=== cam_miss_handler_flat ===
==> src/rtl/cam_miss_handler_if.sv <==
// ---------------------------------------------------------------------------
// cam_miss_handler_if
//   Client-side request/response bundle of cam_miss_handler.
//
//   Handshake rules (both channels):
//     A transfer happens on a rising clk edge where valid && ready are both 1.
//     Once valid is raised, the sender holds valid and its payload stable
//     until that transfer. Ready may change freely and never waits on valid.
//
//   Signals
//     req_valid / req_ready / req_addr           lookup request channel
//     rsp_valid / rsp_ready / rsp_data /
//     rsp_hit / rsp_err                          response channel
//
//   Modports
//     master : the client (drives requests, consumes responses)
//     slave  : cam_miss_handler
// ---------------------------------------------------------------------------
interface cam_miss_handler_if #(
    parameter int AW = 4,
    parameter int DW = 4
);
    logic          req_valid;
    logic          req_ready;
    logic [AW-1:0] req_addr;
    logic          rsp_valid;
    logic          rsp_ready;
    logic [DW-1:0] rsp_data;
    logic          rsp_hit;
    logic          rsp_err;

    modport master (
        output req_valid, req_addr, rsp_ready,
        input  req_ready, rsp_valid, rsp_data, rsp_hit, rsp_err
    );

    modport slave (
        input  req_valid, req_addr, rsp_ready,
        output req_ready, rsp_valid, rsp_data, rsp_hit, rsp_err
    );
endinterface

==> src/rtl/cam_miss_handler.sv <==
// ---------------------------------------------------------------------------
// cam_miss_handler
//   Looks up one address at a time in an external associative memory. On a
//   miss it reads the backing store, writes the fetched word into the
//   associative memory and returns it; a backing store that stays silent for
//   TIMEOUT fetch cycles produces an error response instead.
//
//   Optional feature: define CAM_MISS_COUNT_EN to build an 8-bit saturating
//   miss counter on miss_cnt; without it miss_cnt is constant 0.
//
//   Ports
//     clk, rst          clock; asynchronous active-high reset
//     cl (slave)        client request/response bundle (cam_miss_handler_if)
//     am_wr/am_addr/am_din   associative memory write strobe, address, data
//     am_dout/am_hit    associative memory read data and hit flag
//                       (registered, valid the cycle after the read)
//     mem_req/mem_addr  backing-store read request, held until mem_ack
//     mem_ack/mem_data  backing-store one-cycle acknowledge with data
//     miss_cnt          miss statistics
//     dbg_state         current FSM state, for observation only
// ---------------------------------------------------------------------------
module cam_miss_handler #(
    parameter int AW      = 4,
    parameter int DW      = 4,
    parameter int TIMEOUT = 15
) (
    input  logic                clk,
    input  logic                rst,
    cam_miss_handler_if.slave   cl,
    output logic                am_wr,
    output logic [AW-1:0]       am_addr,
    output logic [DW-1:0]       am_din,
    input  logic [DW-1:0]       am_dout,
    input  logic                am_hit,
    output logic                mem_req,
    output logic [AW-1:0]       mem_addr,
    input  logic                mem_ack,
    input  logic [DW-1:0]       mem_data,
    output logic [7:0]          miss_cnt,
    output logic [2:0]          dbg_state
);
    typedef enum logic [2:0] {
        IDLE   = 3'd0,
        LOOKUP = 3'd1,
        CHECK  = 3'd2,
        FETCH  = 3'd3,
        FILL   = 3'd4,
        RESP   = 3'd5
    } state_t;

    // The timer counts completed silent FETCH cycles; the last allowed one
    // is TIMEOUT-1, so mem_req stays high for exactly TIMEOUT cycles.
    localparam logic [7:0] TIMER_LAST = 8'(TIMEOUT - 1);

    state_t     state;
    logic [7:0] timer;

    assign dbg_state = state;

    // am_addr doubles as the single copy of the accepted request address.
    always_ff @(posedge clk or posedge rst) begin
        if (rst) begin
            state        <= IDLE;
            timer        <= 8'd0;
            cl.req_ready <= 1'b1;
            cl.rsp_valid <= 1'b0;
            cl.rsp_data  <= '0;
            cl.rsp_hit   <= 1'b0;
            cl.rsp_err   <= 1'b0;
            am_wr        <= 1'b0;
            am_addr      <= '0;
            am_din       <= '0;
            mem_req      <= 1'b0;
            mem_addr     <= '0;
        end else begin
            case (state)
                IDLE: begin
                    if (cl.req_valid) begin
                        cl.req_ready <= 1'b0;
                        am_addr      <= cl.req_addr;
                        state        <= LOOKUP;
                    end
                end
                LOOKUP: begin
                    // Read issued this cycle; result arrives in CHECK.
                    state <= CHECK;
                end
                CHECK: begin
                    if (am_hit) begin
                        cl.rsp_data  <= am_dout;
                        cl.rsp_hit   <= 1'b1;
                        cl.rsp_err   <= 1'b0;
                        cl.rsp_valid <= 1'b1;
                        state        <= RESP;
                    end else begin
                        mem_req  <= 1'b1;
                        mem_addr <= am_addr;
                        timer    <= 8'd0;
                        state    <= FETCH;
                    end
                end
                FETCH: begin
                    // An ack in the final allowed cycle still wins over timeout.
                    if (mem_ack) begin
                        mem_req     <= 1'b0;
                        am_wr       <= 1'b1;
                        am_din      <= mem_data;
                        cl.rsp_data <= mem_data;
                        cl.rsp_hit  <= 1'b0;
                        cl.rsp_err  <= 1'b0;
                        state       <= FILL;
                    end else if (timer == TIMER_LAST) begin
                        mem_req      <= 1'b0;
                        cl.rsp_data  <= '0;
                        cl.rsp_hit   <= 1'b0;
                        cl.rsp_err   <= 1'b1;
                        cl.rsp_valid <= 1'b1;
                        state        <= RESP;
                    end else begin
                        timer <= timer + 8'd1;
                    end
                end
                FILL: begin
                    am_wr        <= 1'b0;
                    cl.rsp_valid <= 1'b1;
                    state        <= RESP;
                end
                RESP: begin
                    if (cl.rsp_ready) begin
                        cl.rsp_valid <= 1'b0;
                        cl.req_ready <= 1'b1;
                        state        <= IDLE;
                    end
                end
                default: begin
                    state <= IDLE;
                end
            endcase
        end
    end

`ifdef CAM_MISS_COUNT_EN
    always_ff @(posedge clk or posedge rst) begin
        if (rst) begin
            miss_cnt <= 8'd0;
        end else if (state == CHECK && !am_hit && miss_cnt != 8'hFF) begin
            miss_cnt <= miss_cnt + 8'd1;
        end
    end
`else
    assign miss_cnt = 8'd0;
`endif

endmodule

==> src/flat_wrapper.sv <==
// flat-port wrapper written by rule: the top's interface ports become plain ports
module cam_miss_handler_flat 
#(
    parameter int AW      = 4,
    parameter int DW      = 4,
    parameter int TIMEOUT = 15
)
  (clk, rst, am_wr, am_addr, am_din, am_dout, am_hit, mem_req, mem_addr, mem_ack, mem_data, miss_cnt, dbg_state, cl_req_valid, cl_req_addr, cl_rsp_ready, cl_req_ready, cl_rsp_valid, cl_rsp_data, cl_rsp_hit, cl_rsp_err);
  cam_miss_handler_if #(.AW(AW), .DW(DW)) cl_i ();
  input  logic clk;
  input  logic rst;
  output logic am_wr;
  output logic [AW-1:0] am_addr;
  output logic [DW-1:0] am_din;
  input  logic [DW-1:0] am_dout;
  input  logic am_hit;
  output logic mem_req;
  output logic [AW-1:0] mem_addr;
  input  logic mem_ack;
  input  logic [DW-1:0] mem_data;
  output logic [7:0] miss_cnt;
  output logic [2:0] dbg_state;
  input wire logic [$bits(cl_i.req_valid)-1:0] cl_req_valid;
  input wire logic [$bits(cl_i.req_addr)-1:0] cl_req_addr;
  input wire logic [$bits(cl_i.rsp_ready)-1:0] cl_rsp_ready;
  output wire logic [$bits(cl_i.req_ready)-1:0] cl_req_ready;
  output wire logic [$bits(cl_i.rsp_valid)-1:0] cl_rsp_valid;
  output wire logic [$bits(cl_i.rsp_data)-1:0] cl_rsp_data;
  output wire logic [$bits(cl_i.rsp_hit)-1:0] cl_rsp_hit;
  output wire logic [$bits(cl_i.rsp_err)-1:0] cl_rsp_err;
  assign cl_i.req_valid = cl_req_valid;
  assign cl_i.req_addr = cl_req_addr;
  assign cl_i.rsp_ready = cl_rsp_ready;
  assign cl_req_ready = cl_i.req_ready;
  assign cl_rsp_valid = cl_i.rsp_valid;
  assign cl_rsp_data = cl_i.rsp_data;
  assign cl_rsp_hit = cl_i.rsp_hit;
  assign cl_rsp_err = cl_i.rsp_err;
  cam_miss_handler #(.AW(AW), .DW(DW), .TIMEOUT(TIMEOUT)) u_core (.clk(clk), .rst(rst), .cl(cl_i), .am_wr(am_wr), .am_addr(am_addr), .am_din(am_din), .am_dout(am_dout), .am_hit(am_hit), .mem_req(mem_req), .mem_addr(mem_addr), .mem_ack(mem_ack), .mem_data(mem_data), .miss_cnt(miss_cnt), .dbg_state(dbg_state));
endmodule
==> config.mk <==
export PLATFORM = sky130hd
export DESIGN_NAME = cam_miss_handler_flat
export DESIGN_NICKNAME = d
export VERILOG_FILES = /design/src/rtl/cam_miss_handler_if.sv /design/src/rtl/cam_miss_handler.sv /design/src/flat_wrapper.sv
export SDC_FILE = /design/constraint.sdc
export NUM_CORES = 1
export LEC_CHECK = 0
export CORE_UTILIZATION = 40
export CTS_BUF_LIST = sky130_fd_sc_hd__clkbuf_4 sky130_fd_sc_hd__clkbuf_8
export CTS_CLUSTER_DIAMETER = 30
export DETAILED_ROUTE_END_ITERATION = 6
export GPL_TIMING_DRIVEN = 0
export PLACE_DENSITY = 0.7
export SLEW_MARGIN = 40
export SYNTH_ARGS = -nofsm -noshare
export SYNTH_HDL_FRONTEND = slang
export SYNTH_SLANG_ARGS = --single-unit
export TNS_END_PERCENT = 30
==> constraint.sdc <==
create_clock -name clk -period 1.9 [get_ports clk]
set_input_delay 0.38 -clock clk [delete_from_list [all_inputs] [get_ports clk]]
set_output_delay 0.38 -clock clk [all_outputs]
set_load 0.1 [all_outputs]
=== hdl_test_evt_fifo ===
[src/rtl/hdl_test_pkg.sv]
// hdl_test_pkg: default parameters and the event record shared by the time base and its FIFO.
package hdl_test_pkg;
   localparam int DEF_CNT_W  = 32;
   localparam int DEF_PER_W  = 16;
   localparam int DEF_PERIOD = 100;
   localparam int DEF_DEPTH  = 4;
   // Fields are sized for the widest supported build; narrower builds zero-extend.
   typedef struct packed {
      logic [DEF_CNT_W-1:0] ts;
      logic [DEF_PER_W-1:0] seq;
   } evt_t;
endpackage

[src/rtl/hdl_test_evt_fifo.sv]
// hdl_test_evt_fifo: event queue; a push into a full queue only lands when a pop frees the slot.
module hdl_test_evt_fifo
   import hdl_test_pkg::*;
#(
   parameter int DEPTH = DEF_DEPTH
) (
   input  logic                     clk,
   input  logic                     rst,
   input  logic                     push,
   input  logic                     pop,
   input  evt_t                     din,
   output evt_t                     dout,
   output logic                     valid,
   output logic [$clog2(DEPTH):0]   count,
   output logic                     drop
);
   localparam int AW = $clog2(DEPTH);
   evt_t mem [DEPTH];
   logic [AW-1:0] wr, rd;
   logic do_pop, do_push;
   always_comb begin
      valid   = count != '0;
      do_pop  = pop & valid;
      do_push = push & ((count != (AW+1)'(DEPTH)) | do_pop);
      drop    = push & ~do_push;
      dout    = valid ? mem[rd] : '0;
   end
   always_ff @(posedge clk)
      if (do_push) mem[wr] <= din;
   always_ff @(posedge clk) begin
      if (rst) begin
         wr    <= '0;
         rd    <= '0;
         count <= '0;
      end else begin
         if (do_push) wr <= wr + 1'b1;
         if (do_pop) rd <= rd + 1'b1;
         count <= count + (AW+1)'(do_push) - (AW+1)'(do_pop);
      end
   end
endmodule

[config.mk]
export PLATFORM = sky130hd
export DESIGN_NAME = hdl_test_evt_fifo
export DESIGN_NICKNAME = d
export VERILOG_FILES = /design/src/rtl/hdl_test_pkg.sv /design/src/rtl/hdl_test_evt_fifo.sv
export SDC_FILE = /design/constraint.sdc
export NUM_CORES = 1
export LEC_CHECK = 0
export ABC_AREA = 0
export CAP_MARGIN = 20
export CELL_PAD_IN_SITES_DETAIL_PLACEMENT = 0
export CELL_PAD_IN_SITES_GLOBAL_PLACEMENT = 2
export CORE_UTILIZATION = 32
export DETAILED_ROUTE_END_ITERATION = 10
export PLACE_DENSITY = 0.62
export REMOVE_ABC_BUFFERS = 1
export SLEW_MARGIN = 30
export SYNTH_ARGS = -nofsm -noshare
export SYNTH_HDL_FRONTEND = slang
export SYNTH_SLANG_ARGS = --single-unit
[constraint.sdc]
create_clock -name clk -period 2.8 [get_ports clk]
set_input_delay 0.56 -clock clk [delete_from_list [all_inputs] [get_ports clk]]
set_output_delay 0.56 -clock clk [all_outputs]
set_load 0.05 [all_outputs]
=== hack_io_hub_flat ===
--- src/rtl/hack_io_hub_if.sv ---
// rtl/hack_io_hub_if.sv - CPU-side register bus for the Hack I/O hub
interface hack_io_hub_if;
  logic [2:0]  addr;
  logic        we;
  logic [15:0] wdata;
  logic [15:0] rdata;

  modport master (
    output addr,
    output we,
    output wdata,
    input  rdata
  );

  modport slave (
    input  addr,
    input  we,
    input  wdata,
    output rdata
  );
endinterface

--- src/rtl/hack_io_hub.sv ---
// rtl/hack_io_hub.sv - memory-mapped switches, buttons, LEDs, 7-seg scanner and tick timer
module hack_io_hub #(
  parameter int NUM_BTN            = 5,
  parameter int NUM_SW             = 16,
  parameter int NUM_LED            = 16,
  parameter int SEG_DIGITS         = 4,
  parameter int DEBOUNCE_CYCLES    = 1_000_000,
  parameter int SEG_REFRESH_CYCLES = 100_000,
  parameter int TICK_CYCLES        = 100_000
) (
  input  logic               clk,
  input  logic               reset_n,
  hack_io_hub_if.slave       bus,
  input  logic [NUM_BTN-1:0] btn_raw,
  input  logic [NUM_SW-1:0]  sw_raw,
  output logic [NUM_LED-1:0] led,
  output logic [6:0]         seg,
  output logic [3:0]         an,
  output logic               dp
);

  localparam int DB_W  = (DEBOUNCE_CYCLES > 1) ? $clog2(DEBOUNCE_CYCLES) : 1;
  localparam int REF_W = (SEG_REFRESH_CYCLES > 1) ? $clog2(SEG_REFRESH_CYCLES) : 1;
  localparam int PRE_W = (TICK_CYCLES > 1) ? $clog2(TICK_CYCLES) : 1;

  localparam logic [DB_W-1:0]  DB_LAST  = DB_W'(DEBOUNCE_CYCLES - 1);
  localparam logic [REF_W-1:0] REF_LAST = REF_W'(SEG_REFRESH_CYCLES - 1);
  localparam logic [PRE_W-1:0] PRE_LAST = PRE_W'(TICK_CYCLES - 1);
  localparam logic [1:0]       IDX_LAST = 2'(SEG_DIGITS - 1);

  // Register-bus write decode; offsets 0, 1 and 7 are not writable.
  logic wr_seg, wr_led, wr_evt, wr_timer, wr_ctrl;
  assign wr_seg   = bus.we && (bus.addr == 3'd2);
  assign wr_led   = bus.we && (bus.addr == 3'd3);
  assign wr_evt   = bus.we && (bus.addr == 3'd4);
  assign wr_timer = bus.we && (bus.addr == 3'd5);
  assign wr_ctrl  = bus.we && (bus.addr == 3'd6);

  // Storage
  logic [NUM_SW-1:0]  sw_s1, sw_s2;
  logic [NUM_BTN-1:0] btn_s1, btn_s2;
  logic [NUM_BTN-1:0] btn_lvl;
  logic [DB_W-1:0]    db_cnt [NUM_BTN];
  logic [NUM_BTN-1:0] btn_rise;
  logic [NUM_BTN-1:0] btn_evt;
  logic [NUM_BTN-1:0] evt_clr;
  logic [15:0]        seg_reg;
  logic [15:0]        led_reg;
  logic [7:0]         seg_ctrl;
  logic [15:0]        timer;
  logic [PRE_W-1:0]   presc;
  logic [REF_W-1:0]   ref_cnt;
  logic [1:0]         scan_idx;
  logic [3:0]         an_q;
  logic [6:0]         seg_q;
  logic               dp_q;

  // Active-low {g,f,e,d,c,b,a} pattern for one hex digit.
  function automatic logic [6:0] hex7(input logic [3:0] v);
    logic [6:0] on;
    on = 7'h00;
    case (v)
      4'h0: on = 7'h3F;
      4'h1: on = 7'h06;
      4'h2: on = 7'h5B;
      4'h3: on = 7'h4F;
      4'h4: on = 7'h66;
      4'h5: on = 7'h6D;
      4'h6: on = 7'h7D;
      4'h7: on = 7'h07;
      4'h8: on = 7'h7F;
      4'h9: on = 7'h6F;
      4'hA: on = 7'h77;
      4'hB: on = 7'h7C;
      4'hC: on = 7'h39;
      4'hD: on = 7'h5E;
      4'hE: on = 7'h79;
      4'hF: on = 7'h71;
    endcase
    return ~on;
  endfunction

  // Two-flop synchronisers for the asynchronous switch and button pins.
  always_ff @(posedge clk or negedge reset_n) begin
    if (!reset_n) begin
      sw_s1  <= '0;
      sw_s2  <= '0;
      btn_s1 <= '0;
      btn_s2 <= '0;
    end else begin
      sw_s1  <= sw_raw;
      sw_s2  <= sw_s1;
      btn_s1 <= btn_raw;
      btn_s2 <= btn_s1;
    end
  end

  // A rising debounced level is the cycle the counter expires with the synced input high.
  always_comb begin
    btn_rise = '0;
    for (int i = 0; i < NUM_BTN; i++) begin
      btn_rise[i] = ~btn_lvl[i] & btn_s2[i] & (db_cnt[i] == DB_LAST);
    end
  end

  // Per-channel debounce: level follows the synced input only after a full run of disagreement.
  always_ff @(posedge clk or negedge reset_n) begin
    if (!reset_n) begin
      btn_lvl <= '0;
      for (int i = 0; i < NUM_BTN; i++) begin
        db_cnt[i] <= '0;
      end
    end else begin
      for (int i = 0; i < NUM_BTN; i++) begin
        if (btn_s2[i] == btn_lvl[i]) begin
          db_cnt[i] <= '0;
        end else if (db_cnt[i] == DB_LAST) begin
          btn_lvl[i] <= btn_s2[i];
          db_cnt[i]  <= '0;
        end else begin
          db_cnt[i] <= db_cnt[i] + 1'b1;
        end
      end
    end
  end

  assign evt_clr = wr_evt ? bus.wdata[NUM_BTN-1:0] : '0;

  // Sticky press events: a new edge is OR-ed in after the clear so it is never dropped.
  always_ff @(posedge clk or negedge reset_n) begin
    if (!reset_n) begin
      btn_evt <= '0;
    end else begin
      btn_evt <= (btn_evt & ~evt_clr) | btn_rise;
    end
  end

  // Plain read/write registers: digits, LEDs and display control.
  always_ff @(posedge clk or negedge reset_n) begin
    if (!reset_n) begin
      seg_reg  <= 16'h0000;
      led_reg  <= 16'h0000;
      seg_ctrl <= 8'h0F;
    end else begin
      if (wr_seg) seg_reg <= bus.wdata;
      if (wr_led) led_reg <= bus.wdata;
      if (wr_ctrl) seg_ctrl <= bus.wdata[7:0];
    end
  end

  // Tick timer: prescaler divides clk, a CPU load overrides a coincident tick and restarts the prescaler.
  always_ff @(posedge clk or negedge reset_n) begin
    if (!reset_n) begin
      presc <= '0;
      timer <= 16'h0000;
    end else if (wr_timer) begin
      presc <= '0;
      timer <= bus.wdata;
    end else if (presc == PRE_LAST) begin
      presc <= '0;
      timer <= timer + 16'd1;
    end else begin
      presc <= presc + 1'b1;
    end
  end

  // Digit scan index: holds each digit for one refresh period, wraps after the last fitted digit.
  always_ff @(posedge clk or negedge reset_n) begin
    if (!reset_n) begin
      ref_cnt  <= '0;
      scan_idx <= 2'd0;
    end else if (ref_cnt == REF_LAST) begin
      ref_cnt  <= '0;
      scan_idx <= (scan_idx == IDX_LAST) ? 2'd0 : scan_idx + 2'd1;
    end else begin
      ref_cnt <= ref_cnt + 1'b1;
    end
  end

  logic       digit_on;
  logic [3:0] nibble;
  assign digit_on = seg_ctrl[scan_idx];
  assign nibble   = seg_reg[{scan_idx, 2'b00} +: 4];

  // Display drive registered so anode, segments and DP switch on the same edge.
  always_ff @(posedge clk or negedge reset_n) begin
    if (!reset_n) begin
      an_q  <= 4'hF;
      seg_q <= 7'h7F;
      dp_q  <= 1'b1;
    end else begin
      an_q  <= digit_on ? ~(4'b0001 << scan_idx) : 4'hF;
      seg_q <= digit_on ? hex7(nibble) : 7'h7F;
      dp_q  <= ~seg_ctrl[{1'b1, scan_idx}];
    end
  end

  // Combinational read mux; the CPU samples this directly as inM.
  always_comb begin
    bus.rdata = 16'h0000;
    case (bus.addr)
      3'd0: bus.rdata = 16'(sw_s2);
      3'd1: bus.rdata = 16'(btn_lvl);
      3'd2: bus.rdata = seg_reg;
      3'd3: bus.rdata = led_reg;
      3'd4: bus.rdata = 16'(btn_evt);
      3'd5: bus.rdata = timer;
      3'd6: bus.rdata = {8'h00, seg_ctrl};
      default: bus.rdata = 16'h0000;
    endcase
  end

  assign led = led_reg[NUM_LED-1:0];
  assign an  = an_q;
  assign seg = seg_q;
  assign dp  = dp_q;

endmodule

--- src/flat_wrapper.sv ---
// flat-port wrapper written by rule: the top's interface ports become plain ports
module hack_io_hub_flat 
#(
  parameter int NUM_BTN            = 5,
  parameter int NUM_SW             = 16,
  parameter int NUM_LED            = 16,
  parameter int SEG_DIGITS         = 4,
  parameter int DEBOUNCE_CYCLES    = 1_000_000,
  parameter int SEG_REFRESH_CYCLES = 100_000,
  parameter int TICK_CYCLES        = 100_000
)
  (clk, reset_n, btn_raw, sw_raw, led, seg, an, dp, bus_addr, bus_we, bus_wdata, bus_rdata);
  hack_io_hub_if bus_i ();
  input  logic clk;
  input  logic reset_n;
  input  logic [NUM_BTN-1:0] btn_raw;
  input  logic [NUM_SW-1:0] sw_raw;
  output logic [NUM_LED-1:0] led;
  output logic [6:0] seg;
  output logic [3:0] an;
  output logic dp;
  input wire logic [$bits(bus_i.addr)-1:0] bus_addr;
  input wire logic [$bits(bus_i.we)-1:0] bus_we;
  input wire logic [$bits(bus_i.wdata)-1:0] bus_wdata;
  output wire logic [$bits(bus_i.rdata)-1:0] bus_rdata;
  assign bus_i.addr = bus_addr;
  assign bus_i.we = bus_we;
  assign bus_i.wdata = bus_wdata;
  assign bus_rdata = bus_i.rdata;
  hack_io_hub #(.NUM_BTN(NUM_BTN), .NUM_SW(NUM_SW), .NUM_LED(NUM_LED), .SEG_DIGITS(SEG_DIGITS), .DEBOUNCE_CYCLES(DEBOUNCE_CYCLES), .SEG_REFRESH_CYCLES(SEG_REFRESH_CYCLES), .TICK_CYCLES(TICK_CYCLES)) u_core (.clk(clk), .reset_n(reset_n), .bus(bus_i), .btn_raw(btn_raw), .sw_raw(sw_raw), .led(led), .seg(seg), .an(an), .dp(dp));
endmodule
--- config.mk ---
export PLATFORM = sky130hd
export DESIGN_NAME = hack_io_hub_flat
export DESIGN_NICKNAME = d
export VERILOG_FILES = /design/src/rtl/hack_io_hub_if.sv /design/src/rtl/hack_io_hub.sv /design/src/flat_wrapper.sv
export SDC_FILE = /design/constraint.sdc
export NUM_CORES = 1
export LEC_CHECK = 0
export CORE_MARGIN = 5
export CORE_UTILIZATION = 59
export CTS_CLUSTER_SIZE = 14
export DETAILED_ROUTE_END_ITERATION = 8
export GPL_TIMING_DRIVEN = 0
export PLACE_DENSITY = 0.84
export SYNTH_ARGS = -nofsm -noshare
export SYNTH_HDL_FRONTEND = slang
export SYNTH_SLANG_ARGS = --single-unit
--- constraint.sdc ---
create_clock -name clk -period 2.8 [get_ports clk]
set_input_delay 0.56 -clock clk [delete_from_list [all_inputs] [get_ports clk]]
set_output_delay 0.56 -clock clk [all_outputs]
set_load 0.05 [all_outputs]
=== i2c_arbiter ===
===== src/rtl/i2c_arbiter.sv =====
// i2c_arbiter
//   Round-robin, bus-locking arbiter that shares one I2C register-access controller between
//   NUM_CLIENTS sensor clients. A client keeps its grant for as long as it holds cl_req, so
//   multi-transaction sequences (pointer write, then burst read) stay atomic. The request fields
//   of the granted client are muxed to the controller. Controller returns are routed back to the
//   granted client only.
//
// Parameters
//   NUM_CLIENTS  number of requesters (2..8)
//   HOLD_LIMIT   completed transactions allowed per grant while another client waits; 0 = no limit
//
// Ports
//   clk, rst                       clock, asynchronous active-high reset
//   cl_req[N]                      level request / keep-bus per client
//   cl_gnt[N]                      registered one-hot grant
//   cl_enable[N]                   per-client transaction start
//   cl_reg_addr/len/wrdata/rdwr    flattened per-client request fields (client k at slice k)
//   cl_strobe/done/rd_done/ack[N]  controller returns, gated to the granted client
//   cl_rddata[8]                   controller read data, broadcast while a grant is held
//   i2c_*                          controller side: muxed request out, returns in
//   err_drop                       1-cycle pulse: cl_enable seen from a non-granted client
module i2c_arbiter #(
   parameter int unsigned NUM_CLIENTS = 2,
   parameter int unsigned HOLD_LIMIT  = 0
) (
   input  logic                     clk,
   input  logic                     rst,
   input  logic [NUM_CLIENTS-1:0]   cl_req,
   output logic [NUM_CLIENTS-1:0]   cl_gnt,
   input  logic [NUM_CLIENTS-1:0]   cl_enable,
   input  logic [8*NUM_CLIENTS-1:0] cl_reg_addr,
   input  logic [5*NUM_CLIENTS-1:0] cl_reg_len,
   input  logic [8*NUM_CLIENTS-1:0] cl_reg_wrdata,
   input  logic [NUM_CLIENTS-1:0]   cl_reg_rdwr,
   output logic [NUM_CLIENTS-1:0]   cl_strobe,
   output logic [NUM_CLIENTS-1:0]   cl_done,
   output logic [NUM_CLIENTS-1:0]   cl_rd_done,
   output logic [NUM_CLIENTS-1:0]   cl_ack,
   output logic [7:0]               cl_rddata,
   input  logic                     i2c_strobe,
   output logic                     i2c_enable,
   output logic [7:0]               i2c_reg_addr,
   output logic [4:0]               i2c_reg_len,
   output logic [7:0]               i2c_reg_wrdata,
   output logic                     i2c_reg_rdwr,
   input  logic [7:0]               i2c_reg_rddata,
   input  logic                     i2c_done,
   input  logic                     i2c_rd_done,
   input  logic                     i2c_ack,
   output logic                     err_drop
);

   localparam int unsigned IW = (NUM_CLIENTS > 1) ? $clog2(NUM_CLIENTS) : 1;

   localparam logic [1:0] StIdle  = 2'd0;
   localparam logic [1:0] StOwn   = 2'd1;
   localparam logic [1:0] StDrain = 2'd2;

   logic [1:0]             state_q, state_d;
   logic [NUM_CLIENTS-1:0] gnt_q, gnt_d;
   logic [IW-1:0]          idx_q, idx_d;
   logic [IW-1:0]          ptr_q, ptr_d;
   logic                   busy_q, busy_d;
   logic [7:0]             cnt_q, cnt_d;
   logic                   err_q, err_d;

   logic          req_g, en_g, others_req, start, release_own, found;
   logic [IW-1:0] cand;

   // Everything is keyed off the one-hot grant, so no index decode is needed on the data path.
   assign req_g      = |(cl_req & gnt_q);
   assign en_g       = |(cl_enable & gnt_q);
   assign others_req = |(cl_req & ~gnt_q);

   // Enables only pass while owning; DRAIN blocks new transactions from the departing client.
   assign i2c_enable = (state_q == StOwn) && en_g;
   assign start      = i2c_enable && i2c_strobe;

   always_comb begin
      i2c_reg_addr   = '0;
      i2c_reg_len    = '0;
      i2c_reg_wrdata = '0;
      i2c_reg_rdwr   = 1'b0;
      for (int k = 0; k < NUM_CLIENTS; k++) begin
         if (gnt_q[k]) begin
            i2c_reg_addr   = cl_reg_addr[8*k +: 8];
            i2c_reg_len    = cl_reg_len[5*k +: 5];
            i2c_reg_wrdata = cl_reg_wrdata[8*k +: 8];
            i2c_reg_rdwr   = cl_reg_rdwr[k];
         end
      end
   end

   assign cl_gnt     = gnt_q;
   assign cl_strobe  = {NUM_CLIENTS{i2c_strobe}} & gnt_q;
   assign cl_done    = {NUM_CLIENTS{i2c_done}} & gnt_q;
   assign cl_rd_done = {NUM_CLIENTS{i2c_rd_done}} & gnt_q;
   assign cl_ack     = {NUM_CLIENTS{i2c_ack}} & gnt_q;
   assign cl_rddata  = (|gnt_q) ? i2c_reg_rddata : 8'h00;
   assign err_drop   = err_q;

   always_comb begin
      state_d     = state_q;
      gnt_d       = gnt_q;
      idx_d       = idx_q;
      ptr_d       = ptr_q;
      busy_d      = busy_q;
      cnt_d       = cnt_q;
      release_own = 1'b0;
      found       = 1'b0;
      cand        = '0;
      err_d       = |(cl_enable & ~gnt_q);

      unique case (state_q)
         StIdle: begin
            // First requester at or after the pointer, wrapping.
            for (int i = 0; i < NUM_CLIENTS; i++) begin
               cand = IW'((int'(ptr_q) + i) % int'(NUM_CLIENTS));
               if (!found && cl_req[cand]) begin
                  found        = 1'b1;
                  idx_d        = cand;
                  gnt_d        = '0;
                  gnt_d[cand]  = 1'b1;
               end
            end
            if (found) begin
               state_d = StOwn;
               busy_d  = 1'b0;
               cnt_d   = '0;
            end
         end
         StOwn: begin
            // done wins over a start in the same cycle
            busy_d = i2c_done ? 1'b0 : (start ? 1'b1 : busy_q);
            if (i2c_done && cnt_q != 8'hFF) begin
               cnt_d = cnt_q + 8'd1;
            end
            // Decisions use the updated busy so a start in the release cycle is never orphaned.
            if (!req_g) begin
               if (busy_d) begin
                  state_d = StDrain;
               end else begin
                  release_own = 1'b1;
               end
            end else if (HOLD_LIMIT != 0 && 32'(cnt_q) >= HOLD_LIMIT && others_req && !busy_d)
            begin
               release_own = 1'b1;
            end
         end
         StDrain: begin
            busy_d = busy_q & ~i2c_done;
            if (i2c_done) begin
               release_own = 1'b1;
            end
         end
         default: begin
            state_d = StIdle;
            gnt_d   = '0;
         end
      endcase

      // Releasing always passes through IDLE, giving one dead cycle before the next grant.
      if (release_own) begin
         state_d = StIdle;
         gnt_d   = '0;
         busy_d  = 1'b0;
         cnt_d   = '0;
         ptr_d   = (idx_q == IW'(NUM_CLIENTS - 1)) ? '0 : idx_q + 1'b1;
      end
   end

   always_ff @(posedge clk or posedge rst) begin
      if (rst) begin
         state_q <= StIdle;
         gnt_q   <= '0;
         idx_q   <= '0;
         ptr_q   <= '0;
         busy_q  <= 1'b0;
         cnt_q   <= '0;
         err_q   <= 1'b0;
      end else begin
         state_q <= state_d;
         gnt_q   <= gnt_d;
         idx_q   <= idx_d;
         ptr_q   <= ptr_d;
         busy_q  <= busy_d;
         cnt_q   <= cnt_d;
         err_q   <= err_d;
      end
   end

endmodule


===== config.mk =====
export PLATFORM = sky130hd
export DESIGN_NAME = i2c_arbiter
export DESIGN_NICKNAME = d
export VERILOG_FILES = /design/src/rtl/i2c_arbiter.sv
export SDC_FILE = /design/constraint.sdc
export NUM_CORES = 1
export LEC_CHECK = 0
export CAP_MARGIN = 20
export CORE_MARGIN = 5
export CORE_UTILIZATION = 24
export DETAILED_ROUTE_END_ITERATION = 7
export GPL_ROUTABILITY_DRIVEN = 0
export PLACE_DENSITY = 0.82
export SYNTH_ARGS = -nofsm -noshare
export SYNTH_HDL_FRONTEND = slang
export SYNTH_SLANG_ARGS = --single-unit

===== constraint.sdc =====
create_clock -name clk -period 1.6 [get_ports clk]
set_input_delay 0.16 -clock clk [delete_from_list [all_inputs] [get_ports clk]]
set_output_delay 0.16 -clock clk [all_outputs]
set_load 0.01 [all_outputs]

==> hack_io_hub_flat/sizing.png <==
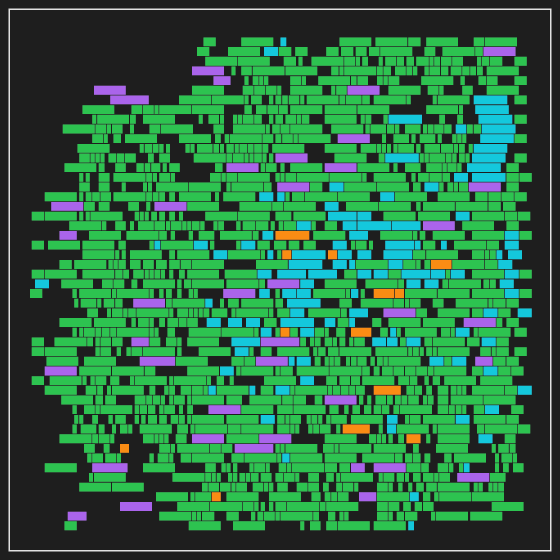
x6 and larger: drawn in purple, cells 39. x3 and x4: drawn in orange, cells 13. x1 and smaller: drawn in green, cells 1060. x2: drawn in cyan, cells 114.
Synth-to-Final Area Change: 18.71%
Final WS setup: 0.02892 ns
Design Area, Final: 14070 um^2

==> metrics.yaml, hack_io_hub_flat <==
cells_and_area:
  combGateArea_um2: 5246
  nets: 1274
  comb_area_frac: 0.3728
  finalNonFillerCells: 1491
  mostFrequentLayoutCell: "dfrtp_1"
  layout.nonclk_buf_frac: 0.07752
flow_run:
  drv_cap: 0
worst_hold_path:
  hold_path_end: "u_core.sw_s2[5]"
outcome:
  outcome: "complete, no violations"
critical_path:
  required_ns: 2.24
  crit_arrival_ns: 2.21
  worst_r2r_path_depth: 5
clock_network:
  postCtsSetupRepairBufs: 0
synth:
  top_cells_by_area: "dfrtp_1 (51%), xor2_1 (5.8%), nor2_1 (5.5%), mux2_2 (4.7%), xnor2_1 (3.6%)"
  top_area_frac: 0.5066
  synth-main-ff-cell: "dfrtp_1"
placement:
  gp_congestion: 0.9013
  dpl_worst_slack_ns: -1.195
sta:
  worstMarginPinSlew_ns: 0.8284
route:
  first_iter_violations: 653
-- hack_io_hub_flat: metal layers --
layer / vias up / share of wire
li1: 4013 / -
met2: 269 / 0.48
met1: 4269 / 0.43
met3: 56 / 0.062
met5: - / 0.00049
met4: 2 / 0.031
-- hack_io_hub_flat: cell families (layout without fill, tap and decap cells) --
| group | Yosys count | count (layout) |
|---|---|---|
| xor+xnor | 128 | 128 |
| simple gates | 460 | 460 |
| flops | 256 | 256 |
| mux | 79 | 79 |
| buf+inv | 67 | 199 |
| compound gates | 81 | 81 |
| fa+ha+maj | 23 | 23 |
-- hack_io_hub_flat: critical path: stages --
cell	delay (ns)
clkbuf_2	0.20
buf_4	0.25
clkbuf_4	0.24
a221oi_1	0.55
a21oi_4	0.05
clkdlybuf4s15_2	0.36
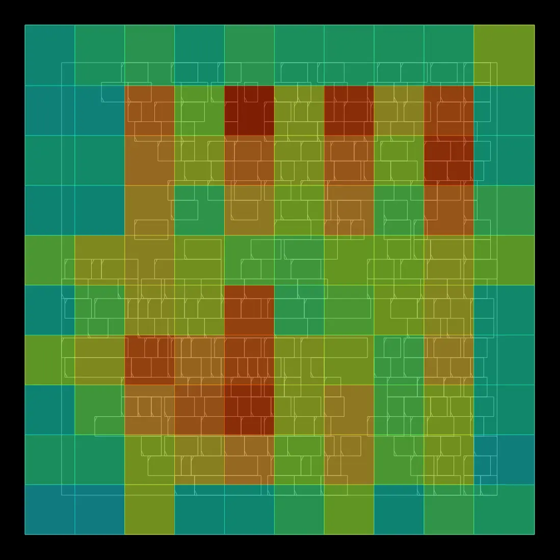
(i2c_arbiter/congestion_map.png)
Core Util, Final: 0.6315
met2 Use GR: 0.3119
met3 track demand over resource: 0.05180
busiest grt layer: met2
Routed WL per cell: 15.25 um

==> i2c_arbiter/class_map.png <==
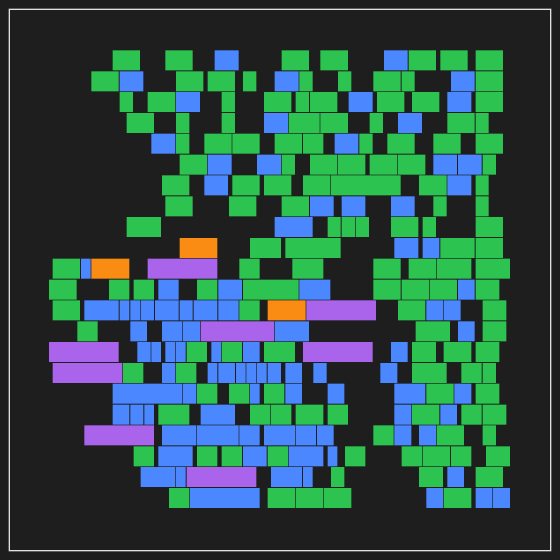
remaining buffers and delay cells: drawn in green, cells 139, share of their area 56%. clock-net drivers: drawn in orange, cells 3, share of their area 1.9%. registers: drawn in purple, cells 8, share of their area 9.1%. remaining logic cells: drawn in blue, cells 95, share of their area 33%.

==> metrics.yaml, i2c_arbiter <==
outcome:
  violations: "negative setup slack"
  outcome: "complete, but fails checks"
clock_network:
  numCtsBuffers: 3
critical_path:
  crit_buf_inv: 1
  crit_fanout: 4
  cp-end-kind: "register"
  path_class: "reg -> reg"
synth:
  yosys.area_share.xor_xnor: 0
  synth-main-ff-cell: "dfrtp_1"
sta:
  max_clock_freq_ghz: 0.5878
  finalSetupViolCount: 8
  rsz0062_at_grt: "true"
  worst_slack_ns: -0.1013
cells_and_area:
  finalNonFillerCells: 293
placement:
  portBuffers: 103
floorplan:
  die-area_um2: 4970
i2c_arbiter: cell usage in the layout (no fill, tap or decap), types with 2 or more instances in the layout:
cell	netlist	routed
o21ai_1	1	2
dlygate4sd2_1	0	9
nor2_1	6	4
clkbuf_8	0	3
a22oi_2	1	2
inv_2	0	3
dlymetal6s2s_1	0	6
dfrtp_1	8	7
clkbuf_2	0	18
buf_4	0	28
buf_2	0	7
and2_1	8	8
nand2_1	6	5
a31oi_1	3	3
nor2b_1	9	8
inv_1	7	4
buf_6	1	5
clkdlybuf4s50_1	0	63
a22o_1	23	23
a21oi_1	6	5
buf_12	0	2
ha_1	5	3
ha_4	0	2
i2c_arbiter: area by class of cell:
| cell class | count | area, um^2 |
|---|---|---|
| Timing Repair Buffer | 139 | 1241 |
| Tap cell | 48 | 60.06 |
| Inverter | 7 | 26.28 |
| Multi-Input combinational cell | 88 | 706.9 |
| Clock buffer | 3 | 41.29 |
| Sequential cell | 8 | 201.4 |
| Fill cell | 309 | 1329 |
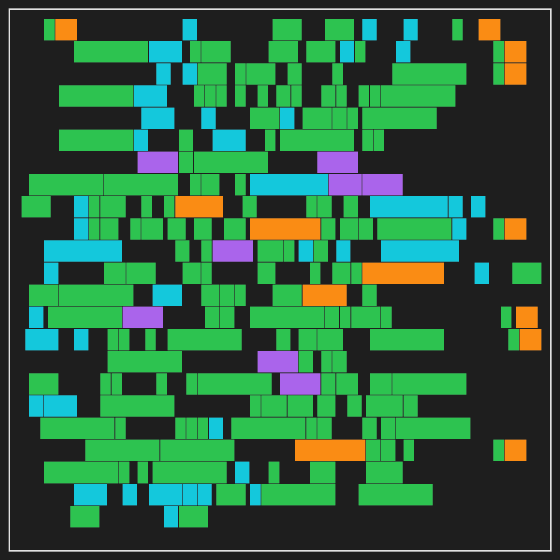
(cam_miss_handler_flat/sizing.png)
x2: drawn in cyan, cells 42. x3 and x4: drawn in orange, cells 13. x6 and larger: drawn in purple, cells 8. x1 and smaller: drawn in green, cells 160.
number of non-clock buffers: 56
Final WS setup: 0.1405 ns

==> metrics.yaml, cam_miss_handler_flat <==
outcome:
  outcome: "complete, but fails checks"
  violations: "design-rule violations"
placement:
  portBuffers: 42
  dpl.cell_count: 265
  hpwl_um: 2371
synth:
  synth_chip_area_um2: 1655
  topCombFamilyByArea: "simple AND/OR/NAND/NOR gates"
  top_area_frac: 0.4837
  synth-main-ff-cell: "dfrtp_1"
clock_network:
  clk_latency_ns: 0.28
  clockRootBuffer: "clkbuf_8"
route:
  final_antenna_net_count: 0
  first_iter_violations: 48
  drcViolationCount: 2
cells_and_area:
  largest_register: "u_core.timer"
  mostFrequentLayoutCell: "nand2_1"
  utilization: 0.5380
sta:
  max_clock_freq_ghz: 0.5683
  finalSetupViolCount: 0
  fin_crit_ns: 1.759
global_routing:
  met1_usage: 0.2289
  grt_pass1_vias: 1204
critical_path:
  crit_arrival_ns: 1.92
flow_run:
  warnings: 27
floorplan:
  rows: 23
-- cam_miss_handler_flat: cell type report --
type	count	area [um^2]
buffer	14	92.59
clock inverter	1	5.005
tap	50	62.56
clock buffer	7	96.34
timing repair buffer	42	295.3
multi-input combinational	120	747.0
fill	383	1848
sequential	33	830.8
inverter	6	22.52
-- cam_miss_handler_flat: worst paths after layout --
path                                    startpoint                    end  cells past startpoint  slack (ns)
worst max register to register     u_core.timer[0]  u_core.cl.rsp_data[3]                      6        0.19
min in group asynchronous                      rst        u_core.timer[1]                      2        0.51
worst min-delay path            u_core.mem_addr[3]     u_core.mem_addr[3]                      2        0.47
worst min register to register  u_core.mem_addr[3]     u_core.mem_addr[3]                      2        0.47
max in group asynchronous                      rst    u_core.dbg_state[1]                      2        0.90
worst max-delay path                       mem_ack  u_core.cl.rsp_data[3]                      5        0.14
==> hdl_test_evt_fifo/congestion_map.png <==
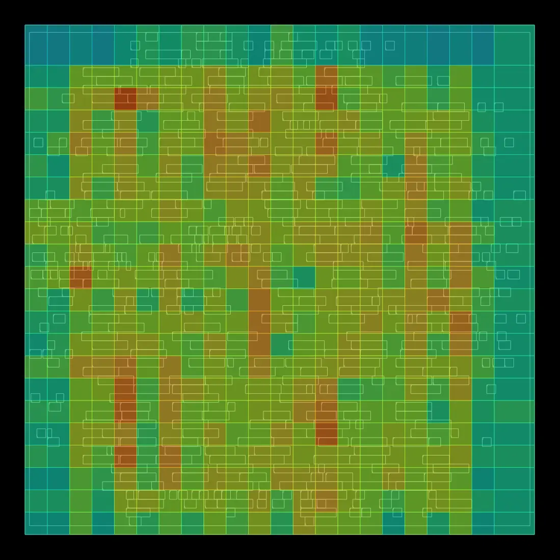
Routed WL per cell: 18.40 um
gr usage total: 0.1259
met3 track demand over resource: 0.02808
busiest grt layer: met2

==> metrics.yaml, hdl_test_evt_fifo <==
flow_run:
  drv_cap: 0
cells_and_area:
  final_area_um2: 9764
  flops: 201
  comb_cells: 131
  area_delta_synth_final_pct: 26.46
  sh_seq_area: 0.6094
  nets: 540
outcome:
  outcome: "complete, no violations"
critical_path:
  cp-end-kind: "output port"
  required_ns: 2.24
sta:
  finalClockPeriodUsage: 0.9309
  finalSetupViolCount: 0
synth:
  async_flop_share: 0
  top_area_frac: 0.7467
route:
  highest_layer: "met4"
  drcViolationCount: 0
clock_network:
  postCtsSetupRepairBufs: 0
floorplan:
  ioPinCount: 105
-- hdl_test_evt_fifo: placed cells by master, fill, tap and decap left out --
cell / netlist / routed
a21oi_1: 1 / 1
and2_1: 6 / 2
and2_2: 0 / 4
and2b_4: 1 / 1
buf_12: 0 / 5
buf_4: 2 / 59
buf_6: 3 / 1
bufinv_16: 0 / 1
clkbuf_1: 8 / 5
clkbuf_16: 0 / 21
clkbuf_8: 0 / 1
clkdlybuf4s50_1: 0 / 54
clkinv_1: 0 / 1
clkinv_2: 0 / 7
dfxtp_1: 9 / 7
dfxtp_2: 0 / 1
dfxtp_4: 0 / 1
edfxtp_1: 192 / 192
fa_1: 1 / 1
ha_1: 6 / 6
inv_1: 7 / 7
mux2_2: 1 / 1
mux2i_1: 1 / 1
mux4_2: 48 / 48
nand2_1: 1 / 1
nand2b_1: 2 / 2
nor2_1: 6 / 6
nor2b_1: 49 / 49
nor3_1: 1 / 1
nor3_4: 0 / 1
nor4b_1: 1 / 1
o21ai_0: 1 / 1
o31ai_1: 1 / 1
or3_1: 1 / 1
xor2_1: 2 / 2
-- hdl_test_evt_fifo: flip-flops by register name, summed over array words and instances (netlist names), named ones only --
signal,flops
mem,192
count,3
rd,2
wr,2

==> screenshots <==
Cell area per tile.
Plate I
Scale bar: 20 um. The die is cut into 7 by 7 equal tiles; dark blue is low, red is high, 0 to 100% covered.
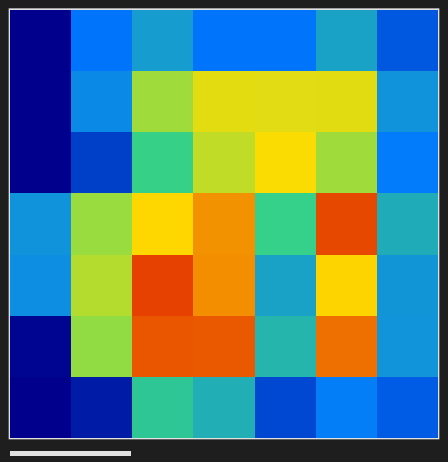
Plate II
Scale bar: 20 um. The die is cut into 7 by 7 equal tiles; dark blue is low, red is high, 0 to 100% covered.
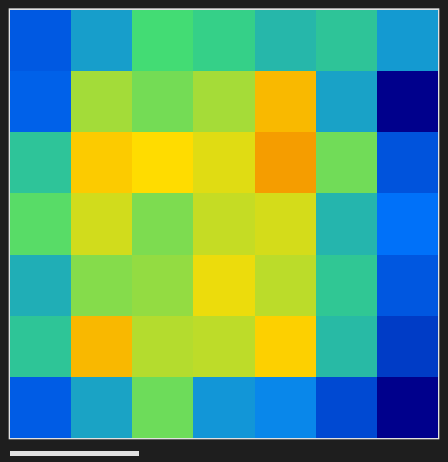
Plate III
Scale bar: 50 um. The die is cut into 15 by 15 equal tiles; dark blue is low, red is high, 0 to 100% covered.
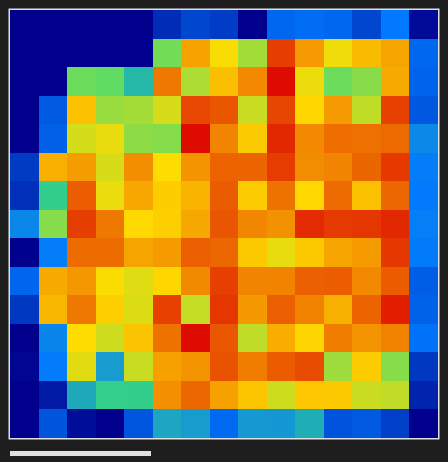
Plate IV
Scale bar: 50 um. The die is cut into 16 by 16 equal tiles; dark blue is low, red is high, 0 to 100% covered.
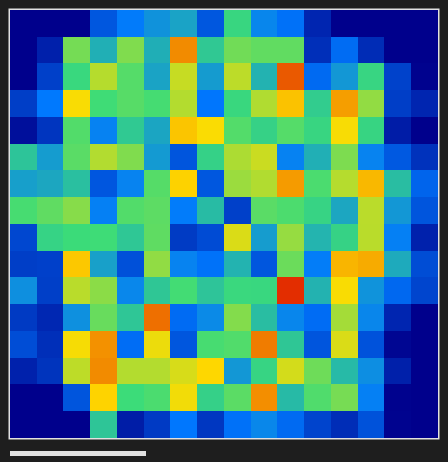
Of these, lowest utilization: Plate IV
cam_miss_handler_flat is Plate II.
hack_io_hub_flat is Plate III.
hdl_test_evt_fifo is Plate IV.
i2c_arbiter is Plate I.

Key to Plate III:
The mean over all tiles is 60%. The fullest tile reaches 99%. 9.8% of the tiles are nearly empty. The emptiest ninth of the die: upper left.


=== alu_rr_scheduler ===
==> alu_rr_scheduler/sizing.png <==
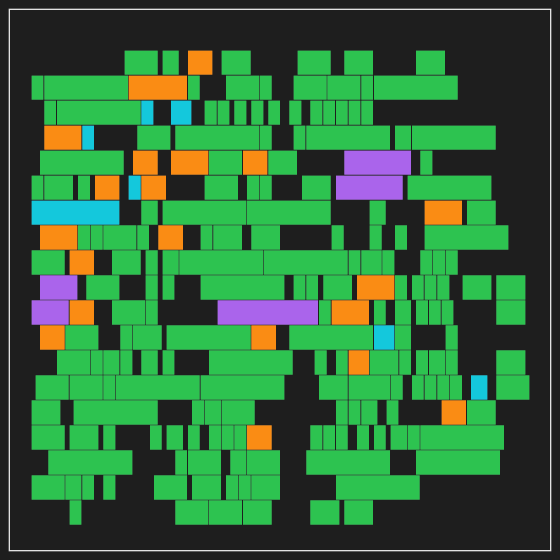

## src/rtl/alu_rr_scheduler.sv

```systemverilog
// -----------------------------------------------------------------------------
// alu_rr_scheduler
//   Shares one external combinational ALU between NUM_REQ requesters using
//   round-robin arbitration. A request is accepted in IDLE, its operands are
//   registered onto the ALU inputs, the ALU result and flags are captured one
//   cycle later (EXEC), and are presented on a single response channel tagged
//   with the requester ID (RESP) until the consumer accepts them.
//
// Ports
//   clk, rst_n             clock (rising edge), asynchronous active-low reset
//   req_valid / req_ready  per-requester handshake; req_ready is one-hot or 0
//   req_a / req_b          packed operands, requester i at [i*DATA_W +: DATA_W]
//   req_sel                packed opcodes, requester i at [i*SEL_W +: SEL_W]
//   alu_a / alu_b / alu_sel  registered operands/opcode driven to the ALU
//   alu_out / alu_flags    ALU result and {error,zero,carry,overflow}
//   rsp_valid / rsp_ready  response handshake
//   rsp_id / rsp_out / rsp_flags  captured response fields
//   err_count              saturating count of responses with error=1
// -----------------------------------------------------------------------------
module alu_rr_scheduler #(
    parameter int NUM_REQ = 2,
    parameter int DATA_W  = 2,
    parameter int SEL_W   = 4,
    parameter int ID_W    = (NUM_REQ > 1) ? $clog2(NUM_REQ) : 1
) (
    input  logic                       clk,
    input  logic                       rst_n,
    input  logic [NUM_REQ-1:0]         req_valid,
    output logic [NUM_REQ-1:0]         req_ready,
    input  logic [NUM_REQ*DATA_W-1:0]  req_a,
    input  logic [NUM_REQ*DATA_W-1:0]  req_b,
    input  logic [NUM_REQ*SEL_W-1:0]   req_sel,
    output logic [DATA_W-1:0]          alu_a,
    output logic [DATA_W-1:0]          alu_b,
    output logic [SEL_W-1:0]           alu_sel,
    input  logic [DATA_W-1:0]          alu_out,
    input  logic [3:0]                 alu_flags,
    output logic                       rsp_valid,
    input  logic                       rsp_ready,
    output logic [ID_W-1:0]            rsp_id,
    output logic [DATA_W-1:0]          rsp_out,
    output logic [3:0]                 rsp_flags,
    output logic [7:0]                 err_count
);

    typedef enum logic [1:0] {IDLE, EXEC, RESP} state_e;

    state_e              state_q, state_d;
    logic [ID_W-1:0]     ptr_q, ptr_d;
    logic [DATA_W-1:0]   alu_a_q, alu_a_d;
    logic [DATA_W-1:0]   alu_b_q, alu_b_d;
    logic [SEL_W-1:0]    alu_sel_q, alu_sel_d;
    logic [ID_W-1:0]     rsp_id_q, rsp_id_d;
    logic [DATA_W-1:0]   rsp_out_q, rsp_out_d;
    logic [3:0]          rsp_flags_q, rsp_flags_d;
    logic [7:0]          err_count_q, err_count_d;

    logic                grant_found;
    logic [ID_W-1:0]     grant_idx;
    logic [DATA_W-1:0]   grant_a;
    logic [DATA_W-1:0]   grant_b;
    logic [SEL_W-1:0]    grant_sel;
    int                  scan_idx;

    // Round-robin search: start one past the last grant and wrap, so the most
    // recently served requester has the lowest priority.
    always_comb begin
        // NOTE: every variable gets a default before any conditional write, so
        // no path leaves it unassigned and no latch is inferred.
        grant_found = 1'b0;
        grant_idx   = '0;
        scan_idx    = 0;
        for (int i = 1; i <= NUM_REQ; i++) begin
            scan_idx = int'(ptr_q) + i;
            if (scan_idx >= NUM_REQ) begin
                scan_idx = scan_idx - NUM_REQ;
            end
            if (!grant_found && req_valid[ID_W'(scan_idx)]) begin
                grant_found = 1'b1;
                grant_idx   = ID_W'(scan_idx);
            end
        end
    end

    // Operand mux for the granted requester.
    always_comb begin
        grant_a   = '0;
        grant_b   = '0;
        grant_sel = '0;
        for (int i = 0; i < NUM_REQ; i++) begin
            if (grant_idx == ID_W'(i)) begin
                grant_a   = req_a[i*DATA_W +: DATA_W];
                grant_b   = req_b[i*DATA_W +: DATA_W];
                grant_sel = req_sel[i*SEL_W +: SEL_W];
            end
        end
    end

    // Ready only ever appears in IDLE; RESP refuses new work even on the
    // handshake cycle.
    always_comb begin
        req_ready = '0;
        if (state_q == IDLE && grant_found) begin
            req_ready[grant_idx] = 1'b1;
        end
    end

    // Next-state and datapath updates; everything holds unless the state
    // calls for a change.
    always_comb begin
        state_d     = state_q;
        ptr_d       = ptr_q;
        alu_a_d     = alu_a_q;
        alu_b_d     = alu_b_q;
        alu_sel_d   = alu_sel_q;
        rsp_id_d    = rsp_id_q;
        rsp_out_d   = rsp_out_q;
        rsp_flags_d = rsp_flags_q;
        err_count_d = err_count_q;

        unique case (state_q)
            IDLE: begin
                if (grant_found) begin
                    alu_a_d   = grant_a;
                    alu_b_d   = grant_b;
                    alu_sel_d = grant_sel;
                    rsp_id_d  = grant_idx;
                    ptr_d     = grant_idx;
                    state_d   = EXEC;
                end
            end
            EXEC: begin
                // The ALU has had a full cycle to settle from the registered
                // operands; capture its result and flags as-is.
                rsp_out_d   = alu_out;
                rsp_flags_d = alu_flags;
                if (alu_flags[3] && err_count_q != 8'hFF) begin
                    err_count_d = err_count_q + 8'd1;
                end
                state_d = RESP;
            end
            RESP: begin
                if (rsp_ready) begin
                    state_d = IDLE;
                end
            end
            default: state_d = IDLE;
        endcase
    end

    always_ff @(posedge clk or negedge rst_n) begin
        if (!rst_n) begin
            state_q     <= IDLE;
            ptr_q       <= ID_W'(NUM_REQ - 1);
            alu_a_q     <= '0;
            alu_b_q     <= '0;
            alu_sel_q   <= '0;
            rsp_id_q    <= '0;
            rsp_out_q   <= '0;
            rsp_flags_q <= '0;
            err_count_q <= '0;
        end else begin
            // NOTE: non-blocking assignments so every register samples the
            // pre-edge values, independent of statement order.
            state_q     <= state_d;
            ptr_q       <= ptr_d;
            alu_a_q     <= alu_a_d;
            alu_b_q     <= alu_b_d;
            alu_sel_q   <= alu_sel_d;
            rsp_id_q    <= rsp_id_d;
            rsp_out_q   <= rsp_out_d;
            rsp_flags_q <= rsp_flags_d;
            err_count_q <= err_count_d;
        end
    end

    assign rsp_valid = (state_q == RESP);
    assign alu_a     = alu_a_q;
    assign alu_b     = alu_b_q;
    assign alu_sel   = alu_sel_q;
    assign rsp_id    = rsp_id_q;
    assign rsp_out   = rsp_out_q;
    assign rsp_flags = rsp_flags_q;
    assign err_count = err_count_q;

endmodule
```

## config.mk

```make
export PLATFORM = sky130hd
export DESIGN_NAME = alu_rr_scheduler
export DESIGN_NICKNAME = d
export VERILOG_FILES = /design/src/rtl/alu_rr_scheduler.sv
export SDC_FILE = /design/constraint.sdc
export NUM_CORES = 1
export LEC_CHECK = 0
export ABC_AREA = 1
export CORE_MARGIN = 2
export CORE_UTILIZATION = 42
export CTS_CLUSTER_DIAMETER = 120
export DETAILED_ROUTE_END_ITERATION = 8
export GPL_ROUTABILITY_DRIVEN = 0
export PLACE_DENSITY = 0.79
export RECOVER_POWER = 50
export SYNTH_ARGS = -nofsm -noshare
export SYNTH_HDL_FRONTEND = slang
export SYNTH_SLANG_ARGS = --single-unit
```

## constraint.sdc

```tcl
create_clock -name clk -period 1.57 [get_ports clk]
set_input_delay 0.314 -clock clk [delete_from_list [all_inputs] [get_ports clk]]
set_output_delay 0.314 -clock clk [all_outputs]
set_load 0.02 [all_outputs]
```

=== alu_seq_flat ===
### config.mk
export PLATFORM = sky130hd
export DESIGN_NAME = alu_seq_flat
export DESIGN_NICKNAME = d
export VERILOG_FILES = /design/src/rtl/alu_seq_if.sv /design/src/rtl/alu_seq.sv /design/src/flat_wrapper.sv
export SDC_FILE = /design/constraint.sdc
export NUM_CORES = 1
export LEC_CHECK = 0
export CAP_MARGIN = 20
export CORE_MARGIN = 2
export CORE_UTILIZATION = 38
export CTS_CLUSTER_DIAMETER = 100
export CTS_CLUSTER_SIZE = 28
export DETAILED_ROUTE_END_ITERATION = 8
export GPL_TIMING_DRIVEN = 0
export HOLD_SLACK_MARGIN = 0.06
export SYNTH_ARGS = -nofsm -noshare
export SYNTH_HDL_FRONTEND = slang
export SYNTH_SLANG_ARGS = --single-unit
### constraint.sdc
create_clock -name clk -period 5 [get_ports clk]
set_input_delay 0.5 -clock clk [delete_from_list [all_inputs] [get_ports clk]]
set_output_delay 0.5 -clock clk [all_outputs]
set_load 0.05 [all_outputs]
### src/rtl/alu_seq_if.sv
// Request/result handshake bundle for alu_seq: operands and opcode in, registered result and flags out.
interface alu_seq_if #(
    parameter int unsigned WIDTH = 8
);
    logic             in_valid;
    logic             in_ready;
    logic [3:0]       op;
    logic [WIDTH-1:0] a;
    logic [WIDTH-1:0] b;
    logic             out_valid;
    logic             out_ready;
    logic [WIDTH-1:0] out_result;
    logic             flag_z;
    logic             flag_c;
    logic             flag_n;
    logic             flag_v;
    logic             flag_err;

    modport master (
        output in_valid, op, a, b, out_ready,
        input  in_ready, out_valid, out_result, flag_z, flag_c, flag_n, flag_v, flag_err
    );

    modport slave (
        input  in_valid, op, a, b, out_ready,
        output in_ready, out_valid, out_result, flag_z, flag_c, flag_n, flag_v, flag_err
    );
endinterface

### src/rtl/alu_seq.sv
// Handshaked sequential ALU: single-cycle logic/arith ops, iterative shifts, registered result and flags.
// Optional shift-add multiplier on opcode 9 when ALU_SEQ_MUL_EN is defined.
module alu_seq #(
    parameter int unsigned WIDTH = 8
) (
    input  logic       clk,
    input  logic       rst_n,
    alu_seq_if.slave   bus
);
    localparam int unsigned SW = $clog2(WIDTH);
    localparam int unsigned CW = SW + 1;

    localparam logic [3:0] OP_ADD  = 4'd0;
    localparam logic [3:0] OP_SUB  = 4'd1;
    localparam logic [3:0] OP_SHL  = 4'd2;
    localparam logic [3:0] OP_SHR  = 4'd3;
    localparam logic [3:0] OP_AND  = 4'd4;
    localparam logic [3:0] OP_OR   = 4'd5;
    localparam logic [3:0] OP_XOR  = 4'd6;
    localparam logic [3:0] OP_NAND = 4'd7;
    localparam logic [3:0] OP_CMP  = 4'd8;
`ifdef ALU_SEQ_MUL_EN
    localparam logic [3:0] OP_MUL  = 4'd9;
`endif

    typedef enum logic [1:0] {IDLE = 2'd0, BUSY = 2'd1, HOLD = 2'd2} state_t;

    state_t           state_q, state_d;
    logic [CW-1:0]    cnt_q, cnt_d;
    logic [3:0]       op_q, op_d;
    logic [WIDTH-1:0] work_q, work_d;
    logic [WIDTH-1:0] res_q, res_d;
    logic             z_q, z_d, c_q, c_d, n_q, n_d, v_q, v_d, err_q, err_d;
    logic             valid_q, valid_d;

    logic             accept;
    logic [SW-1:0]    k;
    logic [WIDTH:0]   sum, diff;
    logic [WIDTH-1:0] sh_step;
    logic             sh_c;
    logic             fin, fin_c, fin_v, fin_err;
    logic [WIDTH-1:0] fin_r;

`ifdef ALU_SEQ_MUL_EN
    logic [2*WIDTH-1:0] prod_q, prod_d, prod_step;
    logic [WIDTH-1:0]   mcand_q, mcand_d;
    logic [WIDTH:0]     msum;

    // One partial product per cycle: add multiplicand into the high half, shift right
    assign msum      = {1'b0, prod_q[2*WIDTH-1:WIDTH]} + (prod_q[0] ? {1'b0, mcand_q} : {(WIDTH+1){1'b0}});
    assign prod_step = {msum, prod_q[WIDTH-1:1]};
`endif

    assign k            = bus.b[SW-1:0];
    assign bus.in_ready = ((state_q == IDLE) || ((state_q == HOLD) && bus.out_ready)) && rst_n;
    assign accept       = bus.in_valid && bus.in_ready;
    assign sum          = {1'b0, bus.a} + {1'b0, bus.b};
    assign diff         = {1'b0, bus.a} - {1'b0, bus.b};

    // One bit of the shift captured at accept
    always_comb begin
        if (op_q == OP_SHL) begin
            sh_step = {work_q[WIDTH-2:0], 1'b0};
            sh_c    = work_q[WIDTH-1];
        end else begin
            sh_step = {1'b0, work_q[WIDTH-1:1]};
            sh_c    = work_q[0];
        end
    end

    // Next state, operation decode and result/flag update
    always_comb begin
        state_d = state_q;
        cnt_d   = cnt_q;
        op_d    = op_q;
        work_d  = work_q;
        res_d   = res_q;
        z_d     = z_q;
        c_d     = c_q;
        n_d     = n_q;
        v_d     = v_q;
        err_d   = err_q;
        valid_d = valid_q;
`ifdef ALU_SEQ_MUL_EN
        prod_d  = prod_q;
        mcand_d = mcand_q;
`endif
        fin     = 1'b0;
        fin_r   = '0;
        fin_c   = 1'b0;
        fin_v   = 1'b0;
        fin_err = 1'b0;

        case (state_q)
            BUSY: begin
                if (cnt_q == '0) begin
                    fin   = 1'b1;
                    fin_r = sh_step;
                    fin_c = sh_c;
`ifdef ALU_SEQ_MUL_EN
                    if (op_q == OP_MUL) begin
                        fin_r = prod_step[WIDTH-1:0];
                        fin_c = |prod_step[2*WIDTH-1:WIDTH];
                    end
`endif
                end else begin
                    cnt_d  = cnt_q - CW'(1);
                    work_d = sh_step;
`ifdef ALU_SEQ_MUL_EN
                    prod_d = prod_step;
`endif
                end
            end
            default: begin
                if ((state_q == HOLD) && bus.out_ready) begin
                    state_d = IDLE;
                    valid_d = 1'b0;
                end
                if (accept) begin
                    op_d = bus.op;
                    fin  = 1'b1;
                    case (bus.op)
                        OP_ADD: begin
                            fin_r = sum[WIDTH-1:0];
                            fin_c = sum[WIDTH];
                            fin_v = (bus.a[WIDTH-1] == bus.b[WIDTH-1]) && (sum[WIDTH-1] != bus.a[WIDTH-1]);
                        end
                        OP_SUB: begin
                            fin_r = diff[WIDTH-1:0];
                            fin_c = diff[WIDTH];
                            fin_v = (bus.a[WIDTH-1] != bus.b[WIDTH-1]) && (diff[WIDTH-1] != bus.a[WIDTH-1]);
                        end
                        OP_SHL, OP_SHR: begin
                            if (k == '0) begin
                                fin_r = bus.a;
                            end else begin
                                fin     = 1'b0;
                                work_d  = bus.a;
                                cnt_d   = CW'(k) - CW'(1);
                                state_d = BUSY;
                                valid_d = 1'b0;
                            end
                        end
                        OP_AND:  fin_r = bus.a & bus.b;
                        OP_OR:   fin_r = bus.a | bus.b;
                        OP_XOR:  fin_r = bus.a ^ bus.b;
                        OP_NAND: fin_r = ~(bus.a & bus.b);
                        OP_CMP:  fin_r = {{(WIDTH-3){1'b0}}, bus.a > bus.b, bus.a < bus.b, bus.a == bus.b};
`ifdef ALU_SEQ_MUL_EN
                        OP_MUL: begin
                            fin     = 1'b0;
                            prod_d  = {{WIDTH{1'b0}}, bus.b};
                            mcand_d = bus.a;
                            cnt_d   = CW'(WIDTH - 1);
                            state_d = BUSY;
                            valid_d = 1'b0;
                        end
`endif
                        default: fin_err = 1'b1;
                    endcase
                end
            end
        endcase

        if (fin) begin
            state_d = HOLD;
            valid_d = 1'b1;
            res_d   = fin_r;
            z_d     = !fin_err && (fin_r == '0);
            c_d     = fin_c;
            n_d     = fin_r[WIDTH-1];
            v_d     = fin_v;
            err_d   = fin_err;
        end
    end

    always_ff @(posedge clk) begin
        if (!rst_n) begin
            state_q <= IDLE;
            cnt_q   <= '0;
            op_q    <= '0;
            work_q  <= '0;
            res_q   <= '0;
            z_q     <= 1'b0;
            c_q     <= 1'b0;
            n_q     <= 1'b0;
            v_q     <= 1'b0;
            err_q   <= 1'b0;
            valid_q <= 1'b0;
`ifdef ALU_SEQ_MUL_EN
            prod_q  <= '0;
            mcand_q <= '0;
`endif
        end else begin
            state_q <= state_d;
            cnt_q   <= cnt_d;
            op_q    <= op_d;
            work_q  <= work_d;
            res_q   <= res_d;
            z_q     <= z_d;
            c_q     <= c_d;
            n_q     <= n_d;
            v_q     <= v_d;
            err_q   <= err_d;
            valid_q <= valid_d;
`ifdef ALU_SEQ_MUL_EN
            prod_q  <= prod_d;
            mcand_q <= mcand_d;
`endif
        end
    end

    assign bus.out_valid  = valid_q;
    assign bus.out_result = res_q;
    assign bus.flag_z     = z_q;
    assign bus.flag_c     = c_q;
    assign bus.flag_n     = n_q;
    assign bus.flag_v     = v_q;
    assign bus.flag_err   = err_q;
endmodule

### src/flat_wrapper.sv
// flat-port wrapper written by rule: the top's interface ports become plain ports
module alu_seq_flat 
#(
    parameter int unsigned WIDTH = 8
)
  (clk, rst_n, bus_in_valid, bus_op, bus_a, bus_b, bus_out_ready, bus_in_ready, bus_out_valid, bus_out_result, bus_flag_z, bus_flag_c, bus_flag_n, bus_flag_v, bus_flag_err);
  alu_seq_if #(.WIDTH(WIDTH)) bus_i ();
  input  logic clk;
  input  logic rst_n;
  input wire logic [$bits(bus_i.in_valid)-1:0] bus_in_valid;
  input wire logic [$bits(bus_i.op)-1:0] bus_op;
  input wire logic [$bits(bus_i.a)-1:0] bus_a;
  input wire logic [$bits(bus_i.b)-1:0] bus_b;
  input wire logic [$bits(bus_i.out_ready)-1:0] bus_out_ready;
  output wire logic [$bits(bus_i.in_ready)-1:0] bus_in_ready;
  output wire logic [$bits(bus_i.out_valid)-1:0] bus_out_valid;
  output wire logic [$bits(bus_i.out_result)-1:0] bus_out_result;
  output wire logic [$bits(bus_i.flag_z)-1:0] bus_flag_z;
  output wire logic [$bits(bus_i.flag_c)-1:0] bus_flag_c;
  output wire logic [$bits(bus_i.flag_n)-1:0] bus_flag_n;
  output wire logic [$bits(bus_i.flag_v)-1:0] bus_flag_v;
  output wire logic [$bits(bus_i.flag_err)-1:0] bus_flag_err;
  assign bus_i.in_valid = bus_in_valid;
  assign bus_i.op = bus_op;
  assign bus_i.a = bus_a;
  assign bus_i.b = bus_b;
  assign bus_i.out_ready = bus_out_ready;
  assign bus_in_ready = bus_i.in_ready;
  assign bus_out_valid = bus_i.out_valid;
  assign bus_out_result = bus_i.out_result;
  assign bus_flag_z = bus_i.flag_z;
  assign bus_flag_c = bus_i.flag_c;
  assign bus_flag_n = bus_i.flag_n;
  assign bus_flag_v = bus_i.flag_v;
  assign bus_flag_err = bus_i.flag_err;
  alu_seq #(.WIDTH(WIDTH)) u_core (.clk(clk), .rst_n(rst_n), .bus(bus_i));
endmodule
=== alu_arbiter ===
## config.mk

```make
export PLATFORM = sky130hd
export DESIGN_NAME = alu_arbiter
export DESIGN_NICKNAME = d
export VERILOG_FILES = /design/src/rtl/alu_pkg.sv /design/src/rtl/alu.sv /design/src/rtl/alu_arbiter.sv
export SDC_FILE = /design/constraint.sdc
export NUM_CORES = 1
export LEC_CHECK = 0
export CORE_MARGIN = 2
export CORE_UTILIZATION = 47
export CTS_BUF_LIST = sky130_fd_sc_hd__clkbuf_2
export CTS_CLUSTER_DIAMETER = 40
export DETAILED_ROUTE_END_ITERATION = 6
export MAX_ROUTING_LAYER = met4
export PLACE_DENSITY = 0.76
export SLEW_MARGIN = 20
export SYNTH_ARGS = -nofsm -noshare
export SYNTH_HDL_FRONTEND = slang
export SYNTH_HIERARCHICAL = 1
export SYNTH_SLANG_ARGS = --single-unit
```

## constraint.sdc

```tcl
create_clock -name clk -period 6.1 [get_ports clk]
set_input_delay 0.915 -clock clk [delete_from_list [all_inputs] [get_ports clk]]
set_output_delay 0.915 -clock clk [all_outputs]
set_load 0.02 [all_outputs]
```

## src/rtl/alu_pkg.sv

```systemverilog
// Shared ALU definitions: widths, opcode encodings, and the arbiter's
// output-register state type.
package alu_pkg;

    localparam int ALU_OP_W   = 4;
    localparam int ALU_DATA_W = 32;

    localparam logic [ALU_OP_W-1:0] OP_ADD  = 4'd0;
    localparam logic [ALU_OP_W-1:0] OP_SUB  = 4'd1;
    localparam logic [ALU_OP_W-1:0] OP_AND  = 4'd2;
    localparam logic [ALU_OP_W-1:0] OP_OR   = 4'd3;
    localparam logic [ALU_OP_W-1:0] OP_XOR  = 4'd4;
    localparam logic [ALU_OP_W-1:0] OP_SLT  = 4'd5;
    localparam logic [ALU_OP_W-1:0] OP_SLTU = 4'd6;
    localparam logic [ALU_OP_W-1:0] OP_SLL  = 4'd7;
    localparam logic [ALU_OP_W-1:0] OP_SRL  = 4'd8;
    localparam logic [ALU_OP_W-1:0] OP_SRA  = 4'd9;

    // Highest legal opcode; anything above it is flagged as an error.
    localparam logic [ALU_OP_W-1:0] ALU_OP_MAX = OP_SRA;

    // Occupancy of the one-entry result register.
    typedef enum logic {
        ARB_EMPTY = 1'b0,
        ARB_FULL  = 1'b1
    } arb_state_t;

endpackage

```

## src/rtl/alu.sv

```systemverilog
// Combinational 32-bit ALU. Illegal opcodes produce a zero result and
// raise err.
module alu
    import alu_pkg::*;
(
    input  logic [ALU_DATA_W-1:0] a,
    input  logic [ALU_DATA_W-1:0] b,
    input  logic [ALU_OP_W-1:0]   op,
    output logic [ALU_DATA_W-1:0] result,
    output logic                  err
);

    logic signed [ALU_DATA_W-1:0] a_s;
    logic signed [ALU_DATA_W-1:0] b_s;
    logic        [4:0]            shamt;

    assign a_s   = a;
    assign b_s   = b;
    assign shamt = b[4:0];

    // Opcode decode and evaluation; shifts only use the low five bits of b.
    always_comb begin
        result = '0;
        err    = (op > ALU_OP_MAX);
        case (op)
            OP_ADD:  result = a + b;
            OP_SUB:  result = a - b;
            OP_AND:  result = a & b;
            OP_OR:   result = a | b;
            OP_XOR:  result = a ^ b;
            OP_SLT:  result = {{(ALU_DATA_W-1){1'b0}}, (a_s < b_s)};
            OP_SLTU: result = {{(ALU_DATA_W-1){1'b0}}, (a < b)};
            OP_SLL:  result = a << shamt;
            OP_SRL:  result = a >> shamt;
            OP_SRA:  result = a_s >>> shamt;
            default: result = '0;
        endcase
    end

endmodule

```

## src/rtl/alu_arbiter.sv

```systemverilog
// Round-robin arbiter sharing one ALU between two requesters. The winner's
// result is captured into a one-entry output register tagged with the
// requester ID; the register accepts a new operation whenever it is empty
// or being drained in the same cycle.
module alu_arbiter
    import alu_pkg::*;
#(
    parameter int DATA_W = 32,
    parameter int OP_W   = 4
) (
    input  logic              clk,
    input  logic              rst,
    input  logic              req0_valid,
    output logic              req0_ready,
    input  logic [DATA_W-1:0] req0_a,
    input  logic [DATA_W-1:0] req0_b,
    input  logic [OP_W-1:0]   req0_op,
    input  logic              req1_valid,
    output logic              req1_ready,
    input  logic [DATA_W-1:0] req1_a,
    input  logic [DATA_W-1:0] req1_b,
    input  logic [OP_W-1:0]   req1_op,
    output logic              resp_valid,
    input  logic              resp_ready,
    output logic              resp_id,
    output logic [DATA_W-1:0] resp_result,
    output logic              resp_err
);

    arb_state_t        state;
    arb_state_t        state_nxt;
    logic              last_grant;
    logic              grant0;
    logic              grant1;
    logic              out_free;
    logic              accept;
    logic              accept_id;
    logic [DATA_W-1:0] alu_a;
    logic [DATA_W-1:0] alu_b;
    logic [OP_W-1:0]   alu_op;
    logic [DATA_W-1:0] alu_result;
    logic              alu_err;

    assign resp_valid = (state == ARB_FULL);
    assign out_free   = !resp_valid || resp_ready;

    // On a tie the requester that did not win last time goes first.
    assign grant0 = req0_valid && (!req1_valid || last_grant);
    assign grant1 = req1_valid && (!req0_valid || !last_grant);

    assign req0_ready = grant0 && out_free;
    assign req1_ready = grant1 && out_free;
    assign accept     = req0_ready || req1_ready;
    assign accept_id  = req1_ready;

    assign alu_a  = grant1 ? req1_a  : req0_a;
    assign alu_b  = grant1 ? req1_b  : req0_b;
    assign alu_op = grant1 ? req1_op : req0_op;

    alu u_alu (
        .a      (alu_a),
        .b      (alu_b),
        .op     (alu_op),
        .result (alu_result),
        .err    (alu_err)
    );

    // Output-register occupancy state.
    always_ff @(posedge clk or posedge rst) begin
        if (rst) state <= ARB_EMPTY;
        else     state <= state_nxt;
    end

    // Fill on acceptance; drain only when the consumer takes the result
    // and nothing new arrives behind it.
    always_comb begin
        state_nxt = state;
        case (state)
            ARB_EMPTY: if (accept) state_nxt = ARB_FULL;
            ARB_FULL:  if (resp_ready && !accept) state_nxt = ARB_EMPTY;
            default:   state_nxt = ARB_EMPTY;
        endcase
    end

    // Result payload; only reloaded on acceptance so it holds during stalls.
    always_ff @(posedge clk or posedge rst) begin
        if (rst) begin
            resp_id     <= 1'b0;
            resp_result <= '0;
            resp_err    <= 1'b0;
        end else if (accept) begin
            resp_id     <= accept_id;
            resp_result <= alu_result;
            resp_err    <= alu_err;
        end
    end

    // Round-robin history; reset to 1 so requester 0 wins the first tie.
    always_ff @(posedge clk or posedge rst) begin
        if (rst)         last_grant <= 1'b1;
        else if (accept) last_grant <= accept_id;
    end

endmodule

```

=== mux32_sel_seq ===
`src/rtl/mux32_pkg.sv`:
```
`default_nettype none
// ============================================================================
// Module   : mux32_pkg
// Brief    : Shared constants, FSM state type and select-encoding helper for
//            drivers of the 32:1 operand mux.
// Revision : 1.0  initial release
// ============================================================================
package mux32_pkg;

    localparam int MUX32_LANES = 32;
    localparam int MUX32_SEL_W = 5;

    typedef enum logic [1:0] {
        ST_IDLE = 2'd0,
        ST_RUN  = 2'd1,
        ST_DONE = 2'd2
    } mux32_state_t;

    // The mux is wired in reverse order: lane 0 sits on select 31.
    function automatic logic [MUX32_SEL_W-1:0] lane_to_sel(input logic [MUX32_SEL_W-1:0] lane);
        return ~lane;
    endfunction

endpackage
`default_nettype wire

```
`src/rtl/mux32_lane_gen.sv`:
```
`default_nettype none
// ============================================================================
// Module   : mux32_lane_gen
// Brief    : Lane schedule generator; holds the descriptor, current lane and
//            element/pass counters and flags the end of pass and job.
// Revision : 1.0  initial release
// ============================================================================
module mux32_lane_gen
    import mux32_pkg::*;
#(
    parameter int REP_W = 8
) (
    input  logic                   clk,
    input  logic                   rst,
    input  logic                   i_load,
    input  logic                   i_step,
    input  logic [MUX32_SEL_W-1:0] i_base,
    input  logic [MUX32_SEL_W-1:0] i_stride,
    input  logic [MUX32_SEL_W-1:0] i_len_m1,
    input  logic [REP_W-1:0]       i_rep_m1,
    output logic [MUX32_SEL_W-1:0] o_lane,
    output logic                   o_pass_last,
    output logic                   o_job_last
);

    logic [MUX32_SEL_W-1:0] r_base;
    logic [MUX32_SEL_W-1:0] r_stride;
    logic [MUX32_SEL_W-1:0] r_len_m1;
    logic [REP_W-1:0]       r_rep_m1;
    logic [MUX32_SEL_W-1:0] r_lane;
    logic [MUX32_SEL_W-1:0] r_elem_cnt;
    logic [REP_W-1:0]       r_pass_cnt;

    logic w_pass_last;
    logic w_job_last;

    assign w_pass_last = (r_elem_cnt == r_len_m1);
    assign w_job_last  = w_pass_last && (r_pass_cnt == r_rep_m1);

    always_ff @(posedge clk) begin
        if (rst) begin
            r_base     <= '0;
            r_stride   <= '0;
            r_len_m1   <= '0;
            r_rep_m1   <= '0;
            r_lane     <= '0;
            r_elem_cnt <= '0;
            r_pass_cnt <= '0;
        end else if (i_load) begin
            r_base     <= i_base;
            r_stride   <= i_stride;
            r_len_m1   <= i_len_m1;
            r_rep_m1   <= i_rep_m1;
            r_lane     <= i_base;
            r_elem_cnt <= '0;
            r_pass_cnt <= '0;
        end else if (i_step && !w_job_last) begin
            if (w_pass_last) begin
                // Every pass restarts at the base lane.
                r_elem_cnt <= '0;
                r_pass_cnt <= r_pass_cnt + 1'b1;
                r_lane     <= r_base;
            end else begin
                r_elem_cnt <= r_elem_cnt + 1'b1;
                r_lane     <= r_lane + r_stride;
            end
        end
    end

    assign o_lane      = r_lane;
    assign o_pass_last = w_pass_last;
    assign o_job_last  = w_job_last;

endmodule
`default_nettype wire

```
`src/rtl/mux32_sel_seq.sv`:
```
`default_nettype none
// ============================================================================
// Module   : mux32_sel_seq
// Brief    : Select sequencer for the 32:1 operand mux feeding the pe_array.
//            Optional abort support: define MUX32_SEL_SEQ_ABORT_EN.
// Revision : 1.0  initial release
// ============================================================================
module mux32_sel_seq
    import mux32_pkg::*;
#(
    parameter int LANES = 32,
    parameter int REP_W = 8
) (
    input  logic                   clk,
    input  logic                   rst,
    input  logic                   cfg_valid,
    output logic                   cfg_ready,
    input  logic [MUX32_SEL_W-1:0] cfg_base,
    input  logic [MUX32_SEL_W-1:0] cfg_stride,
    input  logic [MUX32_SEL_W-1:0] cfg_len_m1,
    input  logic [REP_W-1:0]       cfg_rep_m1,
    output logic                   sel_valid,
    input  logic                   sel_ready,
    output logic [MUX32_SEL_W-1:0] sel_o,
    output logic [MUX32_SEL_W-1:0] lane_o,
    output logic                   pass_last,
    output logic                   job_last,
    output logic                   busy,
`ifdef MUX32_SEL_SEQ_ABORT_EN
    input  logic                   abort,
    output logic                   aborted,
`endif
    output logic                   done
);

    generate
        if (LANES != MUX32_LANES) begin : g_lanes_check
            $error("mux32_sel_seq: LANES must be 32");
        end
    endgenerate

    mux32_state_t r_state;
    mux32_state_t w_state_nxt;

    logic                   w_cfg_fire;
    logic                   w_sel_fire;
    logic                   w_abort;
    logic                   w_step;
    logic [MUX32_SEL_W-1:0] w_lane;
    logic                   w_pass_last;
    logic                   w_job_last;

    assign w_cfg_fire = cfg_valid && cfg_ready;
    assign w_sel_fire = sel_valid && sel_ready;

`ifdef MUX32_SEL_SEQ_ABORT_EN
    logic r_aborted;

    assign w_abort = abort && (r_state != ST_IDLE);

    always_ff @(posedge clk) begin
        if (rst) begin
            r_aborted <= 1'b0;
        end else begin
            r_aborted <= w_abort;
        end
    end

    assign aborted = r_aborted;
`else
    assign w_abort = 1'b0;
`endif

    // An abort coinciding with the final fire suppresses the step and DONE.
    assign w_step = w_sel_fire && !w_abort;

    always_ff @(posedge clk) begin
        if (rst) begin
            r_state <= ST_IDLE;
        end else begin
            r_state <= w_state_nxt;
        end
    end

    always_comb begin
        w_state_nxt = r_state;
        case (r_state)
            ST_IDLE: if (w_cfg_fire)               w_state_nxt = ST_RUN;
            ST_RUN:  if (w_sel_fire && w_job_last) w_state_nxt = ST_DONE;
            ST_DONE:                               w_state_nxt = ST_IDLE;
            default:                               w_state_nxt = ST_IDLE;
        endcase
        if (w_abort) begin
            w_state_nxt = ST_IDLE;
        end
    end

    mux32_lane_gen #(
        .REP_W (REP_W)
    ) u_lane_gen (
        .clk         (clk),
        .rst         (rst),
        .i_load      (w_cfg_fire),
        .i_step      (w_step),
        .i_base      (cfg_base),
        .i_stride    (cfg_stride),
        .i_len_m1    (cfg_len_m1),
        .i_rep_m1    (cfg_rep_m1),
        .o_lane      (w_lane),
        .o_pass_last (w_pass_last),
        .o_job_last  (w_job_last)
    );

    assign cfg_ready = (r_state == ST_IDLE);
    assign sel_valid = (r_state == ST_RUN);
    assign busy      = (r_state != ST_IDLE);
    assign done      = (r_state == ST_DONE);
    assign lane_o    = w_lane;
    assign sel_o     = lane_to_sel(w_lane);
    // Counter compares are only meaningful while a select is on offer.
    assign pass_last = sel_valid && w_pass_last;
    assign job_last  = sel_valid && w_job_last;

endmodule
`default_nettype wire

```
`config.mk`:
```
export PLATFORM = sky130hd
export DESIGN_NAME = mux32_sel_seq
export DESIGN_NICKNAME = d
export VERILOG_FILES = /design/src/rtl/mux32_pkg.sv /design/src/rtl/mux32_lane_gen.sv /design/src/rtl/mux32_sel_seq.sv
export SDC_FILE = /design/constraint.sdc
export NUM_CORES = 1
export LEC_CHECK = 0
export ABC_CLOCK_PERIOD_IN_PS = 2100
export CORE_MARGIN = 2
export CORE_UTILIZATION = 51
export DETAILED_ROUTE_END_ITERATION = 10
export PLACE_DENSITY = 0.91
export SYNTH_ARGS = -nofsm -noshare
export SYNTH_HDL_FRONTEND = slang
export SYNTH_HIERARCHICAL = 1
export SYNTH_SLANG_ARGS = --single-unit
```
`constraint.sdc`:
```
create_clock -name clk -period 2.1 [get_ports clk]
set_clock_uncertainty 0.1 [all_clocks]
set_input_delay 0.315 -clock clk [delete_from_list [all_inputs] [get_ports clk]]
set_output_delay 0.315 -clock clk [all_outputs]
set_load 0.005 [all_outputs]
```
==> alu_seq_flat/util_map.png <==
Scale bar: 20 um. The die is cut into 9 by 9 equal tiles; dark blue is low, red is high, 0 to 100% covered.
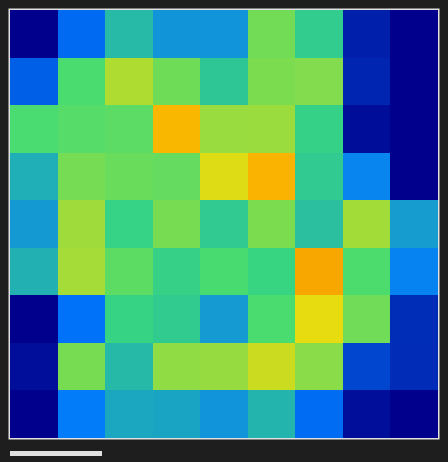
The emptiest ninth of the die: upper right. The fullest tile reaches 81%. 9.9% of the tiles are nearly empty.
Core Util, Final: 0.4694
Initial Util: 0.3910
Core Footprint: 7727 um^2

==> metrics.yaml, alu_seq_flat <==
clock_network:
  clk_latency_ns: 0.29
  cts_hold_buf: 0
outcome:
  outcome: "complete, no violations"
global_routing:
  globalRouteMet2Util: 0.3412
  met3_usage: 0.03626
  antenna_found_initial: 0
sta:
  max_clock_freq_ghz: 0.2953
cells_and_area:
  layout-drive-gt1-share: 0.09382
  sh_seq_area: 0.1711
  comb_cells: 314
  final_area_um2: 3627
  mostFrequentLayoutCell: "nor2_1"
power_and_ir_drop:
  seq_power_share: 0.342
floorplan:
  taps: 102
synth:
  topCombFamilyByArea: "simple AND/OR/NAND/NOR gates"
  ys.flops: 31
  ys_seq_share: 0.2054
  avgSynthCellArea_um2: 7.689
critical_path:
  required_ns: 5.22
route:
  final_antenna_net_count: 0
placement:
  dpl_worst_slack_ns: 1.391
==> alu_seq_flat: sequential cells by signal, indices dropped and copies added, names as in the netlist <==
register / flops
u_core.bus.out_result: 8
u_core.work_q: 8
u_core.cnt_q: 4
u_core.op_q: 4
u_core.state_q: 2
u_core.bus.flag_c: 1
u_core.bus.flag_err: 1
u_core.bus.flag_v: 1
u_core.bus.flag_z: 1
u_core.bus.out_valid: 1
==> alu_seq_flat: critical path, cell delays in order <==
cell,delay [ns]
clkdlybuf4s50_1,0.51
inv_1,0.12
ha_1,0.16
inv_1,0.05
fa_1,0.40
nor3b_1,0.16
nor3_1,0.52
xor2_1,0.13
a22oi_1,0.30
a21oi_1,0.18
nor4_2,0.28
nand4_1,0.12
o21ai_1,0.14
==> alu_seq_flat: worst max-delay path by stage <==
stage / to / cells past startpoint
floorplan: u_core.bus.flag_z / 12
global placement: u_core.bus.flag_z / 13
detailed placement: u_core.bus.flag_z / 13
CTS: u_core.bus.flag_z / 13
global route: u_core.bus.flag_z / 13
finish: u_core.bus.flag_z / 13
==> alu_seq_flat: metal layers <==
layer	vias up	wire length, um
met5	-	0
met4	0	155
met3	14	651
met2	121	4013
met1	1470	4450
li1	1507	-
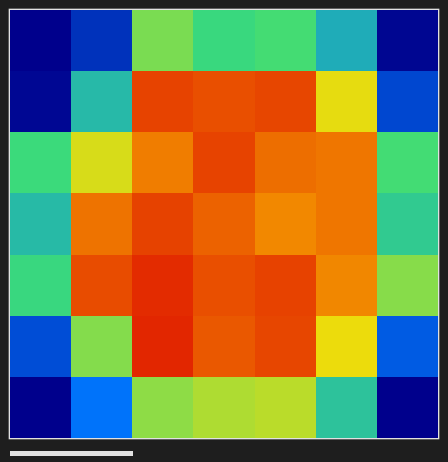
(mux32_sel_seq/util_map.png)
Scale bar: 20 um. The die is cut into 7 by 7 equal tiles; dark blue is low, red is high, 0 to 100% covered.
The fullest tile reaches 96%. The mean over all tiles is 60%. 41% of the tiles are over 75% full. The emptiest ninth of the die: upper left. The densest ninth of the die: center.
Core Util, Final: 0.7253
Core Footprint: 4058 um^2

==> metrics.yaml, mux32_sel_seq <==
outcome:
  outcome: "complete, but fails checks"
  violations: "negative setup slack"
synth:
  syn_area_um2: 2183
  yosys-stat-cells: 236
flow_run:
  warnings: 28
cells_and_area:
  regArea_um2: 867.1
  comb_cells: 167
  finalNonFillerCells: 348
  final_area_um2: 2943
critical_path:
  crit_fanout: 6
  cp-end-kind: "register"
  crit_arrival_ns: 2.18
sta:
  worst_slack_ns: -0.01414
  finalSetupViolCount: 1
placement:
  place_area_um2: 2789
==> mux32_sel_seq: power by group <==
part | internal (mW) | switching (mW)
combinational | 0.255 | 0.231
sequential | 0.858 | 0.0372
clock | 0.222 | 0.259
==> mux32_sel_seq: layer usage <==
| layer | track usage | vias up | share of wire |
|---|---|---|---|
| li1 | - | 912 | - |
| met1 | 0.2697 | 919 | 0.40 |
| met2 | 0.4060 | 78 | 0.52 |
| met3 | 0.04215 | 18 | 0.050 |
| met4 | 0.1111 | 0 | 0.025 |
| met5 | 0 | - | 0 |
==> mux32_sel_seq: kinds of logic (layout without fill, tap and decap cells) <==
kind of cell,count (synthesis),in the layout
fa+ha+maj,7,7
mux,21,21
flops,43,43
xor+xnor,24,24
buf+inv,26,88
simple gates,88,88
compound gates,27,27
==> mux32_sel_seq: worst min-delay path by stage <==
stage / to / slack [ns] / cells after the start
6_report: u_lane_gen/r_base[3] / 0.41 / 2
5_1_grt: u_lane_gen/r_base[3] / 0.45 / 2
4_1_cts: u_lane_gen/r_base[0] / 0.38 / 2
3_5_place_dp: u_lane_gen/r_base[0] / 0.37 / 2
3_3_place_gp: u_lane_gen/r_base[3] / 0.36 / 2
2_1_floorplan: r_state[0] / 0.29 / 1
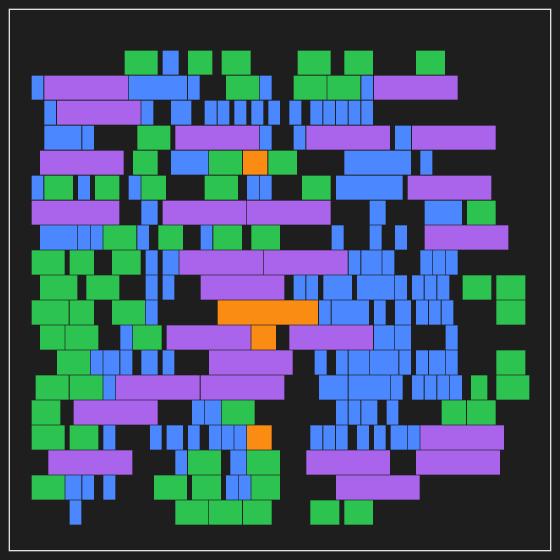
(alu_rr_scheduler/class_map.png)
remaining buffers and delay cells: drawn in green, cells 60, share of their area 29%. registers: drawn in purple, cells 26, share of their area 35%. clock drivers and dummy loads: drawn in orange, cells 4, share of their area 2.8%. remaining logic cells: drawn in blue, cells 124, share of their area 33%.

About alu_rr_scheduler/sizing.png:
x2: drawn in cyan, cells 7. x1 and smaller: drawn in green, cells 182. x3 and x4: drawn in orange, cells 20. x6 and larger: drawn in purple, cells 5.
Final WS setup: 0.05109 ns
number of non-clock buffers: 60

==> metrics.yaml, alu_rr_scheduler <==
cells_and_area:
  flops: 26
  largest_cell_class: "flip-flops and latches"
synth:
  ys_types: 20
  fp_nets: 179
  async_flop_share: 1.000
  ys_sh_adder: 0.009930
clock_network:
  cts_hold_buf: 0
critical_path:
  crit_fanout: 5
route:
  drcViolationCount: 2
outcome:
  violations: "design-rule violations"
  outcome: "complete, but fails checks"
placement:
  hpwl_um: 2219
sta:
  hold-worst-slack_ns: 0.5053
power_and_ir_drop:
  switching_share: 0.4079
floorplan:
  die-area_um2: 3454
-- alu_rr_scheduler: sequential cells by signal, indices dropped and copies added, names as in the netlist --
| signal | flops |
|---|---|
| rsp_id | 1 |
| ptr_q | 1 |
| alu_b | 2 |
| alu_sel | 4 |
| state_q | 2 |
| rsp_out | 2 |
| rsp_flags | 4 |
| err_count | 8 |
| alu_a | 2 |
-- alu_rr_scheduler: path summary, 6_finish.rpt --
kind	start	end	slack, ns	cells past startpoint
setup / recovery	req_valid[0]	req_ready[0]	0.05	4
hold / removal	alu_flags[2]	rsp_flags[2]	0.51	3
setup reg to reg	err_count[0]	err_count[4]	0.26	8
hold reg to reg	rsp_flags[2]	rsp_flags[2]	0.51	2
max in group asynchronous	rst_n	alu_sel[3]	0.64	2
min in group asynchronous	rst_n	err_count[5]	0.52	2
-- alu_rr_scheduler: layer usage --
| metal | wire length, um | vias to the layer above |
|---|---|---|
| met2 | 1434 | 30 |
| met1 | 1225 | 534 |
| met4 | 46 | 0 |
| met3 | 173 | 6 |
| li1 | - | 586 |
| met5 | 0 | - |
==> alu_arbiter/class_map.png <==
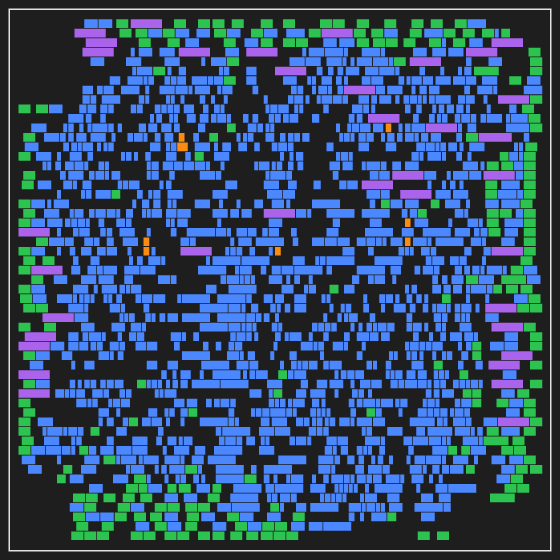
remaining buffers and delay cells: drawn in green, cells 218, share of their area 17%. clock drivers and dummy loads: drawn in orange, cells 8, share of their area 0.35%. remaining logic cells: drawn in blue, cells 1256, share of their area 75%. registers: drawn in purple, cells 36, share of their area 7.3%.

==> alu_arbiter/util_map.png <==
Scale bar: 50 um. The die is cut into 15 by 15 equal tiles; dark blue is low, red is high, 0 to 100% covered.
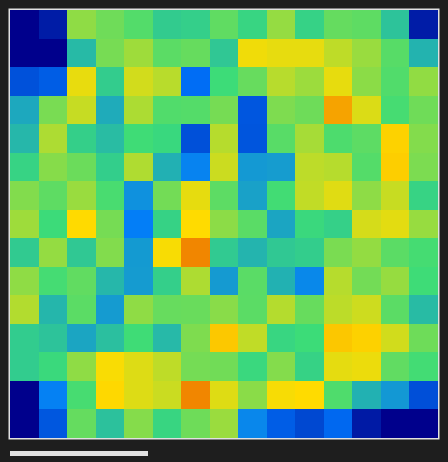
5.3% of the tiles are over 75% full. The mean over all tiles is 51%. The fullest tile reaches 85%. 3.1% of the tiles are nearly empty.
Initial Util: 0.4753
Core Footprint: 22500 um^2
Core Util, Final: 0.5644

==> metrics.yaml, alu_arbiter <==
clock_network:
  h-tree-depth: 2
  postCtsSetupRepairBufs: 0
worst_hold_path:
  holdCritPathClass: "reg -> reg"
critical_path:
  crit_buf_inv: 4
  crit_arrival_ns: 5.75
  crit_slowest_cell: "clkdlybuf4s50_1"
  r2r_start: "last_grant"
sta:
  fin_crit_ns: 5.296
  rsz0062_at_grt: "false"
  finalSetupViolCount: 0
global_routing:
  grt_usage: 0.3846
  grt_pass1_wl_um: 69220
cells_and_area:
  finalNonFillerCells: 1805
  fillers: 2166
  combGateArea_um2: 8887
placement:
  place_area_um2: 12650
power_and_ir_drop:
  internal_power_mw: 1.233
  clkPwrFrac: 0.052
  power_switching_mw: 1.459
outcome:
  outcome: "complete, no violations"
synth:
  ys_seq_share: 0.08434
-- alu_arbiter: through the flow --
stage	util	setup WS [ns]
detailed placement	0.5622	0.3709
finish	0.5644	0.8036
floorplan	-	1.005
CTS	0.5641	0.9476
global placement	0.5622	0.4259
global route	0.5644	0.6285
-- alu_arbiter: layout make-up --
type | count | share of cell area
antenna | 2 | 0.0003941
clock buffer | 5 | 0.001970
clock inverter | 3 | 0.001478
inverter | 100 | 0.02956
multi-input combinational | 1156 | 0.6998
sequential | 36 | 0.07103
tap | 285 | 0.02808
timing repair buffer | 218 | 0.1677
-- alu_arbiter: worst max-delay path by stage --
stage,start,end,slack [ns],depth (start not counted)
6_report,req1_valid,resp_result[28],0.80,16
5_1_grt,req1_valid,resp_result[20],0.63,15
4_1_cts,req1_valid,resp_result[28],0.95,16
3_5_place_dp,req1_valid,resp_result[28],0.37,16
3_3_place_gp,req1_valid,resp_result[28],0.43,16
2_1_floorplan,req1_valid,resp_result[26],1.00,19
-- alu_arbiter: registers in the layout, summed over array words and instances (netlist names) --
| name | count |
|---|---|
| resp_err | 1 |
| resp_result | 32 |
| last_grant | 1 |
| resp_id | 1 |
| resp_valid | 1 |

## Gallery

Congestion heat map.
(a)
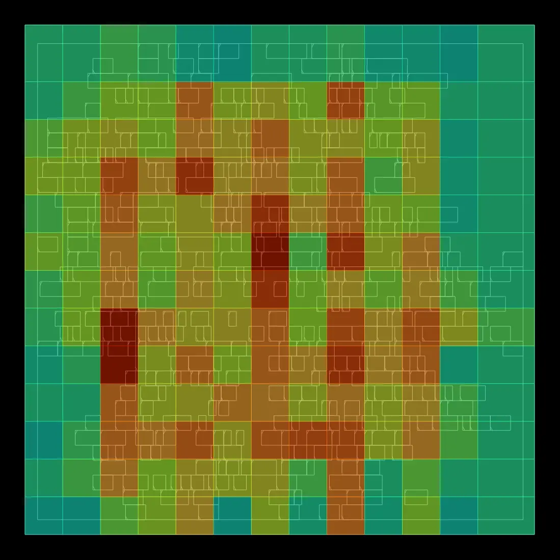
(b)
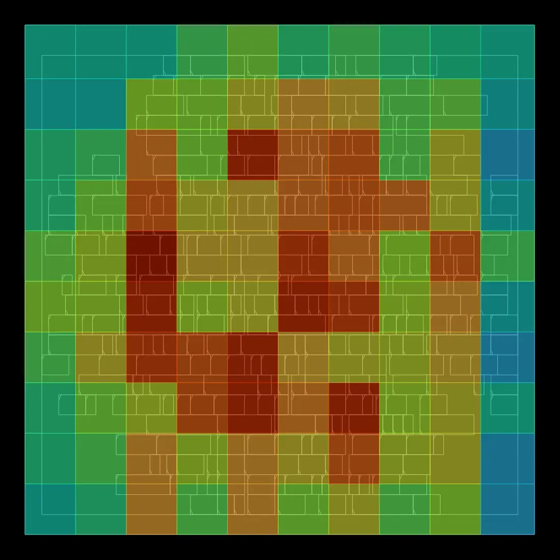
(c)
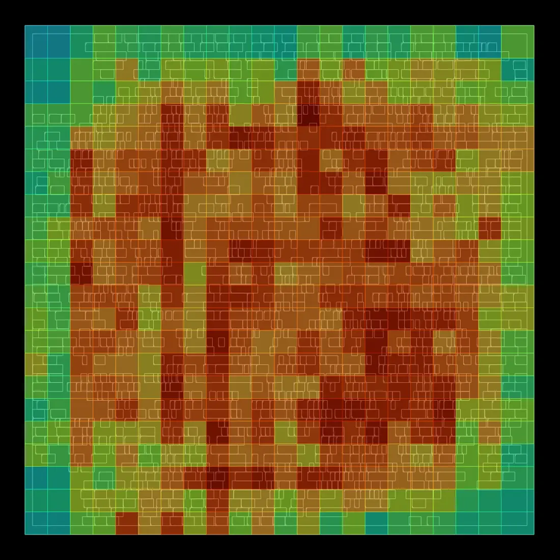
(d)
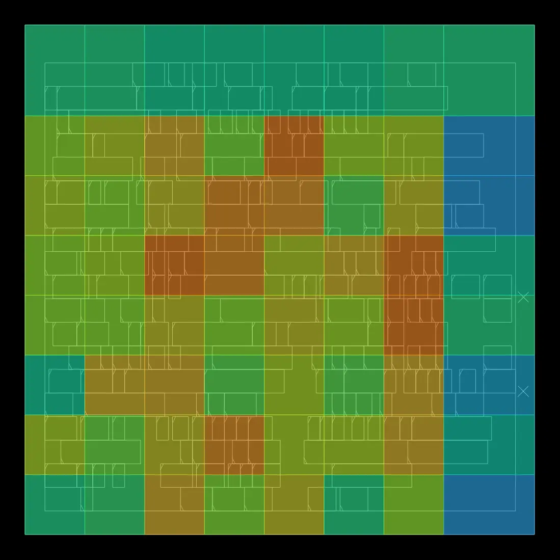
For alu_rr_scheduler, see (d).
For alu_seq_flat, see (a).
For mux32_sel_seq, see (b).
For alu_arbiter, see (c).
The one with the least wire per cell is (d).
The one with the highest track usage is (c).



==> notes/layouts.md <==
Pictures saved along the way, in no particular order.

Sizing map.
image #1
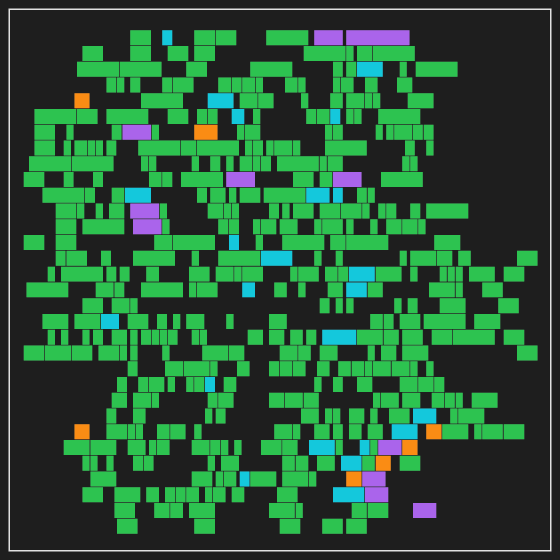
image #2
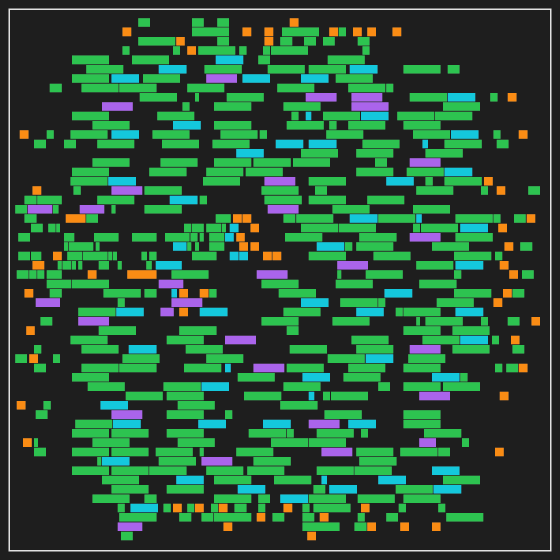
image #3
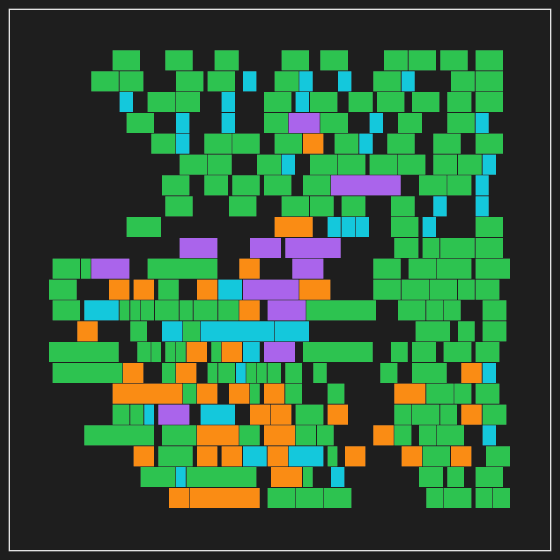
image #4
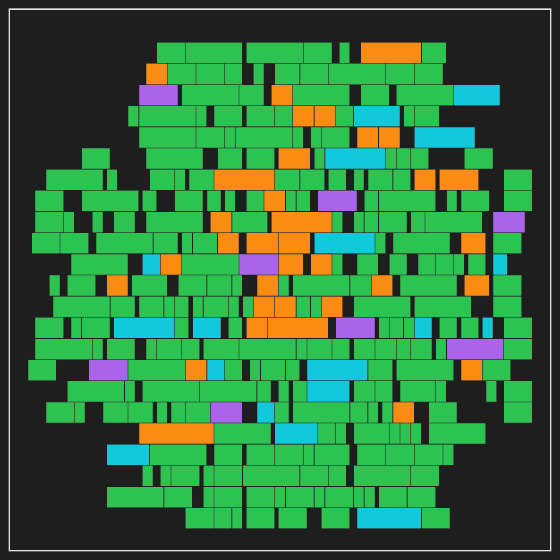
image #5
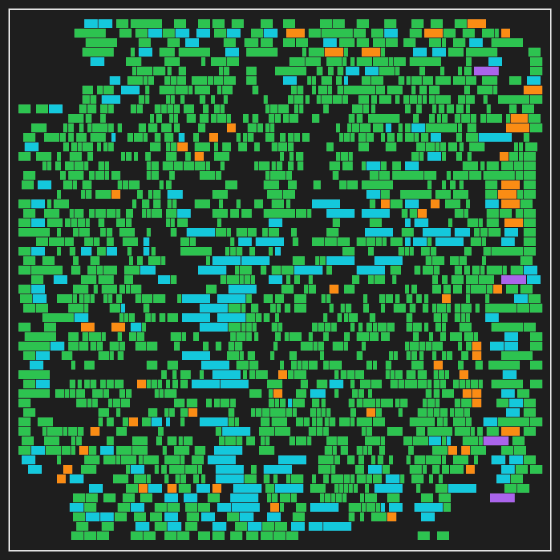
| from | picture |
|---|---|
| hdl_test_evt_fifo | image #2 |
| mux32_sel_seq | image #4 |
| alu_seq_flat | image #1 |
| i2c_arbiter | image #3 |
| alu_arbiter | image #5 |
The one with the fewest cells is image #3.
The one with the most cells is image #5.

Key to image #1:
x1 and smaller: drawn in green, cells 396. x3 and x4: drawn in orange, cells 7. x6 and larger: drawn in purple, cells 11. x2: drawn in cyan, cells 23.


## Gallery

Signal metal coverage by tile.
shot_01.png
Scale bar: 50 um. The die is cut into 30 by 30 equal tiles; dark blue is low, red is high, scaled to the fullest tile. Values are wire area over tile area, all layers added.
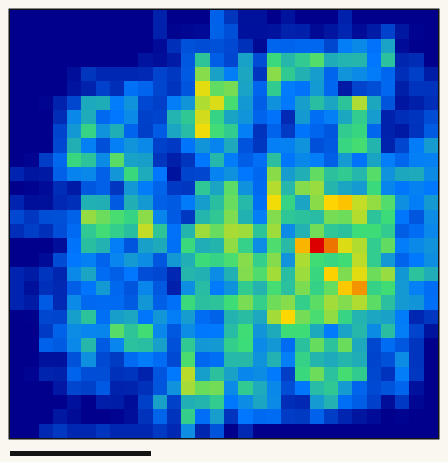
shot_02.png
Scale bar: 20 um. The die is cut into 12 by 12 equal tiles; dark blue is low, red is high, scaled to the fullest tile. Values are wire area over tile area, all layers added.
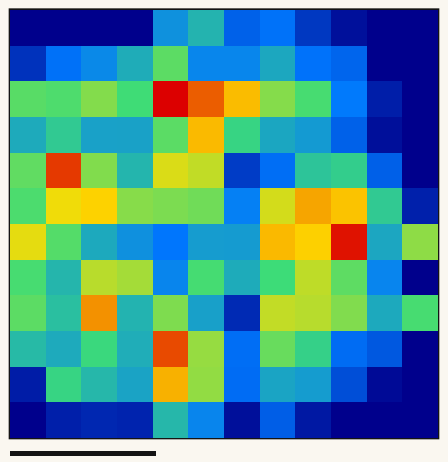
shot_03.png
Scale bar: 50 um. The die is cut into 31 by 31 equal tiles; dark blue is low, red is high, scaled to the fullest tile. Values are wire area over tile area, all layers added.
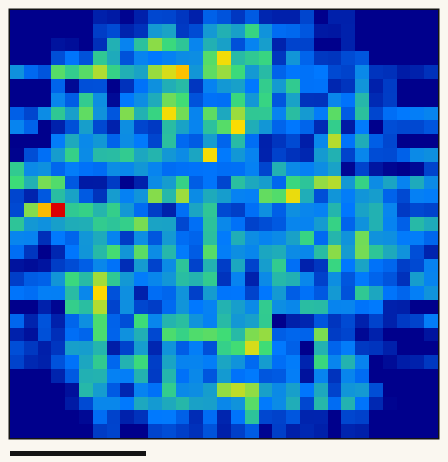
shot_04.png
Scale bar: 20 um. The die is cut into 13 by 13 equal tiles; dark blue is low, red is high, scaled to the fullest tile. Values are wire area over tile area, all layers added.
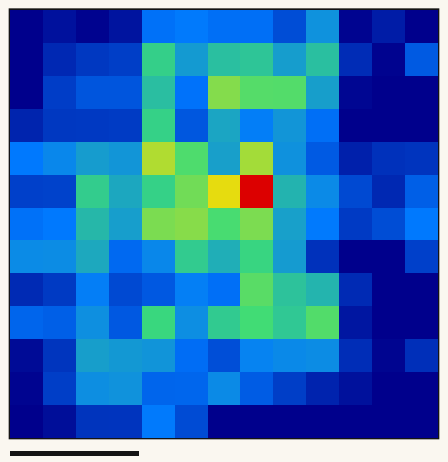
shot_05.png
Scale bar: 20 um. The die is cut into 14 by 14 equal tiles; dark blue is low, red is high, scaled to the fullest tile. Values are wire area over tile area, all layers added.
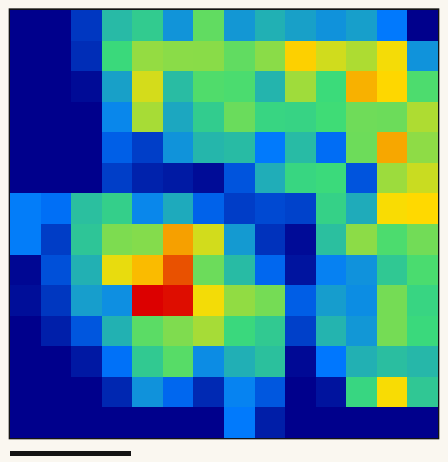
shot_06.png
Scale bar: 20 um. The die is cut into 14 by 14 equal tiles; dark blue is low, red is high, scaled to the fullest tile. Values are wire area over tile area, all layers added.
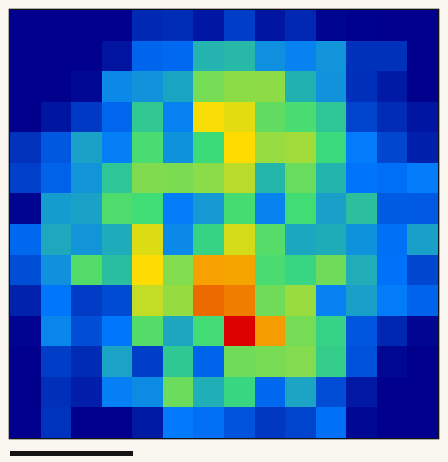
- mux32_sel_seq = shot_06.png
- i2c_arbiter = shot_05.png
- hdl_test_evt_fifo = shot_03.png
- alu_rr_scheduler = shot_02.png
- cam_miss_handler_flat = shot_04.png
- hack_io_hub_flat = shot_01.png
The one with the smallest die is shot_02.png.

Key to shot_04.png:
The densest ninth of the die: center. The emptiest ninth of the die: lower right. 9.5% of the tiles are over half the peak.

Power is estimated from default activity; no workload was simulated.
